# ---- block 1 ----
==> block_1/met3.png <==
Bar = 20 um.
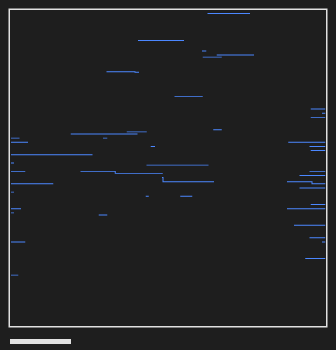

$ cat src/rtl/bist_fail_log_pkg.sv
// Shared types and helpers for the BIST failure logger.
//   state_t  : logger control states (IDLE, ARM, RUN, DONE)
//   entry_t  : one logged failure {addr, exp, act} at the default SRAM widths
//   sat_inc  : saturating increment used by the failure counter
package bist_pkg;

    localparam int ADDR_W = 6;
    localparam int DATA_W = 8;

    typedef enum logic [1:0] {
        IDLE = 2'd0,
        ARM  = 2'd1,
        RUN  = 2'd2,
        DONE = 2'd3
    } state_t;

    typedef struct packed {
        logic [ADDR_W-1:0] addr;
        logic [DATA_W-1:0] exp;
        logic [DATA_W-1:0] act;
    } entry_t;

    // Increment that sticks at max_value; counter widths up to 31 bits fit.
    function automatic logic [31:0] sat_inc(input logic [31:0] value,
                                            input logic [31:0] max_value);
        if (value >= max_value) begin
            return max_value;
        end else begin
            return value + 32'd1;
        end
    endfunction

endpackage

$ cat src/rtl/bist_fail_log_fail_fifo.sv
// fail_fifo: DEPTH-entry synchronous FIFO holding packed failure records.
//   clk, rst  : clock, synchronous active-high reset
//   clear     : synchronous flush (same effect as rst on the pointers)
//   push, din : write din when not full
//   pop       : advance the head when not empty
//   head      : entry at the read pointer (first-word fall-through)
//   full/empty: occupancy flags
module fail_fifo
    import bist_pkg::*;
#(
    parameter int WIDTH = 22,
    parameter int DEPTH = 4
) (
    input  logic             clk,
    input  logic             rst,
    input  logic             clear,
    input  logic             push,
    input  logic             pop,
    input  logic [WIDTH-1:0] din,
    output logic [WIDTH-1:0] head,
    output logic             full,
    output logic             empty
);

    localparam int AW = $clog2(DEPTH);

    // One extra pointer bit separates the full and empty cases when the
    // index bits are equal.
    logic [AW:0]      wr_ptr_r;
    logic [AW:0]      rd_ptr_r;
    logic [WIDTH-1:0] mem_r [DEPTH];

    logic do_push_s;
    logic do_pop_s;

    assign full      = (wr_ptr_r[AW] != rd_ptr_r[AW]) &&
                       (wr_ptr_r[AW-1:0] == rd_ptr_r[AW-1:0]);
    assign empty     = (wr_ptr_r == rd_ptr_r);
    assign do_push_s = push && !full;
    assign do_pop_s  = pop && !empty;
    assign head      = mem_r[rd_ptr_r[AW-1:0]];

    // Read/write pointer registers, flushed by reset or clear.
    always_ff @(posedge clk) begin
        if (rst || clear) begin
            wr_ptr_r <= '0;
            rd_ptr_r <= '0;
        end else begin
            if (do_push_s) begin
                wr_ptr_r <= wr_ptr_r + (AW+1)'(1);
            end
            if (do_pop_s) begin
                rd_ptr_r <= rd_ptr_r + (AW+1)'(1);
            end
        end
    end

    // Entry storage; contents beyond the pointers are don't-care.
    always_ff @(posedge clk) begin
        if (do_push_s && !rst && !clear) begin
            mem_r[wr_ptr_r[AW-1:0]] <= din;
        end
    end

endmodule

$ cat src/rtl/bist_fail_log.sv
// bist_fail_log: captures BIST compare failures during a run, counts them
// (saturating) and replays the captured log over a valid/ready port.
//   clk, rst                      : clock, synchronous active-high reset
//   start                         : arms the logger and clears the last record
//   NbarT                         : 1 while BIST is running
//   fail, fail_addr, expected,
//   actual                        : per-cycle compare result and its context
//   out_valid/out_ready,
//   out_addr/out_exp/out_act      : log readout, head entry shown directly
//   fail_count                    : failures this run, saturating
//   overflow                      : sticky, a failure found the log full
//   done, pass                    : run finished / finished with no failures
module bist_fail_log
    import bist_pkg::*;
#(
    parameter int size   = 6,
    parameter int length = 8,
    parameter int DEPTH  = 4,
    parameter int CNT_W  = 10
) (
    input  logic              clk,
    input  logic              rst,
    input  logic              start,
    input  logic              NbarT,
    input  logic              fail,
    input  logic [size-1:0]   fail_addr,
    input  logic [length-1:0] expected,
    input  logic [length-1:0] actual,
    output logic              out_valid,
    input  logic              out_ready,
    output logic [size-1:0]   out_addr,
    output logic [length-1:0] out_exp,
    output logic [length-1:0] out_act,
    output logic [CNT_W-1:0]  fail_count,
    output logic              overflow,
    output logic              done,
    output logic              pass
);

    localparam int          EW      = size + 2 * length;
    localparam logic [31:0] CNT_MAX = 32'((64'd1 << CNT_W) - 64'd1);

    state_t            state_r;
    state_t            next_s;
    logic [CNT_W-1:0]  fail_count_r;
    logic              overflow_r;
    logic              done_r;

    logic              capture_s;
    logic              pop_s;
    logic              full_s;
    logic              empty_s;
    logic [EW-1:0]     din_s;
    logic [EW-1:0]     head_s;

    // The capture decision looks at the registered state, so a fail on the
    // edge where NbarT drops is still logged. start wins over everything.
    assign capture_s = (state_r == RUN) && fail && !start;
    assign pop_s     = out_valid && out_ready && !start;
    assign din_s     = {fail_addr, expected, actual};

    fail_fifo #(
        .WIDTH (EW),
        .DEPTH (DEPTH)
    ) u_fifo (
        .clk   (clk),
        .rst   (rst),
        .clear (start),
        .push  (capture_s),
        .pop   (pop_s),
        .din   (din_s),
        .head  (head_s),
        .full  (full_s),
        .empty (empty_s)
    );

    // State register.
    always_ff @(posedge clk) begin
        if (rst) begin
            state_r <= IDLE;
        end else begin
            state_r <= next_s;
        end
    end

    // Next-state logic; start re-arms from any state.
    always_comb begin
        next_s = state_r;
        if (start) begin
            next_s = ARM;
        end else begin
            case (state_r)
                IDLE: next_s = IDLE;
                ARM:  next_s = NbarT ? RUN : ARM;
                RUN:  next_s = NbarT ? RUN : DONE;
                DONE: next_s = DONE;
                default: next_s = IDLE;
            endcase
        end
    end

    // Saturating failure counter, cleared on arm.
    always_ff @(posedge clk) begin
        if (rst || start) begin
            fail_count_r <= '0;
        end else if ((state_r == RUN) && fail) begin
            fail_count_r <= CNT_W'(sat_inc(32'(fail_count_r), CNT_MAX));
        end
    end

    // Sticky overflow flag: a failure arrived while the log was full.
    always_ff @(posedge clk) begin
        if (rst || start) begin
            overflow_r <= 1'b0;
        end else if (capture_s && full_s) begin
            overflow_r <= 1'b1;
        end
    end

    // done rises on the edge leaving RUN and holds until the next arm.
    always_ff @(posedge clk) begin
        if (rst || start) begin
            done_r <= 1'b0;
        end else if ((state_r == RUN) && !NbarT) begin
            done_r <= 1'b1;
        end
    end

    // Readout gating: the data lines read zero whenever nothing is offered.
    always_comb begin
        out_valid = done_r && !empty_s;
        if (out_valid) begin
            out_addr = head_s[EW-1 -: size];
            out_exp  = head_s[2*length-1 -: length];
            out_act  = head_s[length-1:0];
        end else begin
            out_addr = {size{1'b0}};
            out_exp  = {length{1'b0}};
            out_act  = {length{1'b0}};
        end
    end

    assign fail_count = fail_count_r;
    assign overflow   = overflow_r;
    assign done       = done_r;
    assign pass       = done_r && (fail_count_r == {CNT_W{1'b0}});

endmodule

$ cat config.mk
export PLATFORM = sky130hd
export DESIGN_NAME = bist_fail_log
export DESIGN_NICKNAME = d
export VERILOG_FILES = /design/src/rtl/bist_fail_log_pkg.sv /design/src/rtl/bist_fail_log_fail_fifo.sv /design/src/rtl/bist_fail_log.sv
export SDC_FILE = /design/constraint.sdc
export NUM_CORES = 1
export LEC_CHECK = 0
export CAP_MARGIN = 5
export CORE_MARGIN = 2
export CORE_UTILIZATION = 45
export DETAILED_ROUTE_END_ITERATION = 6
export GPL_TIMING_DRIVEN = 1
export HOLD_SLACK_MARGIN = 0.05
export PLACE_DENSITY = 0.76
export SLEW_MARGIN = 5
export SYNTH_ARGS = -nofsm -noshare
export SYNTH_HDL_FRONTEND = slang
export SYNTH_SLANG_ARGS = --single-unit
$ cat constraint.sdc
create_clock -name clk -period 4.3 [get_ports clk]
set_clock_uncertainty 0.2 [all_clocks]
set_input_delay 0.86 -clock clk [delete_from_list [all_inputs] [get_ports clk]]
set_output_delay 0.86 -clock clk [all_outputs]
set_load 0.03 [all_outputs]
# ---- block 2 ----
**src/rtl/anode_scanner_if.sv**
```systemverilog
// ----------------------------------------------------------------------------
// anode_scanner_if
//
// Purpose:
//   Bundles the control inputs and the display-drive outputs of the
//   seven-segment anode scanner so the scanner, its controller and the
//   downstream segment decoder can share one connection.
//
// Signals:
//   en          scan enable; 0 = display off
//   digit_mask  bit i = 1 shows digit i, 0 keeps that anode off
//   anode       active-low one-hot anode drive (1111 = all off)
//   digit_idx   index of the current digit slot, 0..3
//   tick        one-cycle pulse on the final cycle of each slot
//
// Modports:
//   master  the side that drives en/digit_mask and observes the scan outputs
//   slave   the scanner itself
// ----------------------------------------------------------------------------
interface anode_scanner_if;

   logic       en;
   logic [3:0] digit_mask;
   logic [3:0] anode;
   logic [1:0] digit_idx;
   logic       tick;

   modport master (
      output en,
      output digit_mask,
      input  anode,
      input  digit_idx,
      input  tick
   );

   modport slave (
      input  en,
      input  digit_mask,
      output anode,
      output digit_idx,
      output tick
   );

endinterface

```
**src/rtl/anode_scanner.sv**
```systemverilog
// ----------------------------------------------------------------------------
// anode_scanner
//
// Purpose:
//   Time-multiplexed digit scanner for a 4-digit common-anode seven-segment
//   display. Each digit slot lasts DIV_COUNT cycles. The first BLANK_CYCLES
//   cycles of every slot keep all anodes off, so the downstream decoder's
//   operand select settles before the digit lights and neighbouring digits
//   do not ghost. The remaining cycles drive the active-low one-hot anode of
//   the current digit, unless digit_mask suppresses it.
//
// Parameters:
//   DIV_COUNT     clock cycles per digit slot (>= 2)
//   BLANK_CYCLES  dead-time cycles at the start of each slot (< DIV_COUNT)
//   CNT_W         slot counter width, 2**CNT_W >= DIV_COUNT
//
// Ports:
//   clk       system clock
//   reset_n   asynchronous active-low reset
//   scan      anode_scanner_if.slave:
//                en, digit_mask (in); anode, digit_idx, tick (out)
//
// All outputs come straight from flops.
// ----------------------------------------------------------------------------
module anode_scanner #(
   parameter int DIV_COUNT    = 100000,
   parameter int BLANK_CYCLES = 1000,
   parameter int CNT_W        = 17
) (
   input  logic            clk,
   input  logic            reset_n,
   anode_scanner_if.slave  scan
);

   typedef enum logic [1:0] {
      IDLE,
      BLANK,
      SHOW
   } state_t;

   // Last counter value of a slot and of its blank window. The blank
   // constant is clamped so it stays legal when there is no blank window;
   // BLANK is never entered in that case.
   localparam logic [CNT_W-1:0] DIV_LAST   = CNT_W'(DIV_COUNT - 1);
   localparam logic [CNT_W-1:0] BLANK_LAST =
      CNT_W'((BLANK_CYCLES > 0) ? (BLANK_CYCLES - 1) : 0);
   localparam bit               HAS_BLANK  = (BLANK_CYCLES > 0);

   state_t           state_q;
   state_t           state_next;
   logic [CNT_W-1:0] cnt_q;
   logic [CNT_W-1:0] cnt_next;
   logic [1:0]       idx_q;
   logic [1:0]       idx_next;
   logic [3:0]       anode_q;
   logic [3:0]       anode_next;
   logic             tick_q;
   logic             tick_next;
   logic [3:0]       onehot;

   // State, slot counter, digit index and the registered outputs. Reset
   // forces the display dark at once, independent of the clock.
   always_ff @(posedge clk or negedge reset_n) begin
      if (!reset_n) begin
         state_q <= IDLE;
         cnt_q   <= '0;
         idx_q   <= 2'd0;
         anode_q <= 4'b1111;
         tick_q  <= 1'b0;
      end else begin
         state_q <= state_next;
         cnt_q   <= cnt_next;
         idx_q   <= idx_next;
         anode_q <= anode_next;
         tick_q  <= tick_next;
      end
   end

   // Next-state logic. Dropping en from any state discards the slot in
   // progress, so a later enable always restarts at digit 0 with a full
   // slot. The counter runs continuously through BLANK into SHOW; only the
   // slot boundary clears it and advances the digit.
   always_comb begin
      state_next = state_q;
      cnt_next   = cnt_q;
      idx_next   = idx_q;

      if (!scan.en) begin
         state_next = IDLE;
         cnt_next   = '0;
         idx_next   = 2'd0;
      end else begin
         case (state_q)
            IDLE: begin
               cnt_next   = '0;
               idx_next   = 2'd0;
               state_next = HAS_BLANK ? BLANK : SHOW;
            end
            BLANK: begin
               cnt_next = cnt_q + CNT_W'(1);
               if (cnt_q == BLANK_LAST) begin
                  state_next = SHOW;
               end
            end
            SHOW: begin
               if (cnt_q == DIV_LAST) begin
                  cnt_next   = '0;
                  idx_next   = idx_q + 2'd1;
                  state_next = HAS_BLANK ? BLANK : SHOW;
               end else begin
                  cnt_next = cnt_q + CNT_W'(1);
               end
            end
            default: begin
               state_next = IDLE;
               cnt_next   = '0;
               idx_next   = 2'd0;
            end
         endcase
      end
   end

   // Output decode, computed from the upcoming state so anode and tick line
   // up with the registered state. The mask is sampled every cycle, so a
   // mask change shows on the very next cycle without touching the counter.
   // Only a single zero bit or all ones can ever be produced here.
   always_comb begin
      onehot     = 4'b0001 << idx_next;
      anode_next = 4'b1111;
      tick_next  = 1'b0;

      if (state_next == SHOW) begin
         if (scan.digit_mask[idx_next]) begin
            anode_next = ~onehot;
         end
         tick_next = (cnt_next == DIV_LAST);
      end
   end

   assign scan.anode     = anode_q;
   assign scan.digit_idx = idx_q;
   assign scan.tick      = tick_q;

   // The decoder relies on anode being dark or selecting exactly one digit.
   anode_one_cold: assert property (
      @(posedge clk) disable iff (!reset_n) $onehot0(~anode_q)
   );

endmodule

```
**src/flat_wrapper.sv**
```systemverilog
// flat-port wrapper written by rule: the top's interface ports become plain ports
module anode_scanner_flat 
#(
   parameter int DIV_COUNT    = 100000,
   parameter int BLANK_CYCLES = 1000,
   parameter int CNT_W        = 17
)
  (clk, reset_n, scan_en, scan_digit_mask, scan_anode, scan_digit_idx, scan_tick);
  anode_scanner_if scan_i ();
  input  logic clk;
  input  logic reset_n;
  input wire logic [$bits(scan_i.en)-1:0] scan_en;
  input wire logic [$bits(scan_i.digit_mask)-1:0] scan_digit_mask;
  output wire logic [$bits(scan_i.anode)-1:0] scan_anode;
  output wire logic [$bits(scan_i.digit_idx)-1:0] scan_digit_idx;
  output wire logic [$bits(scan_i.tick)-1:0] scan_tick;
  assign scan_i.en = scan_en;
  assign scan_i.digit_mask = scan_digit_mask;
  assign scan_anode = scan_i.anode;
  assign scan_digit_idx = scan_i.digit_idx;
  assign scan_tick = scan_i.tick;
  anode_scanner #(.DIV_COUNT(DIV_COUNT), .BLANK_CYCLES(BLANK_CYCLES), .CNT_W(CNT_W)) u_core (.clk(clk), .reset_n(reset_n), .scan(scan_i));
endmodule
```
**config.mk**
```make
export PLATFORM = sky130hd
export DESIGN_NAME = anode_scanner_flat
export DESIGN_NICKNAME = d
export VERILOG_FILES = /design/src/rtl/anode_scanner_if.sv /design/src/rtl/anode_scanner.sv /design/src/flat_wrapper.sv
export SDC_FILE = /design/constraint.sdc
export NUM_CORES = 1
export LEC_CHECK = 0
export CAP_MARGIN = 20
export CORE_UTILIZATION = 55
export CTS_CLUSTER_DIAMETER = 30
export DETAILED_ROUTE_END_ITERATION = 6
export GPL_TIMING_DRIVEN = 1
export HOLD_SLACK_MARGIN = 0.02
export PLACE_DENSITY_LB_ADDON = 0.12
export SYNTH_ARGS = -nofsm -noshare
export SYNTH_HDL_FRONTEND = slang
export SYNTH_SLANG_ARGS = --single-unit
```
**constraint.sdc**
```tcl
create_clock -name clk -period 4.9 [get_ports clk]
set_clock_uncertainty 0.1 [all_clocks]
set_input_delay 0.735 -clock clk [delete_from_list [all_inputs] [get_ports clk]]
set_output_delay 0.735 -clock clk [all_outputs]
set_load 0.05 [all_outputs]
```

==> gallery <==
Signal wires on met2.
Bar = 20 um.
image #1
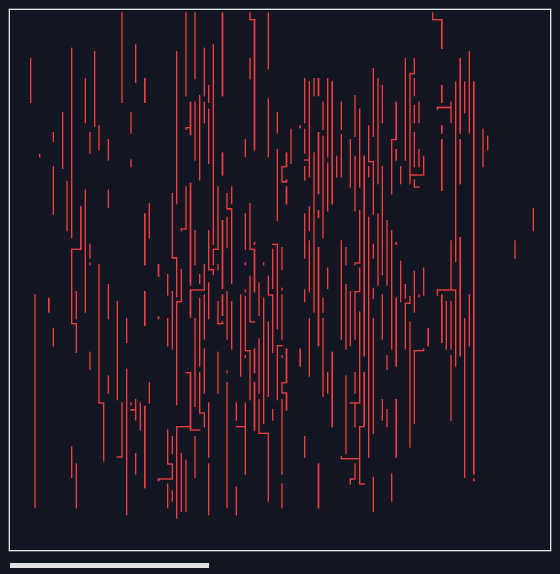
image #2
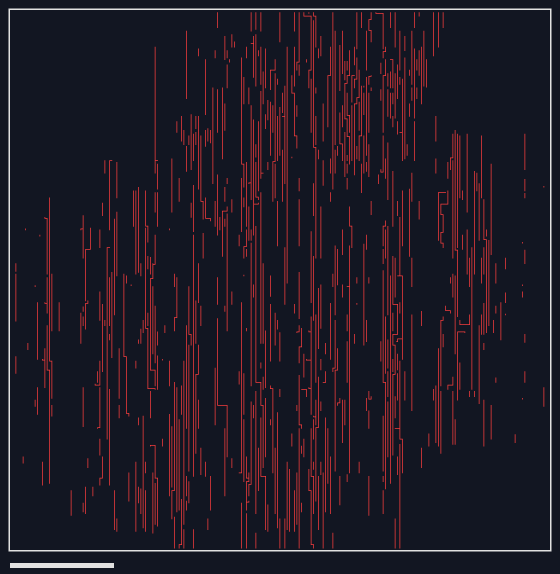
image #1: block 2
image #2: block 1

Key to image #1:
share of all routed wire = 47%
wire length on this layer = 1410 um

==> block_2/final_clocks.png <==
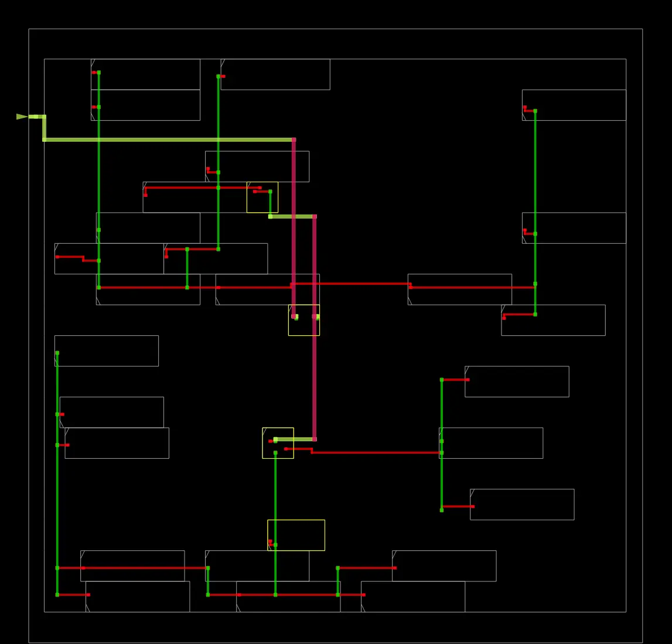
CTS Sinks: 26
Inserted Clock Buffers: 3
Flop Count: 26
clk ins delay skew pair: 0.32 ns

==> results_slide.txt, block 2 <==
Implementation Results

Outcome
  – Outcome: finished clean

Pwr
  – Combinational Power: 19.6 uW
  – Final Power: around 340 uW

Job
  – MaxCap Viol Count: 0
  – Tool warning count: 29

Detailed routing
  – Iteration tally of the first detailed-router pass: 4
  – Drt drc: 0
  – DR vias/cell: 6.141
  – Initial drt markers: 29
  – DR top layer: met4
  – Met2 wire len: 1405 um

Hold path
  – Hold worst-path end: u_core.cnt_q[0]$_DFF_PN0_
  – Hold Startpoint: u_core.cnt_q[0]$_DFF_PN0_

Finish
  – Util after Layout: between 60% and 70%
  – Final instance area: 1679 um^2
  – Final Non-Filler Cells: 198
  – Dominant logic cell types in the final layout: 22 x dfrtp_1, 18 x nor2_1, 13 x clkdlybuf4s50_1
  – MI comb cells: 117
  – Comb/total area: about 46%
  – Area delta synth->final: 11.37%
  – Fraction of area in registers: 39.05%

GRT
  – Initial antenna violation count: 0

Final timing
  – Final setup vio count: 0
  – RSZ-0062 raised after global routing: false
  – Final Hold Vio Count: 0
  – Worst-margin pin slew: 0.6261 ns
  – Fmax: 400.1 MHz

Worst setup path
  – CP top delay family: buffers and inverters
  – CP cell instances: clkdlybuf4s50_1
  – Setup crit end kind: output pin
  – Setup crit start kind: flop
  – WP data arrival: about 1.7 ns
  – Slowest-stage cell, CP: clkdlybuf4s50_1
  – Reg2reg end: u_core.scan.tick$_DFF_PN0_
  – CP startpoint: u_core.scan.anode[3]$_DFF_PN1_

Yosys
  – Syn Area/Cell: 9.542 um^2
  – Mux area share: 0.6639%
  – Yosys top cell by instances: dfrtp_1
  – Most frequent cells after synthesis: 22 x dfrtp_1, 18 x nor2_1, 12 x nand4_1
  – Max-area cell share: 36.51%
  – Largest area contributor in the netlist: dfrtp_1
  – Unique cell types: 42
  – Post-Synthesis Cells: 158
  – Dominant kind of combinational cell: simple AND/OR/NAND/NOR gates

Floorplan
  – IO Pins: 14
  – Core area: 2522 um^2

Clock network
  – H-tree Lvls: 1
  – CTS resizes: 0
  – CTS Hold Bufs: 0

Placed design
  – Placed cells: 194
  – Area after DPL: roughly 1600 um^2
==> block_1/final_clocks.png <==
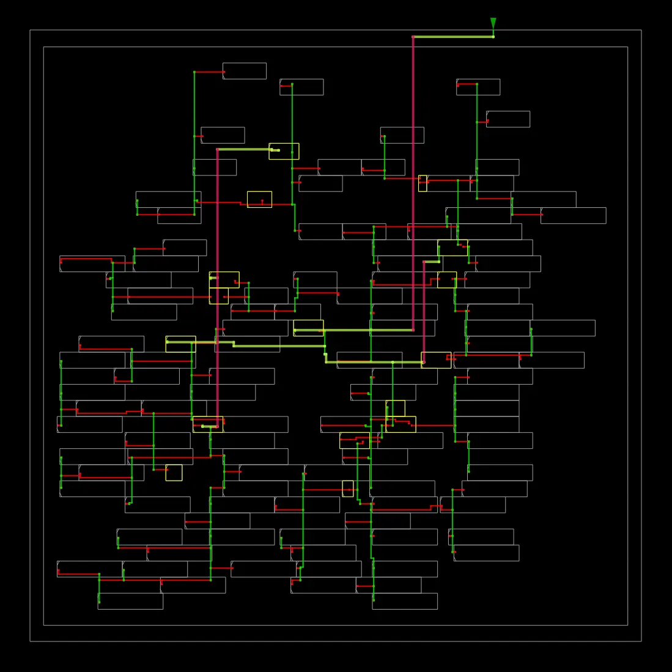
CTS Sinks: 110
clk ins delay skew pair: 0.36 ns
clock buf count: 9
Flop Count: 110

==> block_1/met1.png <==
Cells faint in the background.
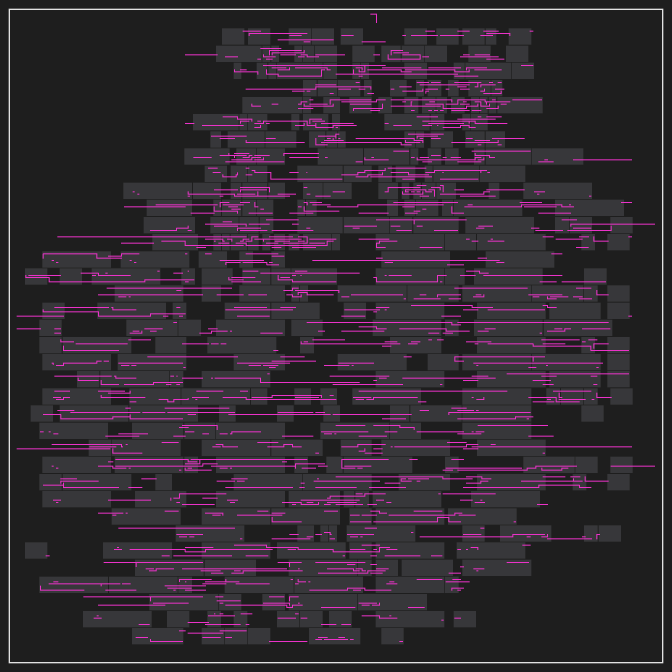
wire length on this layer = 3520 um
nets with wire on the layer = 337
longest straight run = 29.9 um

## Picture notes: block_1/met3.png
main direction = horizontal
longest straight run = 26.4 um

==> results_slide.txt, block 1 <==
Implementation Results

Placed design
  – Area after DPL: 5271 um^2
  – Placed cells: 463
  – I/O Buffers: 63

Outcome
  – Outcome: finished clean

Finish
  – Diode count: 0
  – Fraction of area in registers: between 50% and 60%
  – Filler instances: around 760

GRT
  – Vias in the first global route: roughly 2600

Worst setup path
  – CP cell instances: buf_4, mux4_2, and3_1, clkdlybuf4s50_1
  – Slowest-stage cell, CP: dfxtp_1

Clock network
  – CTS resizes: 0
  – H-tree Lvls: 3
  – CTS tree: yes

Detailed routing
  – Iteration tally of the first detailed-router pass: 4
  – DR top layer: met4

Floorplan
  – IO Pins: 64

Yosys
  – Most frequent cells after synthesis: 88 x edfxtp_1, 29 x and3_1, 22 x dfxtp_1, 22 x mux4_2, 16 x nor2_1

Pwr
  – P_leak: roughly 0.0018 uW

Final timing
  – Max_slew headroom: 66.93%
  – Tcrit/Tclk final: 81.48%

# ---- block 3 ----
==> block_3/met2.png <==
Bar = 20 um.
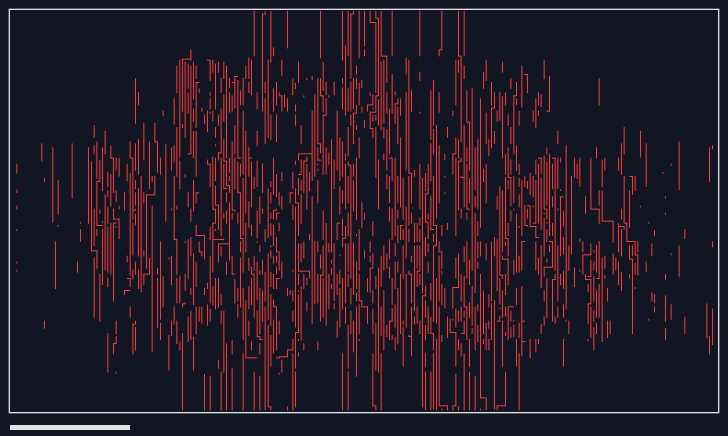

**src/rtl/serv_mem_pkg.sv**
```systemverilog
// serv_mem_pkg: shared types and helpers for the serial memory interface.
package serv_mem_pkg;

  localparam int unsigned WORD_BITS = 32;
  localparam int unsigned BYTE_BITS = 8;

  typedef enum logic [1:0] {
    ST_IDLE      = 2'd0,
    ST_SHIFT_IN  = 2'd1,
    ST_REQ       = 2'd2,
    ST_SHIFT_OUT = 2'd3
  } state_e;

  // Force the byte offset onto the natural alignment of the access size.
  function automatic logic [1:0] align_lsb(input logic [1:0] lsb,
                                           input logic       half,
                                           input logic       word_sz);
    if (word_sz)   return 2'b00;
    else if (half) return {lsb[1], 1'b0};
    else           return lsb;
  endfunction

  // Right-align the addressed bytes of a bus word and extend to 32 bits.
  function automatic logic [WORD_BITS-1:0] extend_load(input logic [WORD_BITS-1:0] word,
                                                       input logic [1:0]           lsb,
                                                       input logic                 half,
                                                       input logic                 word_sz,
                                                       input logic                 sgn);
    logic [WORD_BITS-1:0] sh;
    sh = word >> (BYTE_BITS * 32'(lsb));
    if (word_sz)   return sh;
    else if (half) return {{16{sgn & sh[15]}}, sh[15:0]};
    else           return {{24{sgn & sh[7]}}, sh[7:0]};
  endfunction

endpackage

```
**src/rtl/serv_mem_lane_sel.sv**
```systemverilog
// serv_mem_lane_sel: byte-lane select and store-data replication for the data bus.
module serv_mem_lane_sel
  import serv_mem_pkg::*;
(
  input  logic [1:0]           lsb_i,
  input  logic                 word_i,
  input  logic                 half_i,
  input  logic [WORD_BITS-1:0] buf_i,
  output logic [3:0]           sel_o,
  output logic [WORD_BITS-1:0] dat_o
);

  // Lanes touched by the access at the given byte offset.
  always_comb begin
    sel_o[0] = (lsb_i == 2'd0);
    sel_o[1] = (lsb_i == 2'd1) | word_i | (half_i & ~lsb_i[1]);
    sel_o[2] = (lsb_i == 2'd2) | word_i;
    sel_o[3] = (lsb_i == 2'd3) | word_i | (half_i & lsb_i[1]);
  end

  // Replicate the low byte/halfword so every selected lane carries the data.
  always_comb begin
    if (word_i)      dat_o = buf_i;
    else if (half_i) dat_o = {2{buf_i[15:0]}};
    else             dat_o = {4{buf_i[7:0]}};
  end

endmodule

```
**src/rtl/serv_mem_if_w.sv**
```systemverilog
// serv_mem_if_w: W-bit serial load/store path between core and a 32-bit data bus.
// Optional misaligned-access trap enabled by defining SERV_MEM_IF_W_MISALIGN_TRAP_EN.
module serv_mem_if_w
  import serv_mem_pkg::*;
#(
  parameter int unsigned W = 1
) (
  input  logic         i_clk,
  input  logic         i_rst,
  input  logic         i_ld_start,
  input  logic         i_st_start,
  input  logic         i_cnt_en,
  input  logic [1:0]   i_lsb,
  input  logic         i_word,
  input  logic         i_half,
  input  logic         i_signed,
  input  logic [W-1:0] i_rs2,
  input  logic [31:0]  i_dbus_rdt,
  input  logic         i_dbus_ack,
  output logic         o_dbus_cyc,
  output logic         o_dbus_we,
  output logic [31:0]  o_dbus_dat,
  output logic [3:0]   o_dbus_sel,
  output logic [W-1:0] o_rd,
  output logic         o_busy,
  output logic         o_done,
  output logic         o_misalign
);

  localparam int unsigned     BEATS = WORD_BITS / W;
  localparam int unsigned     CW    = $clog2(BEATS);
  localparam logic [CW-1:0]   LAST  = CW'(BEATS - 1);

  if (!(W == 1 || W == 2 || W == 4 || W == 8)) begin : g_bad_w
    $error("serv_mem_if_w: W must be 1, 2, 4 or 8");
  end

  state_e               state_q, state_d;
  logic [WORD_BITS-1:0] buf_q, buf_d;
  logic [CW-1:0]        cnt_q, cnt_d;
  logic                 we_q, we_d;
  logic                 done_q, done_d;
  logic [1:0]           lsb_eff;
  logic                 start_ok;

`ifdef SERV_MEM_IF_W_MISALIGN_TRAP_EN
  assign o_misalign = (i_lsb[0] & (i_word | i_half)) | (i_lsb[1] & i_word);
`else
  assign o_misalign = 1'b0;
`endif

  // Misaligned starts are refused only when the trap is built in; otherwise
  // the offset is simply snapped to the access size below.
  assign start_ok = ~o_misalign;
  assign lsb_eff  = align_lsb(i_lsb, i_half, i_word);

  // Next-state logic for the request FSM, shift buffer and beat counter.
  always_comb begin
    state_d = state_q;
    buf_d   = buf_q;
    cnt_d   = cnt_q;
    we_d    = we_q;
    done_d  = 1'b0;
    unique case (state_q)
      ST_IDLE: begin
        if (start_ok && i_st_start) begin
          state_d = ST_SHIFT_IN;
          cnt_d   = '0;
          we_d    = 1'b1;
        end else if (start_ok && i_ld_start) begin
          state_d = ST_REQ;
          cnt_d   = '0;
          we_d    = 1'b0;
        end
      end
      ST_SHIFT_IN: begin
        if (i_cnt_en) begin
          buf_d = {i_rs2, buf_q[WORD_BITS-1:W]};
          if (cnt_q == LAST) begin
            cnt_d   = '0;
            state_d = ST_REQ;
          end else begin
            cnt_d = cnt_q + CW'(1);
          end
        end
      end
      ST_REQ: begin
        if (i_dbus_ack) begin
          if (we_q) begin
            state_d = ST_IDLE;
            done_d  = 1'b1;
          end else begin
            buf_d   = extend_load(i_dbus_rdt, lsb_eff, i_half, i_word, i_signed);
            state_d = ST_SHIFT_OUT;
          end
        end
      end
      ST_SHIFT_OUT: begin
        if (i_cnt_en) begin
          buf_d = buf_q >> W;
          if (cnt_q == LAST) begin
            cnt_d   = '0;
            state_d = ST_IDLE;
            done_d  = 1'b1;
          end else begin
            cnt_d = cnt_q + CW'(1);
          end
        end
      end
      default: state_d = ST_IDLE;
    endcase
  end

  // State registers with synchronous reset.
  always_ff @(posedge i_clk) begin
    if (i_rst) begin
      state_q <= ST_IDLE;
      buf_q   <= '0;
      cnt_q   <= '0;
      we_q    <= 1'b0;
      done_q  <= 1'b0;
    end else begin
      state_q <= state_d;
      buf_q   <= buf_d;
      cnt_q   <= cnt_d;
      we_q    <= we_d;
      done_q  <= done_d;
    end
  end

  serv_mem_lane_sel u_lane_sel (
    .lsb_i  (lsb_eff),
    .word_i (i_word),
    .half_i (i_half),
    .buf_i  (buf_q),
    .sel_o  (o_dbus_sel),
    .dat_o  (o_dbus_dat)
  );

  assign o_dbus_cyc = (state_q == ST_REQ);
  assign o_dbus_we  = o_dbus_cyc & we_q;
  assign o_rd       = (state_q == ST_SHIFT_OUT) ? buf_q[W-1:0] : '0;
  assign o_busy     = (state_q != ST_IDLE);
  assign o_done     = done_q;

endmodule

```
**config.mk**
```make
export PLATFORM = sky130hd
export DESIGN_NAME = serv_mem_if_w
export DESIGN_NICKNAME = d
export VERILOG_FILES = /design/src/rtl/serv_mem_pkg.sv /design/src/rtl/serv_mem_lane_sel.sv /design/src/rtl/serv_mem_if_w.sv
export SDC_FILE = /design/constraint.sdc
export NUM_CORES = 1
export LEC_CHECK = 0
export ABC_AREA = 1
export CAP_MARGIN = 20
export CORE_AREA = 5 5 113 62
export DETAILED_ROUTE_END_ITERATION = 8
export DIE_AREA = 0 0 118 67
export PLACE_DENSITY = 0.89
export SLEW_MARGIN = 30
export SYNTH_ARGS = -nofsm -noshare
export SYNTH_HDL_FRONTEND = slang
export SYNTH_SLANG_ARGS = --single-unit
```
**constraint.sdc**
```tcl
create_clock -name i_clk -period 2.01 [get_ports i_clk]
set_input_delay 0.201 -clock i_clk [delete_from_list [all_inputs] [get_ports i_clk]]
set_output_delay 0.201 -clock i_clk [all_outputs]
set_load 0.02 [all_outputs]
```
# ---- block 4 ----
## src/rtl/uart_pkg.sv

```systemverilog
// Shared state type, oversampling constants and the majority-vote helper
// used by the UART receive path.
package uart_pkg;

  localparam int unsigned OVERSAMPLE = 16;
  localparam int unsigned CNT_W      = $clog2(OVERSAMPLE);

  localparam logic [CNT_W-1:0] SAMPLE_A  = CNT_W'(7);
  localparam logic [CNT_W-1:0] SAMPLE_B  = CNT_W'(8);
  localparam logic [CNT_W-1:0] SAMPLE_C  = CNT_W'(9);
  localparam logic [CNT_W-1:0] LAST_TICK = CNT_W'(OVERSAMPLE - 1);

  typedef enum logic [2:0] {
    IDLE      = 3'd0,
    START     = 3'd1,
    DATA      = 3'd2,
    PARITY    = 3'd3,
    STOP      = 3'd4,
    WAIT_HIGH = 3'd5
  } rx_state_t;

  function automatic logic majority3(input logic a, input logic b, input logic c);
    return (a & b) | (a & c) | (b & c);
  endfunction

endpackage

```

## src/rtl/uart_sync2.sv

```systemverilog
// Generic two-flop synchroniser for asynchronous inputs; resets to all ones
// so an idle-high line does not look active coming out of reset.
module uart_sync2 #(
  parameter int unsigned WIDTH = 1
) (
  input  logic             i_clk,
  input  logic             i_rst_n,
  input  logic [WIDTH-1:0] i_d,
  output logic [WIDTH-1:0] o_q
);

  logic [WIDTH-1:0] r_meta;
  logic [WIDTH-1:0] r_sync;

  always_ff @(posedge i_clk or negedge i_rst_n) begin
    if (!i_rst_n) begin
      r_meta <= '1;
      r_sync <= '1;
    end else begin
      r_meta <= i_d;
      r_sync <= r_meta;
    end
  end

  assign o_q = r_sync;

endmodule

```

## src/rtl/uart_rx.sv

```systemverilog
// UART receiver: 16x oversampled, majority-voted bit sampling with start-bit
// glitch rejection and a valid/ready holding register for the deframed word.
module uart_rx
  import uart_pkg::*;
#(
  parameter int unsigned DATA_BITS  = 8,
  parameter int unsigned PARITY_EN  = 0,
  parameter int unsigned PARITY_ODD = 0
) (
  input  logic                 clk_i,
  input  logic                 rst_n_i,
  input  logic                 tick_i,
  input  logic                 rx_i,
  output logic [DATA_BITS-1:0] data_o,
  output logic                 valid_o,
  input  logic                 ready_i,
  output logic                 frame_err_o,
  output logic                 parity_err_o,
  output logic                 overrun_o,
  output logic                 busy_o
);

  localparam int unsigned      IDX_W      = $clog2(DATA_BITS);
  localparam logic [IDX_W-1:0] LAST_IDX   = IDX_W'(DATA_BITS - 1);
  localparam logic             PAR_ODD    = 1'(PARITY_ODD);
  localparam rx_state_t        AFTER_DATA = (PARITY_EN != 0) ? PARITY : STOP;

  logic                 w_rx_s;
  rx_state_t            r_state;
  rx_state_t            w_state_nxt;
  logic [CNT_W-1:0]     r_cnt;
  logic [IDX_W-1:0]     r_bit_idx;
  logic [DATA_BITS-1:0] r_shift;
  logic [DATA_BITS-1:0] r_data;
  logic                 r_s7;
  logic                 r_s8;
  logic                 w_maj;
  logic                 w_decide;
  logic                 w_last;
  logic                 w_shift_en;
  logic                 w_par_en;
  logic                 w_done;
  logic                 r_par_err;
  logic                 r_valid;
  logic                 r_frame_err;
  logic                 r_parity_err;
  logic                 r_overrun;
  logic                 r_busy;

  uart_sync2 #(.WIDTH(1)) u_sync (
    .i_clk   (clk_i),
    .i_rst_n (rst_n_i),
    .i_d     (rx_i),
    .o_q     (w_rx_s)
  );

  // Third sample comes straight from the synchroniser on the deciding tick.
  assign w_maj    = majority3(r_s7, r_s8, w_rx_s);
  assign w_decide = tick_i && (r_cnt == SAMPLE_C);
  assign w_last   = tick_i && (r_cnt == LAST_TICK);

  always_ff @(posedge clk_i or negedge rst_n_i) begin
    if (!rst_n_i) begin
      r_state <= IDLE;
    end else begin
      r_state <= w_state_nxt;
    end
  end

  always_comb begin
    w_state_nxt = r_state;
    w_shift_en  = 1'b0;
    w_par_en    = 1'b0;
    w_done      = 1'b0;
    case (r_state)
      IDLE: begin
        if (tick_i && !w_rx_s) w_state_nxt = START;
      end
      START: begin
        if (w_decide && w_maj) w_state_nxt = IDLE;
        else if (w_last)       w_state_nxt = DATA;
      end
      DATA: begin
        w_shift_en = w_decide;
        if (w_last && (r_bit_idx == LAST_IDX)) w_state_nxt = AFTER_DATA;
      end
      PARITY: begin
        w_par_en = w_decide;
        if (w_last) w_state_nxt = STOP;
      end
      // Leaving at mid-stop-bit gives half a bit of slack for baud mismatch.
      STOP: begin
        w_done = w_decide;
        if (w_decide) w_state_nxt = w_maj ? IDLE : WAIT_HIGH;
      end
      WAIT_HIGH: begin
        if (w_rx_s) w_state_nxt = IDLE;
      end
      default: w_state_nxt = IDLE;
    endcase
  end

  always_ff @(posedge clk_i or negedge rst_n_i) begin
    if (!rst_n_i) begin
      r_cnt <= '0;
      r_s7  <= 1'b1;
      r_s8  <= 1'b1;
    end else begin
      if ((r_state == IDLE) || (w_state_nxt == IDLE)) r_cnt <= '0;
      else if (tick_i)                                 r_cnt <= r_cnt + CNT_W'(1);
      if (tick_i && (r_cnt == SAMPLE_A)) r_s7 <= w_rx_s;
      if (tick_i && (r_cnt == SAMPLE_B)) r_s8 <= w_rx_s;
    end
  end

  always_ff @(posedge clk_i or negedge rst_n_i) begin
    if (!rst_n_i) begin
      r_bit_idx <= '0;
      r_shift   <= '0;
      r_par_err <= 1'b0;
    end else begin
      if (r_state != DATA) r_bit_idx <= '0;
      else if (w_last)     r_bit_idx <= r_bit_idx + IDX_W'(1);
      if (w_shift_en) r_shift <= {w_maj, r_shift[DATA_BITS-1:1]};
      if (r_state == START) r_par_err <= 1'b0;
      else if (w_par_en)    r_par_err <= (^r_shift) ^ w_maj ^ PAR_ODD;
    end
  end

  // Holding register: a word completing while the previous one is still
  // unaccepted is dropped and reported as an overrun.
  always_ff @(posedge clk_i or negedge rst_n_i) begin
    if (!rst_n_i) begin
      r_data       <= '0;
      r_valid      <= 1'b0;
      r_frame_err  <= 1'b0;
      r_parity_err <= 1'b0;
      r_overrun    <= 1'b0;
      r_busy       <= 1'b0;
    end else begin
      r_overrun <= 1'b0;
      r_busy    <= (w_state_nxt != IDLE);
      if (w_done) begin
        if (!r_valid || ready_i) begin
          r_data       <= r_shift;
          r_frame_err  <= !w_maj;
          r_parity_err <= r_par_err;
          r_valid      <= 1'b1;
        end else begin
          r_overrun <= 1'b1;
        end
      end else if (r_valid && ready_i) begin
        r_valid <= 1'b0;
      end
    end
  end

  assign data_o       = r_data;
  assign valid_o      = r_valid;
  assign frame_err_o  = r_frame_err;
  assign parity_err_o = r_parity_err;
  assign overrun_o    = r_overrun;
  assign busy_o       = r_busy;

endmodule

```

## config.mk

```make
export PLATFORM = sky130hd
export DESIGN_NAME = uart_rx
export DESIGN_NICKNAME = d
export VERILOG_FILES = /design/src/rtl/uart_pkg.sv /design/src/rtl/uart_sync2.sv /design/src/rtl/uart_rx.sv
export SDC_FILE = /design/constraint.sdc
export NUM_CORES = 1
export LEC_CHECK = 0
export CAP_MARGIN = 20
export CORE_AREA = 2 2 86 88
export CTS_CLUSTER_SIZE = 30
export DETAILED_ROUTE_END_ITERATION = 6
export DIE_AREA = 0 0 88 90
export GPL_TIMING_DRIVEN = 0
export SLEW_MARGIN = 15
export SYNTH_ARGS = -nofsm -noshare
export SYNTH_HDL_FRONTEND = slang
export SYNTH_SLANG_ARGS = --single-unit
```

## constraint.sdc

```tcl
create_clock -name clk_i -period 2.1 [get_ports clk_i]
set_input_delay 0.315 -clock clk_i [delete_from_list [all_inputs] [get_ports clk_i]]
set_output_delay 0.315 -clock clk_i [all_outputs]
set_load 0.02 [all_outputs]
```

# ---- block 5 ----
### config.mk
export PLATFORM = sky130hd
export DESIGN_NAME = song_writer
export DESIGN_NICKNAME = d
export VERILOG_FILES = /design/src/rtl/song_writer.sv
export SDC_FILE = /design/constraint.sdc
export NUM_CORES = 1
export LEC_CHECK = 0
export CAP_MARGIN = 10
export CORE_MARGIN = 5
export CORE_UTILIZATION = 57
export CTS_CLUSTER_DIAMETER = 30
export DETAILED_ROUTE_END_ITERATION = 6
export PLACE_DENSITY_LB_ADDON = 0.1
export SYNTH_ARGS = -nofsm -noshare
export SYNTH_HDL_FRONTEND = slang
export SYNTH_SLANG_ARGS = --single-unit
### constraint.sdc
create_clock -name clk -period 3.7 [get_ports clk]
set_clock_uncertainty 0.05 [all_clocks]
set_input_delay 0.37 -clock clk [delete_from_list [all_inputs] [get_ports clk]]
set_output_delay 0.37 -clock clk [all_outputs]
set_load 0.02 [all_outputs]
### src/rtl/song_writer.sv
// song_writer: run-length encodes ticked note samples into {note, dur} song RAM entries
module song_writer #(
    parameter int ADDR_W = 5,
    parameter int DUR_W  = 8
) (
    input  logic              clk,
    input  logic              rst,
    input  logic              tick,
    input  logic              rec,
    input  logic [3:0]        note_in,
    output logic              we,
    output logic [ADDR_W-1:0] waddr,
    output logic [3+DUR_W:0]  wdata,
    output logic              busy,
    output logic              full,
    output logic [ADDR_W-1:0] len
);
    typedef enum logic [2:0] {IDLE, RUN, FLUSH, TERM, DONE} state_t;
    localparam logic [ADDR_W-1:0] LAST = '1;
    localparam logic [DUR_W-1:0]  DMAX = '1;
    state_t           state;
    logic [3:0]       cur_note;
    logic [DUR_W-1:0] dur;
    // len doubles as the next write address; the last address is kept for the terminator
    always_ff @(posedge clk or negedge rst)
        if (!rst) begin
            state    <= IDLE;
            cur_note <= '0;
            dur      <= '0;
            we       <= 1'b0;
            waddr    <= '0;
            wdata    <= '0;
            busy     <= 1'b0;
            full     <= 1'b0;
            len      <= '0;
        end else begin
            we <= 1'b0;
            case (state)
                IDLE: if (rec) begin
                    len   <= '0;
                    dur   <= '0;
                    full  <= 1'b0;
                    busy  <= 1'b1;
                    state <= RUN;
                    if (tick) begin
                        cur_note <= note_in;
                        dur      <= DUR_W'(1);
                    end
                end
                RUN: if (!rec) state <= FLUSH;
                else if (tick) begin
                    if (dur == '0) begin
                        cur_note <= note_in;
                        dur      <= DUR_W'(1);
                    end else if (note_in == cur_note && dur != DMAX) dur <= dur + 1'b1;
                    else if (len == LAST) begin
                        full  <= 1'b1;
                        state <= TERM;
                    end else begin
                        we       <= 1'b1;
                        waddr    <= len;
                        wdata    <= {cur_note, dur};
                        len      <= len + 1'b1;
                        cur_note <= note_in;
                        dur      <= DUR_W'(1);
                    end
                end
                FLUSH: if (dur != '0 && len != LAST) begin
                    we    <= 1'b1;
                    waddr <= len;
                    wdata <= {cur_note, dur};
                    len   <= len + 1'b1;
                    state <= TERM;
                end else begin
                    we    <= 1'b1;
                    waddr <= len;
                    wdata <= '0;
                    full  <= full | (dur != '0);
                    state <= DONE;
                end
                TERM: begin
                    we    <= 1'b1;
                    waddr <= len;
                    wdata <= '0;
                    state <= DONE;
                end
                DONE: begin
                    busy <= 1'b0;
                    if (!rec) state <= IDLE;
                end
                default: state <= IDLE;
            endcase
        end
endmodule

==> block_3/met3.png <==
Bar = 20 um.
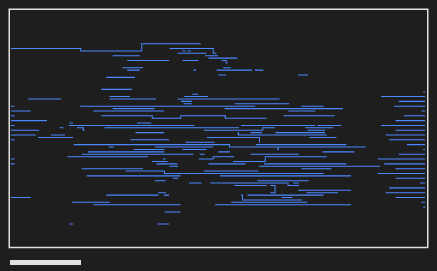
main direction = horizontal
longest straight run = 49.2 um
share of all routed wire = 16%

==> block_3/met1.png <==
Cells faint in the background.
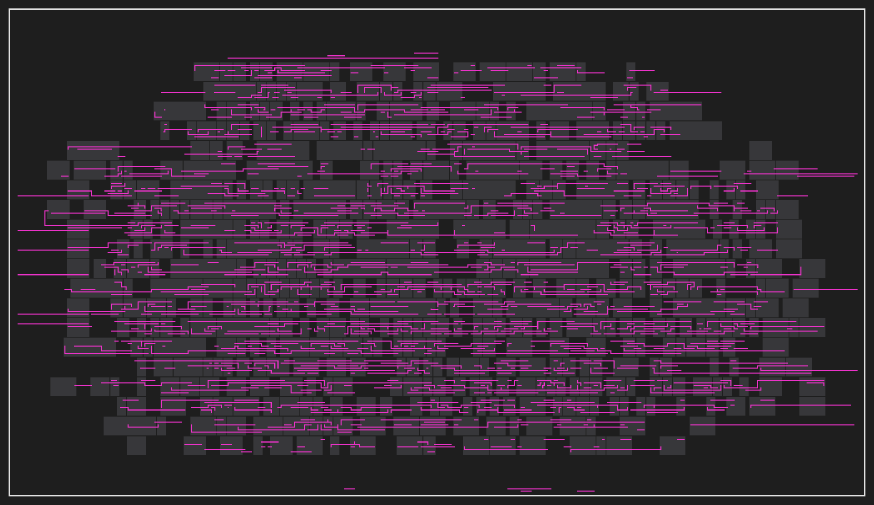
nets with wire on the layer = 569
wire length on this layer = 4540 um
main direction = horizontal
longest straight run = 29.0 um

About block_3/met2.png:
nets with wire on the layer = 519
main direction = vertical
share of all routed wire = 40%
wire length on this layer = 4220 um
longest straight run = 30.3 um

==> results_slide.txt, block 3 <==
Implementation Results

Outcome
  – Outcome: finished clean

Floorplan
  – Chip Width: 118 um
  – IO Pins: 86

Finish
  – Signal buf overhead: 26.38%
  – Nets: between 600 and 700
  – Final Non-Filler Cells: 650
  – Flop Count: 41
  – MI comb cells: between 300 and 400
  – Inverters: 51
  – Max reg flops: 32
  – Top flop regs: buf_q (32), cnt_q (5), state_q (2)
  – Comb/total area: 42.38%

Worst setup path
  – CP top delay family: buffers and inverters
  – Critical Path Fanout Max: 8
  – Flop2flop setup slack: 0.32 ns
  – Critical path class: primary input to output pin
  – Worst Path Buf+Inv: 4
  – CP startpoint: i_word
  – Crit path depth: 6

Yosys
  – Largest area contributor in the netlist: dfxtp_1
  – Yosys stat area: 2954 um^2
  – Synth warnings: 0
  – Yosys xor share: 0.2965%
  – Most frequent cells after synthesis: 116 x nand2_1, 71 x o21ai_0, 60 x a21oi_1
  – Syn nets: 529
  – Dominant kind of combinational cell: simple AND/OR/NAND/NOR gates
  – Main flop type after synthesis: dfxtp_1
  – Mux area share: 0%
  – Mapped Area: 2954 um^2
  – Max-area cell share: between 20 and 30%
  – Yosys reg bits: 41

Detailed routing
  – WL met3: 1661 um
  – Via Count: ~3700
  – DR vias/cell: 5.757
  – Drt wl/cell: 16.31 um
  – Met2 wire len: 4217 um
  – Drt drc: 0
  – Number of routed nets with antenna violations: 0

Pwr
  – Peak supply drop: 0.0007528 V
  – Combinational Power: 2810 uW
  – Power Density: ~1300 nW/um^2
  – Clock power share: 17.9%

Clock network
  – Clk Tree Root Cell: clkbuf_16
  – Inserted Clock Buffers: 5
  – CTS Hold Bufs: 0
  – CTS clock-pin slew for the worst setup and hold paths: 0.06 ns
  – Clock Tree Buf Depth: 2
  – Post-CTS Setup Repair Bufs: 0

GRT
  – Global route overflow: 0
  – GR Util met1: between 30% and 40%
  – Largest net degree at the start of global routing: around 47
  – Grt met2 use: 38.24%
  – Initial antenna violation count: 0

Placed design
  – I/O Buffers: 84
  – Placed cells: 641
  – Post-DP HPWL: ~8000 um

Hold path
  – Hold worst-path end: we_q$_SDFFE_PP0P_

Job
  – Tool warning count: 26

Final timing
  – Fmax: approximately 530 MHz
  – Layout Skew: around 0.0071 ns
  – Final setup vio count: 0
  – Tmin final: 1.894 ns
  – Worst Hold Slack: 0.4842 ns
==> block_5/wire_density.png <==
Bar = 20 um. 14 x 14 tiles, from dark purple (low) to yellow (high), scaled to the fullest tile. Values are wire area over tile area, all layers added.
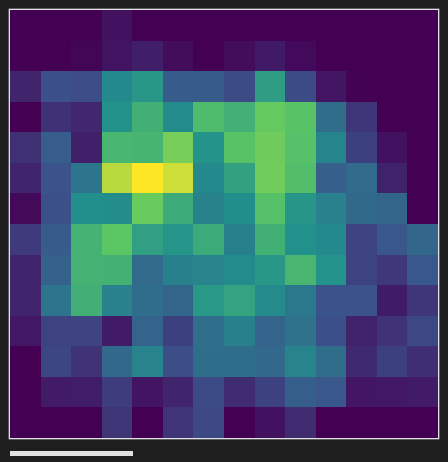
fullest tile = 0.53
tiles over half the peak = 20%
densest ninth of the die = centre
nearly empty tiles = 21%
emptiest ninth of the die = north-east

==> block_5/met1.png <==
Cells faint in the background.
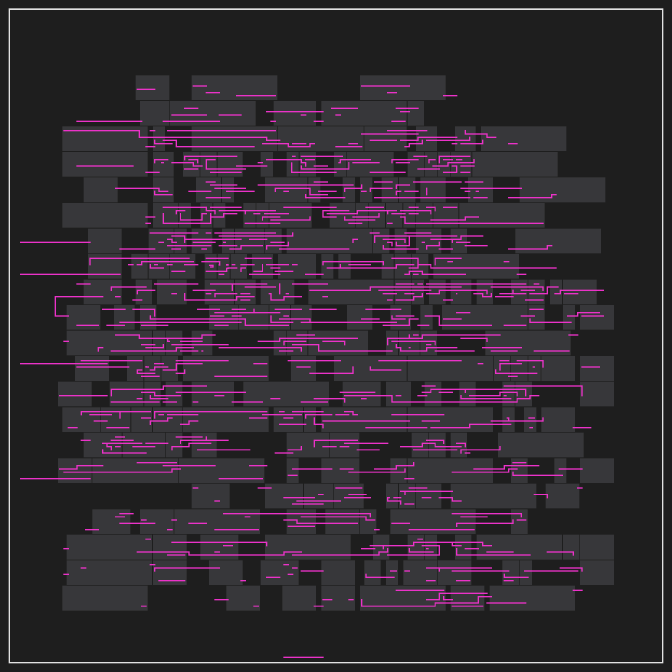
wire length on this layer = 1790 um
main direction = horizontal
nets with wire on the layer = 222
share of all routed wire = 41%
longest straight run = 15.6 um

==> results_slide.txt, block 5 <==
Implementation Results

Worst setup path
  – WP data arrival: about 2.9 ns
  – Setup crit end kind: flop

Finish
  – Flop Count: 40
  – Largest cell class by area: registers
  – Inverters: 19

Yosys
  – Yosys simple share: 18.86%
  – Mux area share: 5.583%
  – Dominant kind of combinational cell: simple AND/OR/NAND/NOR gates
  – Syn nets: 214
  – Yosys reg bits: 40
  – Post-Synthesis Cells: 202
  – Unique cell types: 43

Floorplan
  – TAP cells: 46

Pwr
  – Final Power: 1461 uW
  – Clock power share: between 10% and 20%
  – Net Sw Frac: 41.14%
  – Seq pwr: around 630 uW
  – Sw Pwr: between 600 and 700 uW

Detailed routing
  – DR top layer: met4
  – Drt wl/cell: 15.65 um
  – WL met3: 278 um

Placed design
  – Placed cells: 275

Clock network
  – Post-CTS Setup Repair Bufs: 0
  – Clock Tree Buf Depth: 2
  – CTS resizes: 0
  – Inserted Clock Buffers: 5

Hold path
  – Hold WC Path Type: primary input to asynchronous set/reset pin

GRT
  – Initial antenna violation count: 0

Outcome
  – Outcome: finished clean
==> block_4/wire_density.png <==
Bar = 20 um. 18 x 18 tiles, from dark purple (low) to yellow (high), scaled to the fullest tile. Values are wire area over tile area, all layers added.
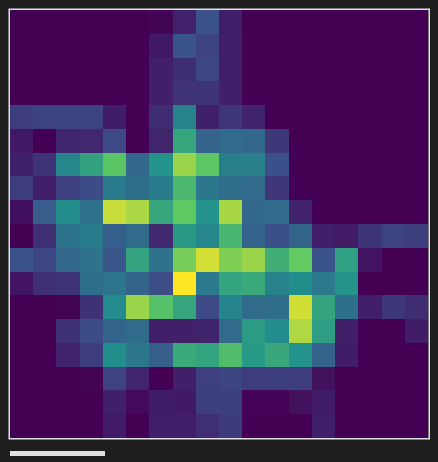
nearly empty tiles = 43%
fullest tile = 0.30
mean over tiles = 0.056

==> results_slide.txt, block 4 <==
Implementation Results

Finish
  – Final Non-Filler Cells: between 200 and 300
  – Filler instances: 721
  – Area delta synth->final: 24.20%
  – Share of layout cells above drive strength 1: 29.94%
  – Layout clock area frac: 4.238%
  – Signal buffers: 24
  – Most numerous logic cell after layout: dfrtp_1
  – Flop Count: 36
  – Dominant logic cell types in the final layout: 32 x dfrtp_1, 19 x mux2_2, 15 x clkdlybuf4s50_1

Yosys
  – Synth warnings: 0
  – Unique cell types: 36
  – Yosys cell count: 131
  – Post-Synthesis Cells: 131
  – Main flop type after synthesis: dfrtp_1
  – Yosys xor share: 6.433%
  – Most frequent cells after synthesis: 32 x dfrtp_1, 19 x mux2_2, 8 x nand2_1, 8 x nor2_1, 7 x xnor2_1
  – Top area cell types: dfrtp_1 47%, mux2_2 13%, dfstp_2 6.1%

Worst setup path
  – Crit path depth: 8
  – Worst Path Buf+Inv: 2
  – Crit path largest cell delay: 0.41 ns
  – Critical Path Fanout Max: 8
  – CP startpoint: r_cnt[1]$_DFFE_PN0P_

GRT
  – Global route overflow: 0
  – Vias in the first global route: 1057
  – Grt met3 use: between 3 and 4%

Detailed routing
  – Number of routed nets with antenna violations: 0
  – Initial drt markers: 56
  – Drt wl/cell: 11.19 um
  – Met2 wire len: 1433 um

Final timing
  – Final setup vio count: 0
  – Layout Skew: 0.004566 ns
  – Tmin final: approximately 1.9 ns
  – Fin worst setup slack: approximately 0.19 ns
  – Final Hold Vio Count: 0

Pwr
  – Flop pwr share: 53.3%
  – Combinational Power: 203 uW
  – Net Sw Frac: between 20% and 30%
  – Power Density: 700.5 nW/um^2
  – Peak supply drop: 0.0003050 V

Clock network
  – CTS Hold Bufs: 1
  – Clk ins delay skew pair: 0.28 ns
  – CTS resizes: 0

Floorplan
  – Num rows: 31
  – Die Area: 7920 um^2
  – IO Pins: 18

Placed design
  – I/O Buffers: 16

Job
  – Tool warning count: 28

Outcome
  – Outcome: finished clean

Hold path
  – Hold Startpoint: tick_i

# ---- block 6 ----
==> block_6/met1.png <==
Cells faint in the background.
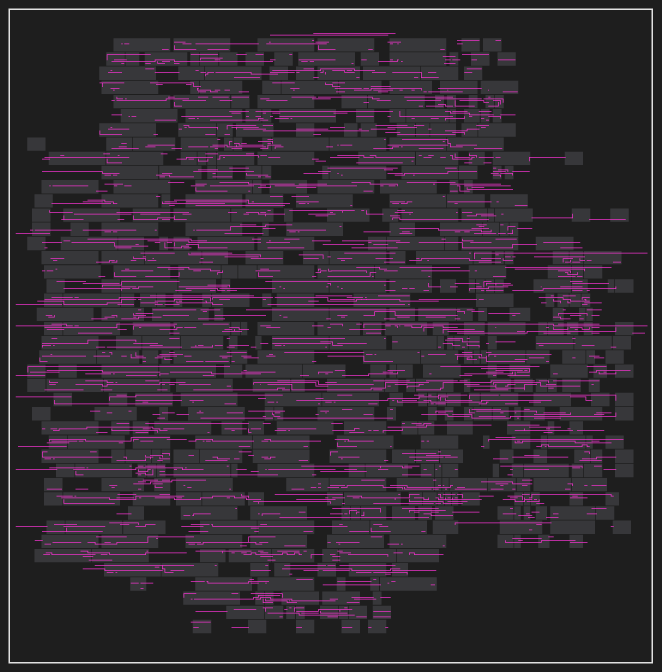

**src/rtl/router_link_pkg.sv**
```systemverilog
// router_link_pkg
// Shared types and constants for the router link transmitter slice.
//   link_tx_state_t : transmitter FSM states (IDLE, SEND, GAP)
//   DEF_DATA_W      : default flit width
//   DEF_FIFO_DEPTH  : default flit buffer depth
//   cnt_width()     : bits needed to hold an occupancy count of 0..depth
package router_link_pkg;

    typedef enum logic [1:0] {
        IDLE = 2'd0,
        SEND = 2'd1,
        GAP  = 2'd2
    } link_tx_state_t;

    localparam int DEF_DATA_W     = 32;
    localparam int DEF_FIFO_DEPTH = 4;

    // Width of a counter that must represent every value from 0 to depth.
    function automatic int cnt_width(input int depth);
        return $clog2(depth + 1);
    endfunction

endpackage

```
**src/rtl/router_link_oreq_tx_if.sv**
```systemverilog
// router_link_oreq_tx_if
// Bundles the router-side flit handshake and the inter-tile OREQ/IACK link.
//   in_valid/in_ready/in_data : flit offered by the router output stage
//   link_req/link_data        : level request and payload towards the receiver
//   link_ack                  : one-cycle registered acknowledge from the receiver
// Modports:
//   master : the transmitter block
//   slave  : the surrounding router/receiver environment
interface router_link_oreq_tx_if #(
    parameter int DATA_W = router_link_pkg::DEF_DATA_W
) ();

    logic              in_valid;
    logic              in_ready;
    logic [DATA_W-1:0] in_data;
    logic              link_req;
    logic [DATA_W-1:0] link_data;
    logic              link_ack;

    modport master (
        input  in_valid,
        input  in_data,
        input  link_ack,
        output in_ready,
        output link_req,
        output link_data
    );

    modport slave (
        output in_valid,
        output in_data,
        output link_ack,
        input  in_ready,
        input  link_req,
        input  link_data
    );

endinterface

```
**src/rtl/router_link_fifo.sv**
```systemverilog
// router_link_fifo
// Synchronous flit FIFO for the link transmitter.
//   clk, reset : rising-edge clock, synchronous active-low reset
//   push       : write wr_data at the tail (ignored when full)
//   pop        : drop the head entry (ignored when empty)
//   rd_data    : current head entry
//   count      : registered occupancy
//   full/empty : decoded from the registered occupancy
// DEPTH must be a power of two so the pointers wrap by natural overflow.
module router_link_fifo #(
    parameter int DATA_W = router_link_pkg::DEF_DATA_W,
    parameter int DEPTH  = router_link_pkg::DEF_FIFO_DEPTH
) (
    input  logic                       clk,
    input  logic                       reset,
    input  logic                       push,
    input  logic                       pop,
    input  logic [DATA_W-1:0]          wr_data,
    output logic [DATA_W-1:0]          rd_data,
    output logic [$clog2(DEPTH+1)-1:0] count,
    output logic                       full,
    output logic                       empty
);

    localparam int PTR_W = $clog2(DEPTH);
    localparam int CNT_W = $clog2(DEPTH + 1);

    logic [DATA_W-1:0] mem_r [DEPTH];
    logic [PTR_W-1:0]  wr_ptr_r;
    logic [PTR_W-1:0]  rd_ptr_r;
    logic [CNT_W-1:0]  count_r;
    logic              push_ok_s;
    logic              pop_ok_s;

    assign full      = (count_r == CNT_W'(DEPTH));
    assign empty     = (count_r == {CNT_W{1'b0}});
    assign push_ok_s = push & ~full;
    assign pop_ok_s  = pop & ~empty;
    assign rd_data   = mem_r[rd_ptr_r];
    assign count     = count_r;

    // Storage write; contents need no reset because count gates every read.
    always_ff @(posedge clk) begin
        if (push_ok_s) begin
            mem_r[wr_ptr_r] <= wr_data;
        end
    end

    // Pointer and occupancy bookkeeping.
    always_ff @(posedge clk) begin
        if (!reset) begin
            wr_ptr_r <= {PTR_W{1'b0}};
            rd_ptr_r <= {PTR_W{1'b0}};
            count_r  <= {CNT_W{1'b0}};
        end else begin
            if (push_ok_s) begin
                wr_ptr_r <= wr_ptr_r + PTR_W'(1);
            end else begin
                wr_ptr_r <= wr_ptr_r;
            end
            if (pop_ok_s) begin
                rd_ptr_r <= rd_ptr_r + PTR_W'(1);
            end else begin
                rd_ptr_r <= rd_ptr_r;
            end
            case ({push_ok_s, pop_ok_s})
                2'b10:   count_r <= count_r + CNT_W'(1);
                2'b01:   count_r <= count_r - CNT_W'(1);
                default: count_r <= count_r;
            endcase
        end
    end

endmodule

```
**src/rtl/router_link_oreq_tx.sv**
```systemverilog
// router_link_oreq_tx
// Link transmitter: buffers router flits and presents them one at a time on
// the inter-tile link as a level request plus data, retiring each flit on the
// receiver's acknowledge pulse.
//   clk, reset  : rising-edge clock, synchronous active-low reset
//   link        : flit handshake and OREQ/IACK link (master side)
//   err_clr     : clears the sticky error flags (a same-cycle set wins)
//   err_timeout : sticky, the ack wait reached ACK_TIMEOUT cycles
//   err_proto   : sticky, an ack arrived while no request was outstanding
//   fifo_count  : buffered flit count (the in-flight flit counts until acked)
//   busy        : buffer non-empty or transmitter not idle
module router_link_oreq_tx #(
    parameter int DATA_W      = router_link_pkg::DEF_DATA_W,
    parameter int FIFO_DEPTH  = router_link_pkg::DEF_FIFO_DEPTH,
    parameter int ACK_TIMEOUT = 15
) (
    input  logic                                            clk,
    input  logic                                            reset,
    router_link_oreq_tx_if.master                           link,
    input  logic                                            err_clr,
    output logic                                            err_timeout,
    output logic                                            err_proto,
    output logic [router_link_pkg::cnt_width(FIFO_DEPTH)-1:0] fifo_count,
    output logic                                            busy
);

    import router_link_pkg::*;

    localparam int CNT_W = cnt_width(FIFO_DEPTH);
    localparam int TMR_W = (ACK_TIMEOUT > 0) ? $clog2(ACK_TIMEOUT + 1) : 1;
    localparam bit TO_EN = (ACK_TIMEOUT != 0);
    // The flag fires on the edge that moves the counter onto ACK_TIMEOUT.
    localparam logic [TMR_W-1:0] TO_M1   = TMR_W'(ACK_TIMEOUT - 1);
    localparam logic [TMR_W-1:0] TMR_MAX = {TMR_W{1'b1}};

    link_tx_state_t    state_r;
    link_tx_state_t    state_nxt_s;
    logic              link_req_r;
    logic              link_req_nxt_s;
    logic [DATA_W-1:0] link_data_r;
    logic [TMR_W-1:0]  tmr_r;
    logic [TMR_W-1:0]  tmr_nxt_s;
    logic              ready_en_r;
    logic              err_timeout_r;
    logic              err_proto_r;
    logic              busy_r;
    logic              load_s;
    logic              pop_s;
    logic              push_s;
    logic              to_hit_s;
    logic              proto_hit_s;
    logic [DATA_W-1:0] head_data_s;
    logic [CNT_W-1:0]  count_s;
    logic [CNT_W-1:0]  count_nxt_s;
    logic              full_s;
    logic              empty_s;

    router_link_fifo #(
        .DATA_W (DATA_W),
        .DEPTH  (FIFO_DEPTH)
    ) u_fifo (
        .clk     (clk),
        .reset   (reset),
        .push    (push_s),
        .pop     (pop_s),
        .wr_data (link.in_data),
        .rd_data (head_data_s),
        .count   (count_s),
        .full    (full_s),
        .empty   (empty_s)
    );

    // ready_en_r keeps in_ready low through reset without a combinational
    // path from the reset pin; otherwise readiness is the registered count.
    assign link.in_ready = ready_en_r & ~full_s;
    assign push_s        = link.in_valid & link.in_ready;
    assign count_nxt_s   = count_s + CNT_W'(push_s) - CNT_W'(pop_s);

    assign link.link_req  = link_req_r;
    assign link.link_data = link_data_r;
    assign err_timeout    = err_timeout_r;
    assign err_proto      = err_proto_r;
    assign fifo_count     = count_s;
    assign busy           = busy_r;

    // Next-state, request level, head load/pop and error-event decode.
    always_comb begin
        state_nxt_s    = state_r;
        link_req_nxt_s = link_req_r;
        tmr_nxt_s      = tmr_r;
        load_s         = 1'b0;
        pop_s          = 1'b0;
        to_hit_s       = 1'b0;
        proto_hit_s    = 1'b0;
        case (state_r)
            IDLE, GAP: begin
                // No request outstanding: any ack here is a protocol error.
                tmr_nxt_s   = {TMR_W{1'b0}};
                proto_hit_s = link.link_ack;
                if (!empty_s) begin
                    state_nxt_s    = SEND;
                    link_req_nxt_s = 1'b1;
                    load_s         = 1'b1;
                end else begin
                    state_nxt_s    = IDLE;
                    link_req_nxt_s = 1'b0;
                end
            end
            SEND: begin
                if (link.link_ack) begin
                    pop_s          = 1'b1;
                    state_nxt_s    = GAP;
                    link_req_nxt_s = 1'b0;
                    tmr_nxt_s      = {TMR_W{1'b0}};
                end else begin
                    state_nxt_s    = SEND;
                    link_req_nxt_s = 1'b1;
                    if (tmr_r != TMR_MAX) begin
                        tmr_nxt_s = tmr_r + TMR_W'(1);
                    end else begin
                        tmr_nxt_s = tmr_r;
                    end
                    to_hit_s = TO_EN & (tmr_r == TO_M1);
                end
            end
            default: begin
                state_nxt_s    = IDLE;
                link_req_nxt_s = 1'b0;
                tmr_nxt_s      = {TMR_W{1'b0}};
            end
        endcase
    end

    // State, link outputs, timeout counter, sticky errors and busy.
    always_ff @(posedge clk) begin
        if (!reset) begin
            state_r       <= IDLE;
            link_req_r    <= 1'b0;
            link_data_r   <= {DATA_W{1'b0}};
            tmr_r         <= {TMR_W{1'b0}};
            ready_en_r    <= 1'b0;
            err_timeout_r <= 1'b0;
            err_proto_r   <= 1'b0;
            busy_r        <= 1'b0;
        end else begin
            state_r    <= state_nxt_s;
            link_req_r <= link_req_nxt_s;
            tmr_r      <= tmr_nxt_s;
            ready_en_r <= 1'b1;
            // Data only moves on entry to SEND, so it is stable under req.
            if (load_s) begin
                link_data_r <= head_data_s;
            end else begin
                link_data_r <= link_data_r;
            end
            err_timeout_r <= to_hit_s | (err_timeout_r & ~err_clr);
            err_proto_r   <= proto_hit_s | (err_proto_r & ~err_clr);
            busy_r        <= (count_nxt_s != {CNT_W{1'b0}}) | (state_nxt_s != IDLE);
        end
    end

endmodule

```
**src/flat_wrapper.sv**
```systemverilog
// flat-port wrapper written by rule: the top's interface ports become plain ports
module router_link_oreq_tx_flat import router_link_pkg::*;
#(
    parameter int DATA_W      = router_link_pkg::DEF_DATA_W,
    parameter int FIFO_DEPTH  = router_link_pkg::DEF_FIFO_DEPTH,
    parameter int ACK_TIMEOUT = 15
)
  (clk, reset, err_clr, err_timeout, err_proto, fifo_count, busy, link_in_valid, link_in_data, link_link_ack, link_in_ready, link_link_req, link_link_data);
  router_link_oreq_tx_if #(.DATA_W(DATA_W)) link_i ();
  input  logic clk;
  input  logic reset;
  input  logic err_clr;
  output logic err_timeout;
  output logic err_proto;
  output logic [router_link_pkg::cnt_width(FIFO_DEPTH)-1:0] fifo_count;
  output logic busy;
  input wire logic [$bits(link_i.in_valid)-1:0] link_in_valid;
  input wire logic [$bits(link_i.in_data)-1:0] link_in_data;
  input wire logic [$bits(link_i.link_ack)-1:0] link_link_ack;
  output wire logic [$bits(link_i.in_ready)-1:0] link_in_ready;
  output wire logic [$bits(link_i.link_req)-1:0] link_link_req;
  output wire logic [$bits(link_i.link_data)-1:0] link_link_data;
  assign link_i.in_valid = link_in_valid;
  assign link_i.in_data = link_in_data;
  assign link_i.link_ack = link_link_ack;
  assign link_in_ready = link_i.in_ready;
  assign link_link_req = link_i.link_req;
  assign link_link_data = link_i.link_data;
  router_link_oreq_tx #(.DATA_W(DATA_W), .FIFO_DEPTH(FIFO_DEPTH), .ACK_TIMEOUT(ACK_TIMEOUT)) u_core (.clk(clk), .reset(reset), .link(link_i), .err_clr(err_clr), .err_timeout(err_timeout), .err_proto(err_proto), .fifo_count(fifo_count), .busy(busy));
endmodule
```
**config.mk**
```make
export PLATFORM = sky130hd
export DESIGN_NAME = router_link_oreq_tx_flat
export DESIGN_NICKNAME = d
export VERILOG_FILES = /design/src/rtl/router_link_pkg.sv /design/src/rtl/router_link_oreq_tx_if.sv /design/src/rtl/router_link_fifo.sv /design/src/rtl/router_link_oreq_tx.sv /design/src/flat_wrapper.sv
export SDC_FILE = /design/constraint.sdc
export NUM_CORES = 1
export LEC_CHECK = 0
export ABC_CLOCK_PERIOD_IN_PS = 2500
export CAP_MARGIN = 0
export CORE_AREA = 3 3 120 122
export CTS_BUF_LIST = sky130_fd_sc_hd__clkbuf_8
export DETAILED_ROUTE_END_ITERATION = 12
export DIE_AREA = 0 0 123 125
export GPL_TIMING_DRIVEN = 0
export HOLD_SLACK_MARGIN = 0.05
export PLACE_DENSITY = 0.77
export SLEW_MARGIN = 25
export SYNTH_ARGS = -nofsm -noshare
export SYNTH_HDL_FRONTEND = slang
export SYNTH_HIERARCHICAL = 1
export SYNTH_SLANG_ARGS = --single-unit
```
**constraint.sdc**
```tcl
create_clock -name clk -period 2.5 [get_ports clk]
set_input_delay 0.625 -clock clk [delete_from_list [all_inputs] [get_ports clk]]
set_output_delay 0.625 -clock clk [all_outputs]
set_load 0.03 [all_outputs]
```
# ---- block 7 ----
<file path="config.mk">
export PLATFORM = sky130hd
export DESIGN_NAME = uart_tx_arbiter
export DESIGN_NICKNAME = d
export VERILOG_FILES = /design/src/rtl/uart_tx_arbiter.sv
export SDC_FILE = /design/constraint.sdc
export NUM_CORES = 1
export LEC_CHECK = 0
export ABC_CLOCK_PERIOD_IN_PS = 2000
export CAP_MARGIN = 15
export CORE_AREA = 2 2 105 107
export DETAILED_ROUTE_END_ITERATION = 7
export DIE_AREA = 0 0 107 109
export GPL_ROUTABILITY_DRIVEN = 1
export HOLD_SLACK_MARGIN = 0.08
export PLACE_DENSITY = 0.57
export SLEW_MARGIN = 0
export SYNTH_ARGS = -nofsm -noshare
export SYNTH_HDL_FRONTEND = slang
export SYNTH_SLANG_ARGS = --single-unit
</file>
<file path="constraint.sdc">
create_clock -name i_clk -period 2 [get_ports i_clk]
set_input_delay 0.4 -clock i_clk [delete_from_list [all_inputs] [get_ports i_clk]]
set_output_delay 0.4 -clock i_clk [all_outputs]
set_load 0.005 [all_outputs]
</file>
<file path="src/rtl/uart_tx_arbiter.sv">
// Round-robin arbiter that shares one uart_tx serializer among NREQ byte producers.
// It has a watchdog on the serializer's done and a programmable idle gap between frames.
module uart_tx_arbiter #(
  parameter int NREQ       = 4,
  parameter int ID_W       = 2,
  parameter int GAP_CYCLES = 2,
  parameter int TIMEOUT    = 64
) (
  input  logic              i_clk,
  input  logic              i_rst_n,
  input  logic [NREQ-1:0]   req,
  input  logic [8*NREQ-1:0] req_data,
  output logic [NREQ-1:0]   gnt,
  output logic [ID_W-1:0]   grant_id,
  output logic [7:0]        tx_data,
  output logic              tx_start,
  input  logic              tx_done,
  output logic              busy,
  output logic              err_timeout
);

  localparam logic [1:0] S_IDLE = 2'd0;
  localparam logic [1:0] S_SEND = 2'd1;
  localparam logic [1:0] S_WAIT = 2'd2;
  localparam logic [1:0] S_GAP  = 2'd3;

  // A frame that ends with no idle gap goes straight back to arbitration.
  localparam logic [1:0] S_AFTER = (GAP_CYCLES == 0) ? S_IDLE : S_GAP;
  localparam int CNT_MAX = (TIMEOUT > GAP_CYCLES) ? TIMEOUT : GAP_CYCLES;
  localparam int CNT_W   = $clog2(CNT_MAX + 1);

  logic [1:0]      state_q, state_d;
  logic [CNT_W-1:0] cnt_q, cnt_d;
  logic [ID_W-1:0] ptr_q, ptr_d;
  logic [NREQ-1:0] gnt_q, gnt_d;
  logic [ID_W-1:0] grant_id_q, grant_id_d;
  logic [7:0]      tx_data_q, tx_data_d;
  logic            tx_start_q, tx_start_d;
  logic            busy_q, busy_d;
  logic            err_q, err_d;

  logic            sel_found;
  logic [ID_W-1:0] sel_id;
  logic [NREQ-1:0] sel_onehot;
  logic [7:0]      sel_byte;

  // Search for the first active request at ptr, ptr+1, ... with wrap-around.
  always_comb begin
    sel_found  = 1'b0;
    sel_id     = '0;
    sel_onehot = '0;
    sel_byte   = '0;
    for (int i = 0; i < NREQ; i++) begin
      for (int j = 0; j < NREQ; j++) begin
        if (!sel_found && (j == (int'(ptr_q) + i) % NREQ) && req[j]) begin
          sel_found     = 1'b1;
          sel_id        = ID_W'(j);
          sel_onehot[j] = 1'b1;
          sel_byte      = req_data[8*j +: 8];
        end
      end
    end
  end

  always_comb begin
    // NOTE: every signal driven here gets a default value first, so no path can leave one unassigned and infer a latch.
    state_d    = state_q;
    cnt_d      = cnt_q;
    ptr_d      = ptr_q;
    gnt_d      = '0;
    tx_start_d = 1'b0;
    err_d      = 1'b0;
    grant_id_d = grant_id_q;
    tx_data_d  = tx_data_q;
    case (state_q)
      S_IDLE: begin
        if (sel_found) begin
          state_d    = S_SEND;
          grant_id_d = sel_id;
          tx_data_d  = sel_byte;
          gnt_d      = sel_onehot;
          tx_start_d = 1'b1;
        end
      end
      S_SEND: begin
        state_d = S_WAIT;
        cnt_d   = '0;
        ptr_d   = (grant_id_q == ID_W'(NREQ - 1)) ? '0 : grant_id_q + ID_W'(1);
      end
      S_WAIT: begin
        // tx_done is tested first, so a done that arrives on the timeout edge still completes the frame.
        if (tx_done) begin
          state_d = S_AFTER;
          cnt_d   = '0;
        end else if (cnt_q == CNT_W'(TIMEOUT - 1)) begin
          err_d   = 1'b1;
          state_d = S_AFTER;
          cnt_d   = '0;
        end else begin
          cnt_d = cnt_q + CNT_W'(1);
        end
      end
      S_GAP: begin
        if (cnt_q == CNT_W'(GAP_CYCLES - 1)) begin
          state_d = S_IDLE;
          cnt_d   = '0;
        end else begin
          cnt_d = cnt_q + CNT_W'(1);
        end
      end
      default: state_d = S_IDLE;
    endcase
    busy_d = (state_d != S_IDLE);
  end

  always_ff @(posedge i_clk) begin
    // NOTE: state is updated with non-blocking assignments so that every flop samples values from before the edge.
    if (!i_rst_n) begin
      state_q    <= S_IDLE;
      cnt_q      <= '0;
      ptr_q      <= '0;
      gnt_q      <= '0;
      grant_id_q <= '0;
      tx_data_q  <= '0;
      tx_start_q <= 1'b0;
      busy_q     <= 1'b0;
      err_q      <= 1'b0;
    end else begin
      state_q    <= state_d;
      cnt_q      <= cnt_d;
      ptr_q      <= ptr_d;
      gnt_q      <= gnt_d;
      grant_id_q <= grant_id_d;
      tx_data_q  <= tx_data_d;
      tx_start_q <= tx_start_d;
      busy_q     <= busy_d;
      err_q      <= err_d;
    end
  end

  assign gnt         = gnt_q;
  assign grant_id    = grant_id_q;
  assign tx_data     = tx_data_q;
  assign tx_start    = tx_start_q;
  assign busy        = busy_q;
  assign err_timeout = err_q;

endmodule

</file>
# ---- block 8 ----
### config.mk
export PLATFORM = sky130hd
export DESIGN_NAME = aes_spi_master_flat
export DESIGN_NICKNAME = d
export VERILOG_FILES = /design/src/rtl/aes_spi_pkg.sv /design/src/rtl/aes_spi_master_if.sv /design/src/rtl/aes_spi_shreg.sv /design/src/rtl/aes_spi_master.sv /design/src/flat_wrapper.sv
export SDC_FILE = /design/constraint.sdc
export NUM_CORES = 1
export LEC_CHECK = 0
export CELL_PAD_IN_SITES_DETAIL_PLACEMENT = 1
export CELL_PAD_IN_SITES_GLOBAL_PLACEMENT = 2
export CORE_MARGIN = 2
export CORE_UTILIZATION = 30
export CTS_CLUSTER_SIZE = 40
export DETAILED_ROUTE_END_ITERATION = 16
export PLACE_DENSITY_LB_ADDON = 0.1
export SKIP_LAST_GASP = 1
export SLEW_MARGIN = 20
export SYNTH_ARGS = -nofsm -noshare
export SYNTH_HDL_FRONTEND = slang
export SYNTH_HIERARCHICAL = 1
export SYNTH_SLANG_ARGS = --single-unit
export TNS_END_PERCENT = 5
### constraint.sdc
create_clock -name clk -period 12 [get_ports clk]
set_input_delay 2.4 -clock clk [delete_from_list [all_inputs] [get_ports clk]]
set_output_delay 2.4 -clock clk [all_outputs]
set_load 0.02 [all_outputs]
### src/rtl/aes_spi_pkg.sv
// Shared definitions for the AES bit-serial front end.
// Holds the FSM state encoding, the fixed AES block width and a helper
// that sizes the bit counter so it can count a full load without wrapping.
package aes_spi_pkg;

    localparam int AES_BLOCK_BITS = 128;

    typedef enum logic [2:0] {
        ST_IDLE = 3'd0,
        ST_LOAD = 3'd1,
        ST_WAIT = 3'd2,
        ST_GAP  = 3'd3,
        ST_READ = 3'd4,
        ST_DONE = 3'd5
    } aes_spi_state_t;

    // Counter must reach 'bits' itself, hence the +1.
    function automatic int cnt_width(input int bits);
        return $clog2(bits + 1);
    endfunction

    localparam int AES_CNT_W = cnt_width(2 * AES_BLOCK_BITS);

endpackage

### src/rtl/aes_spi_master_if.sv
// Bus bundle between a request source/result sink and aes_spi_master,
// plus the serial link to the AES core.
//   master modport : the aes_spi_master side
//   slave  modport : the requester/consumer/core side
// Optional macro AES_SPI_MASTER_FINISHED_EN adds 'finished' (core -> master)
// and 'timeout' (master -> requester).
interface aes_spi_master_if
    import aes_spi_pkg::*;
#(
    parameter int BLOCK_BITS = AES_BLOCK_BITS,
    parameter int KEY_BITS   = 128
);
    logic                  in_valid;
    logic                  in_ready;
    logic [BLOCK_BITS-1:0] in_data;
    logic [KEY_BITS-1:0]   in_key;
    logic                  out_valid;
    logic                  out_ready;
    logic [BLOCK_BITS-1:0] out_data;
    logic                  cs;
    logic                  miso;
    logic                  mosi;
    logic                  busy;
`ifdef AES_SPI_MASTER_FINISHED_EN
    logic                  finished;
    logic                  timeout;
`endif

    modport master (
        input  in_valid, in_data, in_key, out_ready, mosi,
`ifdef AES_SPI_MASTER_FINISHED_EN
        input  finished,
        output timeout,
`endif
        output in_ready, out_valid, out_data, cs, miso, busy
    );

    modport slave (
        output in_valid, in_data, in_key, out_ready, mosi,
`ifdef AES_SPI_MASTER_FINISHED_EN
        output finished,
        input  timeout,
`endif
        input  in_ready, out_valid, out_data, cs, miso, busy
    );

endinterface

### src/rtl/aes_spi_shreg.sv
// Loadable LSB-first shift register.
// Ports: clk, rst (async active-high); load/load_val parallel load;
// shift moves every bit one place toward bit 0; sample writes sin at idx;
// q is the register contents; sout is the LSB the register will hold after
// this edge, so a downstream flop can present it in the same cycle.
module aes_spi_shreg #(
    parameter int W     = 8,
    parameter int IDX_W = (W > 1) ? $clog2(W) : 1
) (
    input  logic             clk,
    input  logic             rst,
    input  logic             load,
    input  logic [W-1:0]     load_val,
    input  logic             shift,
    input  logic             sample,
    input  logic [IDX_W-1:0] idx,
    input  logic             sin,
    output logic [W-1:0]     q,
    output logic             sout
);
    logic [W-1:0] q_d;
    logic [W-1:0] q_q;

    // Next contents: load beats shift beats indexed sample.
    always_comb begin
        q_d = q_q;
        if (load) begin
            q_d = load_val;
        end else if (shift) begin
            q_d = {1'b0, q_q[W-1:1]};
        end else if (sample) begin
            q_d[idx] = sin;
        end else begin
            q_d = q_q;
        end
    end

    // Register storage.
    always_ff @(posedge clk or posedge rst) begin
        if (rst) begin
            q_q <= '0;
        end else begin
            q_q <= q_d;
        end
    end

    assign q    = q_q;
    assign sout = q_d[0];

endmodule

### src/rtl/aes_spi_master.sv
// Parallel-to-serial front end for a bit-serial AES core.
// Accepts data+key over in_valid/in_ready, streams data then key LSB first
// on miso with cs high, holds cs low for the compute window, gives one
// setup cycle with cs high, then collects BLOCK_BITS result bits from mosi
// and presents them on out_data with out_valid until out_ready.
// Ports: clk, rst (async active-high), bus (aes_spi_master_if.master).
// Optional macro AES_SPI_MASTER_FINISHED_EN: the compute window ends early on
// 'finished'; WAIT_CYCLES becomes a timeout flagged on sticky 'timeout'.
module aes_spi_master
    import aes_spi_pkg::*;
#(
    parameter int BLOCK_BITS  = AES_BLOCK_BITS,
    parameter int KEY_BITS    = 128,
    parameter int WAIT_CYCLES = 26
) (
    input  logic             clk,
    input  logic             rst,
    aes_spi_master_if.master bus
);
    localparam int LOAD_BITS = BLOCK_BITS + KEY_BITS;
    localparam int CNT_W     = cnt_width(LOAD_BITS);
    localparam int RD_IDX_W  = $clog2(BLOCK_BITS);
    localparam int LD_IDX_W  = $clog2(LOAD_BITS);

    localparam logic [CNT_W-1:0] CNT_ZERO  = CNT_W'(0);
    localparam logic [CNT_W-1:0] CNT_ONE   = CNT_W'(1);
    localparam logic [CNT_W-1:0] LOAD_LAST = CNT_W'(LOAD_BITS - 1);
    localparam logic [CNT_W-1:0] WAIT_LAST = CNT_W'(WAIT_CYCLES - 1);
    localparam logic [CNT_W-1:0] READ_LAST = CNT_W'(BLOCK_BITS - 1);

    aes_spi_state_t   state_q, state_d;
    logic [CNT_W-1:0] cnt_q, cnt_d;
    logic cs_q, cs_d;
    logic miso_q, miso_d;
    logic in_ready_q, in_ready_d;
    logic out_valid_q, out_valid_d;
    logic busy_q, busy_d;
    logic accept_s;
    logic ld_sout_s;
    logic [LOAD_BITS-1:0]  ld_q_unused;
    logic [BLOCK_BITS-1:0] rd_q_s;
    logic                  rd_sout_unused;
`ifdef AES_SPI_MASTER_FINISHED_EN
    logic timeout_q, timeout_d;
    logic timeout_set_s;
`endif

    // in_ready_q is only ever high in IDLE, so it alone gates acceptance.
    assign accept_s = (state_q == ST_IDLE) && bus.in_valid && in_ready_q;

    // State and bit-counter registers.
    always_ff @(posedge clk or posedge rst) begin
        if (rst) begin
            state_q <= ST_IDLE;
            cnt_q   <= CNT_ZERO;
        end else begin
            state_q <= state_d;
            cnt_q   <= cnt_d;
        end
    end

    // Next-state and counter; counter restarts at zero on every state entry.
    always_comb begin
        state_d = state_q;
        cnt_d   = cnt_q + CNT_ONE;
`ifdef AES_SPI_MASTER_FINISHED_EN
        timeout_set_s = 1'b0;
`endif
        case (state_q)
            ST_IDLE: begin
                cnt_d = CNT_ZERO;
                if (accept_s) state_d = ST_LOAD;
                else          state_d = ST_IDLE;
            end
            ST_LOAD: begin
                if (cnt_q == LOAD_LAST) begin
                    state_d = ST_WAIT;
                    cnt_d   = CNT_ZERO;
                end else begin
                    state_d = ST_LOAD;
                end
            end
            ST_WAIT: begin
`ifdef AES_SPI_MASTER_FINISHED_EN
                if (bus.finished) begin
                    state_d = ST_GAP;
                    cnt_d   = CNT_ZERO;
                end else if (cnt_q == WAIT_LAST) begin
                    state_d       = ST_GAP;
                    cnt_d         = CNT_ZERO;
                    timeout_set_s = 1'b1;
                end else begin
                    state_d = ST_WAIT;
                end
`else
                if (cnt_q == WAIT_LAST) begin
                    state_d = ST_GAP;
                    cnt_d   = CNT_ZERO;
                end else begin
                    state_d = ST_WAIT;
                end
`endif
            end
            ST_GAP: begin
                state_d = ST_READ;
                cnt_d   = CNT_ZERO;
            end
            ST_READ: begin
                if (cnt_q == READ_LAST) begin
                    state_d = ST_DONE;
                    cnt_d   = CNT_ZERO;
                end else begin
                    state_d = ST_READ;
                end
            end
            ST_DONE: begin
                cnt_d = CNT_ZERO;
                if (bus.out_ready) state_d = ST_IDLE;
                else               state_d = ST_DONE;
            end
            default: begin
                state_d = ST_IDLE;
                cnt_d   = CNT_ZERO;
            end
        endcase
    end

    // Outputs are decoded from the next state so the flops line up with it.
    always_comb begin
        cs_d        = (state_d == ST_LOAD) || (state_d == ST_GAP) || (state_d == ST_READ);
        miso_d      = (state_d == ST_LOAD) ? ld_sout_s : 1'b0;
        in_ready_d  = (state_d == ST_IDLE);
        busy_d      = (state_d != ST_IDLE);
        out_valid_d = (state_d == ST_DONE);
`ifdef AES_SPI_MASTER_FINISHED_EN
        if (accept_s)           timeout_d = 1'b0;
        else if (timeout_set_s) timeout_d = 1'b1;
        else                    timeout_d = timeout_q;
`endif
    end

    // Output registers.
    always_ff @(posedge clk or posedge rst) begin
        if (rst) begin
            cs_q        <= 1'b0;
            miso_q      <= 1'b0;
            in_ready_q  <= 1'b0;
            busy_q      <= 1'b0;
            out_valid_q <= 1'b0;
`ifdef AES_SPI_MASTER_FINISHED_EN
            timeout_q   <= 1'b0;
`endif
        end else begin
            cs_q        <= cs_d;
            miso_q      <= miso_d;
            in_ready_q  <= in_ready_d;
            busy_q      <= busy_d;
            out_valid_q <= out_valid_d;
`ifdef AES_SPI_MASTER_FINISHED_EN
            timeout_q   <= timeout_d;
`endif
        end
    end

    // Outgoing stream: key above data so bit 0 leaves first.
    aes_spi_shreg #(.W(LOAD_BITS), .IDX_W(LD_IDX_W)) u_load (
        .clk      (clk),
        .rst      (rst),
        .load     (accept_s),
        .load_val ({bus.in_key, bus.in_data}),
        .shift    (state_q == ST_LOAD),
        .sample   (1'b0),
        .idx      ({LD_IDX_W{1'b0}}),
        .sin      (1'b0),
        .q        (ld_q_unused),
        .sout     (ld_sout_s)
    );

    // Result collector; cleared on accept so a stale result never leaks.
    aes_spi_shreg #(.W(BLOCK_BITS), .IDX_W(RD_IDX_W)) u_read (
        .clk      (clk),
        .rst      (rst),
        .load     (accept_s),
        .load_val ({BLOCK_BITS{1'b0}}),
        .shift    (1'b0),
        .sample   (state_q == ST_READ),
        .idx      (cnt_q[RD_IDX_W-1:0]),
        .sin      (bus.mosi),
        .q        (rd_q_s),
        .sout     (rd_sout_unused)
    );

    assign bus.cs        = cs_q;
    assign bus.miso      = miso_q;
    assign bus.in_ready  = in_ready_q;
    assign bus.busy      = busy_q;
    assign bus.out_valid = out_valid_q;
    assign bus.out_data  = rd_q_s;
`ifdef AES_SPI_MASTER_FINISHED_EN
    assign bus.timeout   = timeout_q;
`endif

endmodule
### src/flat_wrapper.sv
// flat-port wrapper written by rule: the top's interface ports become plain ports
module aes_spi_master_flat import aes_spi_pkg::*;
#(
    parameter int BLOCK_BITS  = AES_BLOCK_BITS,
    parameter int KEY_BITS    = 128,
    parameter int WAIT_CYCLES = 26
)
  (clk, rst, bus_in_valid, bus_in_data, bus_in_key, bus_out_ready, bus_mosi, bus_in_ready, bus_out_valid, bus_out_data, bus_cs, bus_miso, bus_busy);
  aes_spi_master_if #(.BLOCK_BITS(BLOCK_BITS), .KEY_BITS(KEY_BITS)) bus_i ();
  input  logic clk;
  input  logic rst;
  input wire logic [$bits(bus_i.in_valid)-1:0] bus_in_valid;
  input wire logic [$bits(bus_i.in_data)-1:0] bus_in_data;
  input wire logic [$bits(bus_i.in_key)-1:0] bus_in_key;
  input wire logic [$bits(bus_i.out_ready)-1:0] bus_out_ready;
  input wire logic [$bits(bus_i.mosi)-1:0] bus_mosi;
  output wire logic [$bits(bus_i.in_ready)-1:0] bus_in_ready;
  output wire logic [$bits(bus_i.out_valid)-1:0] bus_out_valid;
  output wire logic [$bits(bus_i.out_data)-1:0] bus_out_data;
  output wire logic [$bits(bus_i.cs)-1:0] bus_cs;
  output wire logic [$bits(bus_i.miso)-1:0] bus_miso;
  output wire logic [$bits(bus_i.busy)-1:0] bus_busy;
  assign bus_i.in_valid = bus_in_valid;
  assign bus_i.in_data = bus_in_data;
  assign bus_i.in_key = bus_in_key;
  assign bus_i.out_ready = bus_out_ready;
  assign bus_i.mosi = bus_mosi;
  assign bus_in_ready = bus_i.in_ready;
  assign bus_out_valid = bus_i.out_valid;
  assign bus_out_data = bus_i.out_data;
  assign bus_cs = bus_i.cs;
  assign bus_miso = bus_i.miso;
  assign bus_busy = bus_i.busy;
  aes_spi_master #(.BLOCK_BITS(BLOCK_BITS), .KEY_BITS(KEY_BITS), .WAIT_CYCLES(WAIT_CYCLES)) u_core (.clk(clk), .rst(rst), .bus(bus_i));
endmodule
==> block_7/met3.png <==
Bar = 20 um.
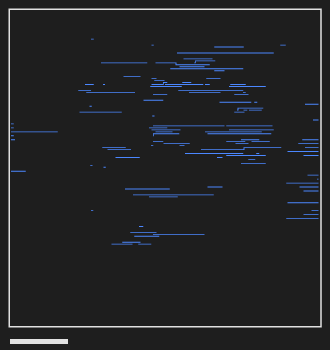
main direction = horizontal
longest straight run = 33.1 um
share of all routed wire = 7.0%
nets with wire on the layer = 82

==> block_7/final_clocks.png <==
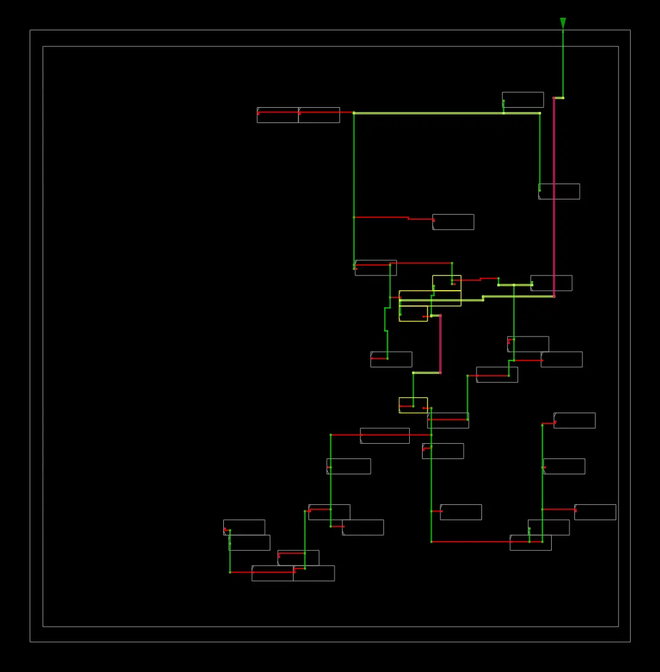
Inserted Clock Buffers: 3
clock buf count: 3
clk ins delay skew pair: 0.30 ns
Flop Count: 28
Clk power: 480 uW

==> results_slide.txt, block 7 <==
Implementation Results

Outcome
  – Outcome: finished clean

GRT
  – Global route overflow: 0
  – Vias in the first global route: 3347
  – GR Util met1: between 20 and 30%
  – GRT Max-Usage Layer: met2
  – Grt met3 use: 1.614%

Worst setup path
  – Reg2reg end: tx_data[1]$_SDFFE_PN0P_
  – Flop2flop setup slack: ~0.090 ns
  – CP required: 2.20 ns
  – CP cell instances: buf_4, buf_4, nand4bb_1, o32ai_1, a211oi_1, o31ai_2, a21oi_1, o311a_1
  – Slowest-stage cell, CP: dfxtp_2
  – Critical Path Fanout Max: 7
  – Setup crit end kind: flop

Yosys
  – Yosys stat area: roughly 2600 um^2
  – Unique cell types: between 60 and 70
  – FFs w/ async S/R, synth: 0%
  – Yosys simple share: 28.61%
  – Adder share: approximately 1.5%
  – Most frequent cells after synthesis: 40 x o21ai_0, 38 x nand2_1, 28 x dfxtp_1
  – Syn nets: 408
  – Yosys xor share: less than 1%
  – Yosys reg bits: 28
  – Yosys cell count: 366

Clock network
  – Post-CTS Setup Repair Bufs: 0
  – H-tree Lvls: 1

Finish
  – Final Non-Filler Cells: 645
  – Most numerous logic cell after layout: buf_4
  – Signal buffers: 162
  – Filler instances: about 1100
  – Nets: 548
  – Seq. cell area: 565.5 um^2
  – Diode count: 0
  – Fraction of area in registers: 13.48%

Pwr
  – Top power group: combinational cells
  – Combinational share of power: 48.6%
  – Power Density: 533.0 nW/um^2
  – Final Power: 2237 uW
  – Flop pwr share: 29.9%
  – Clock power share: 21.5%

Placed design
  – RePlAce Congestion: 0.9626

Final timing
  – Setup TNS: 0 ns
  – Fin worst setup slack: 0.08969 ns
  – Worst Hold Slack: 0.5284 ns

Floorplan
  – Die Y: roughly 110 um

Job
  – Tool warning count: 28

Detailed routing
  – Iteration tally of the first detailed-router pass: 5
  – Met2 wire len: 5170 um
  – Initial drt markers: 385
  – Drt total wl: 11460 um
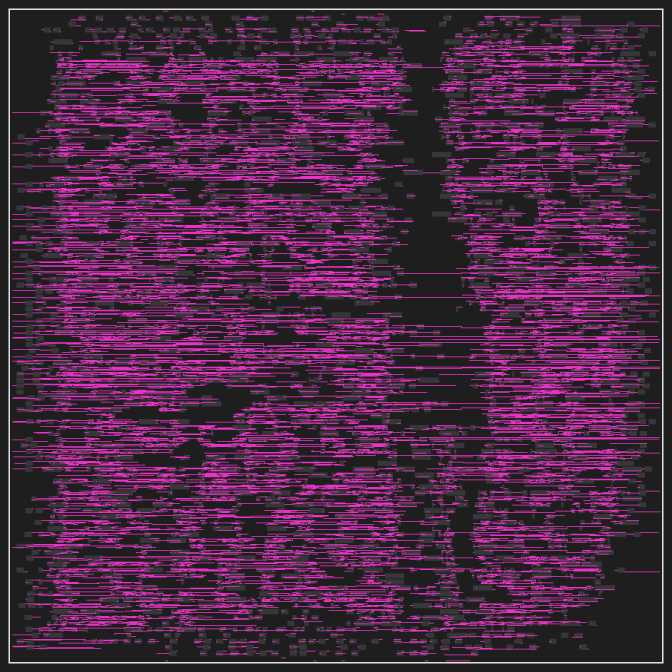
(block_8/met1.png)
Cells faint in the background.
main direction = horizontal
wire length on this layer = 51.0 mm

==> results_slide.txt, block 8 <==
Implementation Results

Outcome
  – Outcome: finished with violations
  – Failing checks: slew limit

Worst setup path
  – Crit path largest cell delay: between 0.8 and 0.9 ns
  – CP startpoint: bus_in_valid
  – Most frequent CP cell: buf_4
  – Setup crit end kind: flop
  – CP top delay family: buffers and inverters
  – Flop2flop setup slack: 7.90 ns

Yosys
  – Synth warnings: 6
  – Yosys cell count: approximately 2800
  – Top area cell types: dfrtp_1 38%, nor2b_1 9.0%, a41oi_1 8.0%
  – Most frequent cells after synthesis: 401 x dfrtp_1, 375 x nor2b_1, 305 x clkbuf_1

Finish
  – Fraction of area in registers: 30.94%
  – Seq. cell area: 10030 um^2
  – MI comb cells: ~2100
  – Signal buffers: 417
  – Nets: 3272
  – Share of layout cells above drive strength 1: ~4.8%
  – Dominant logic cell types in the final layout: 401 x dfrtp_1, 393 x clkdlybuf4s50_1, 375 x nor2b_1

Detailed routing
  – Number of routed nets with antenna violations: 0
  – Iteration tally of the first detailed-router pass: 5
  – WL met3: between 6000 and 7000 um
  – Drt wl/cell: about 28 um
  – Initial drt markers: 1825

Floorplan
  – TAP cells: roughly 1200

Pwr
  – Top power group: clock
  – Final Power: 3290 uW
  – Combinational share of power: 8.9%

Final timing
  – Final Hold Vio Count: 0
  – Fin. max-slew vios: 193

Hold path
  – Hold worst-path end: u_core/u_read/q[45]$_DFFE_PP0P_

Clock network
  – H-tree Lvls: 2
  – CTS clock-pin slew for the worst setup and hold paths: 0.06 ns

Job
  – Tool warning count: 48

Placed design
  – I/O Buffers: 393

GRT
  – Grt met2 use: 43.08%
==> block_6/final_clocks.png <==
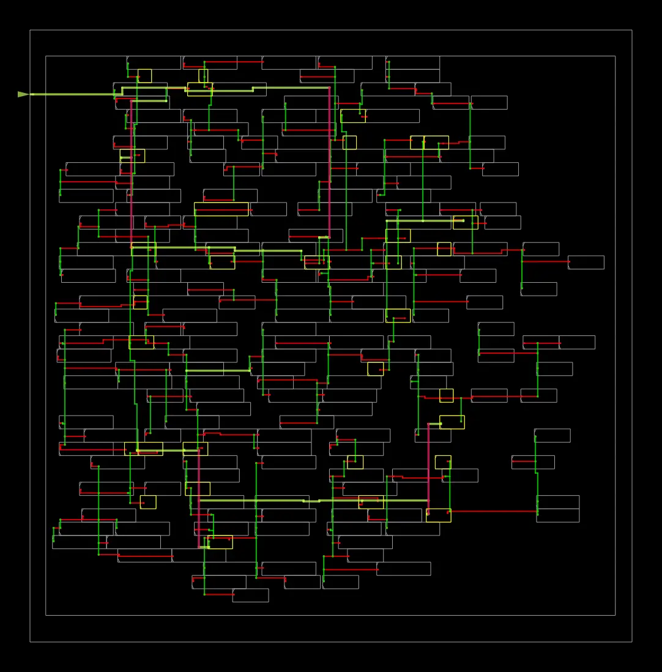
Layout Skew: 0.009141 ns
CTS Sinks: 179
Flop Count: 179

==> block_6/met4.png <==
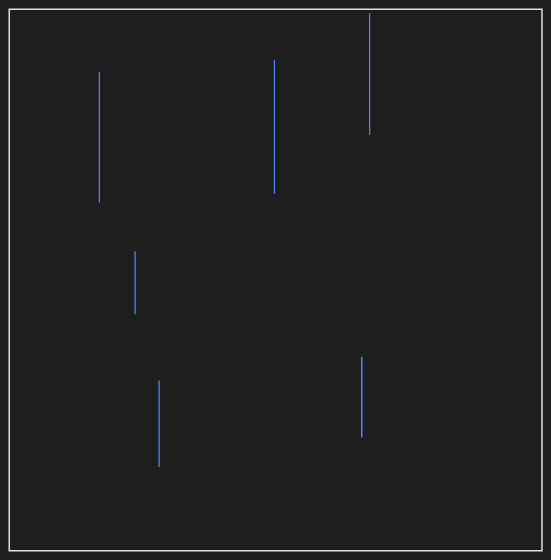
main direction = vertical
wire length on this layer = 141 um
longest straight run = 30.6 um

## Picture notes: block_6/met1.png
main direction = horizontal
nets with wire on the layer = 513
wire length on this layer = 5630 um

==> results_slide.txt, block 6 <==
Implementation Results

Floorplan
  – IO Pins: 77
  – Core area: around 13000 um^2
  – TAP cells: 176

Pwr
  – Cell internal pwr: 4397 uW
  – Combinational share of power: 11.5%
  – Final Power: 5857 uW
  – Flop pwr share: 56.9%
  – Net Sw Frac: 24.93%

Job
  – MaxCap Viol Count: 0
  – Tool warning count: 30

Finish
  – Most numerous logic cell after layout: edfxtp_1
  – Gate Area: 1909 um^2
  – Largest cell class by area: registers
  – Share of layout cells above drive strength 1: 19.09%
  – Comb/total area: 22.68%
  – Clock buf count: 18
  – Max reg flops: around 130
  – Inverters: 11

Yosys
  – Yosys xor share: 0.5738%
  – Syn Area/Cell: 16.77 um^2
  – Adder share: 2.188%
  – Syn nets: 464
  – Mux area share: 10.76%
  – Main flop type after synthesis: edfxtp_1
  – Max-area cell share: a little under three fifths
  – FFs w/ async S/R, synth: 0%
  – AO/OA Area Share: 6.168%

GRT
  – Largest net degree at the start of global routing: 33
  – Grt met2 use: 28.88%
  – Grt met3 use: approximately 5.3%
  – GRT Max-Usage Layer: met2
  – Vias in the first global route: 4015
  – Initial antenna violation count: 0

Detailed routing
  – Number of routed nets with antenna violations: 0
  – DR top layer: met4
  – Met2 wire len: 6516 um
  – Drt total wl: between 10000 and 15000 um
  – Initial drt markers: 258
  – Met1 WL: roughly 5600 um

Worst setup path
  – Critical R2R Launch: u_core/u_fifo/count[0]$_SDFFE_PN0P_
  – Worst r2r path cells: 12
  – CP top delay family: adder cells
  – CP required: 2.84 ns
  – Setup crit end kind: flop
  – Worst Path Buf+Inv: 2

Clock network
  – CTS tree: yes
  – CTS Hold Bufs: 0
  – Clk Tree Root Cell: clkbuf_8
  – CTS clock-pin slew for the worst setup and hold paths: 0.09 ns

Placed design
  – RePlAce Congestion: 0.7545
  – Area after DPL: 7973 um^2
  – Post-DP HPWL: 8404 um

Final timing
  – Fin. max-slew vios: 0
  – Worst-margin pin slew: 0.9165 ns

Hold path
  – Hold Startpoint: u_core/link.link_data[0]$_SDFFE_PN0N_
  – Hold WC Path Type: flop to flop

Outcome
  – Outcome: finished clean

==> screenshots <==
Signal wires on met2.
shot_01.png
Bar = 100 um.
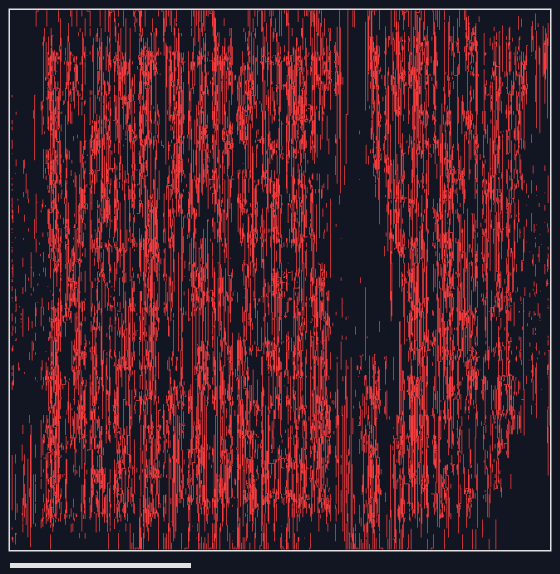
shot_02.png
Bar = 20 um.
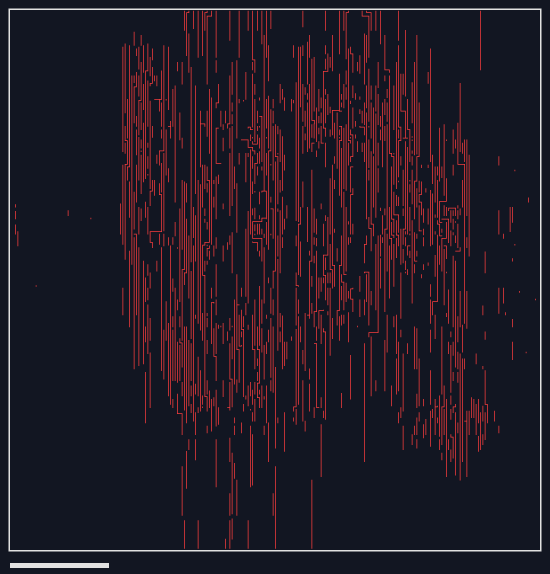
shot_03.png
Bar = 20 um.
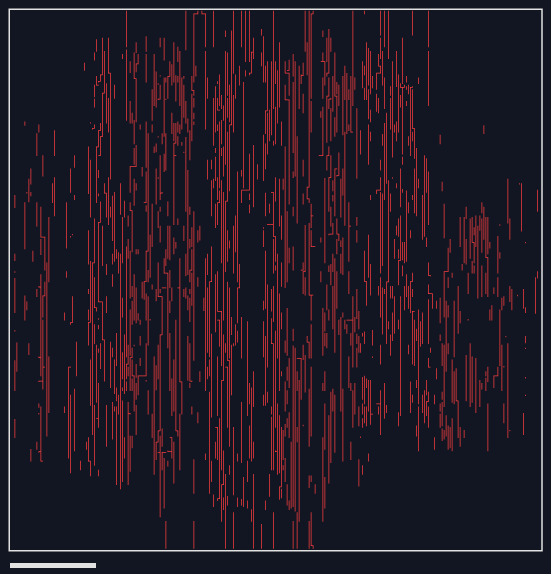
block 8: shot_01.png
block 6: shot_03.png
block 7: shot_02.png
The one with the largest die is shot_01.png.
The one with the smallest die is shot_02.png.



==> screenshots <==
Metal 3.
(a)
Bar = 20 um.
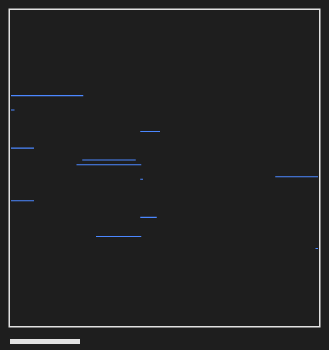
(b)
Bar = 20 um.
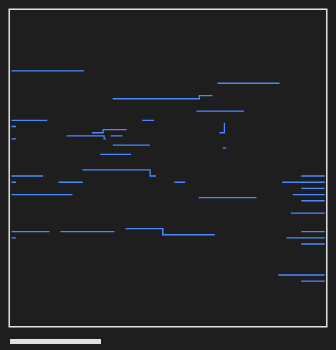
(c)
Bar = 20 um.
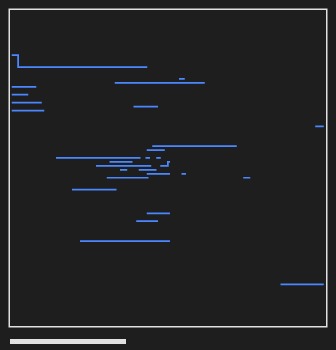
(d)
Bar = 20 um.
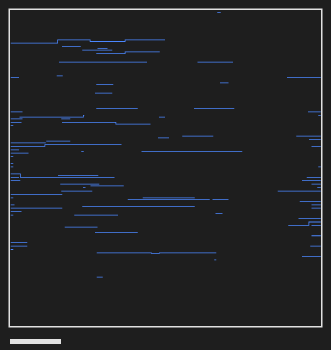
(e)
Bar = 100 um.
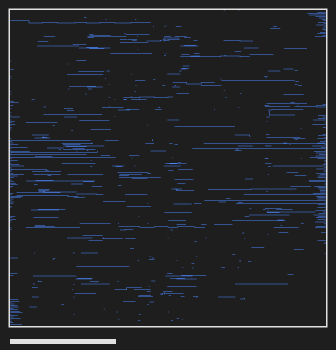
(a) comes from block 4.
(d) comes from block 6.
(e) comes from block 8.
(c) comes from block 2.
(b) comes from block 5.
- smallest die: (c)


==> screenshots <==
Signal wires on met1.
Cells faint in the background.
picture 1
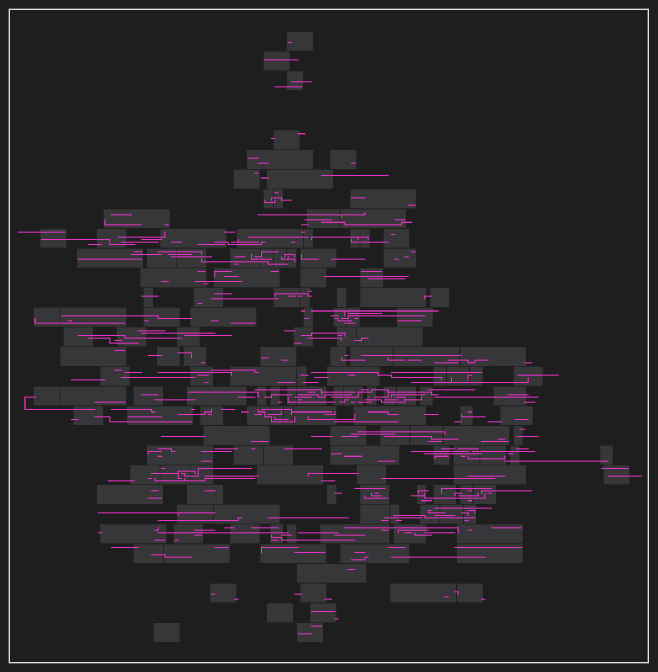
picture 2
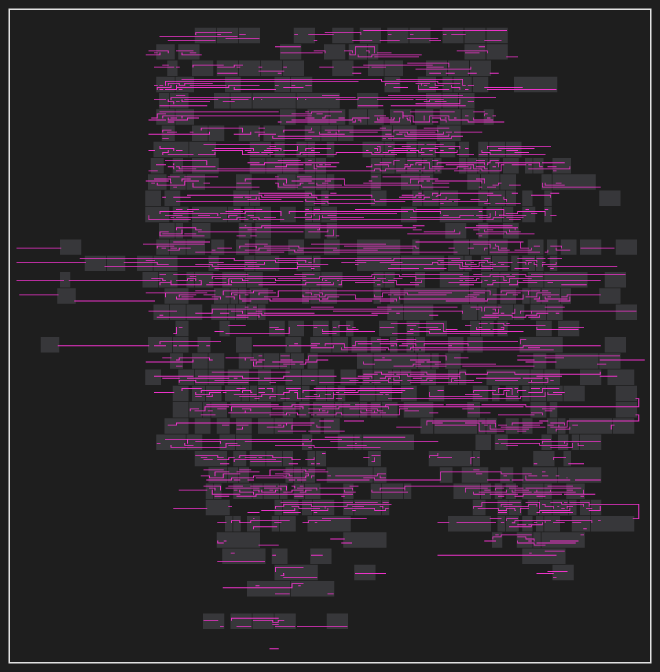
picture 3
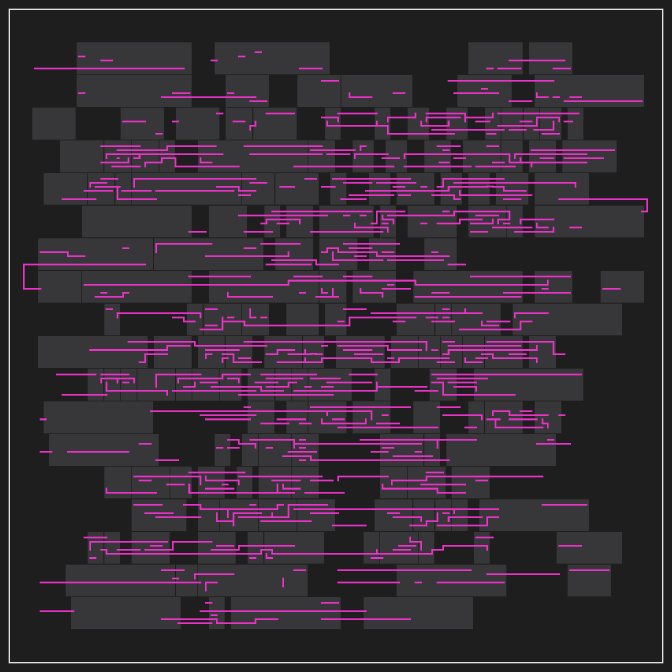
Block 7 is picture 2.
Block 2 is picture 3.
Block 4 is picture 1.

Key to picture 3:
main direction = horizontal
nets with wire on the layer = 160

Power figures rest on the tool's default switching activity, not on a simulated workload.
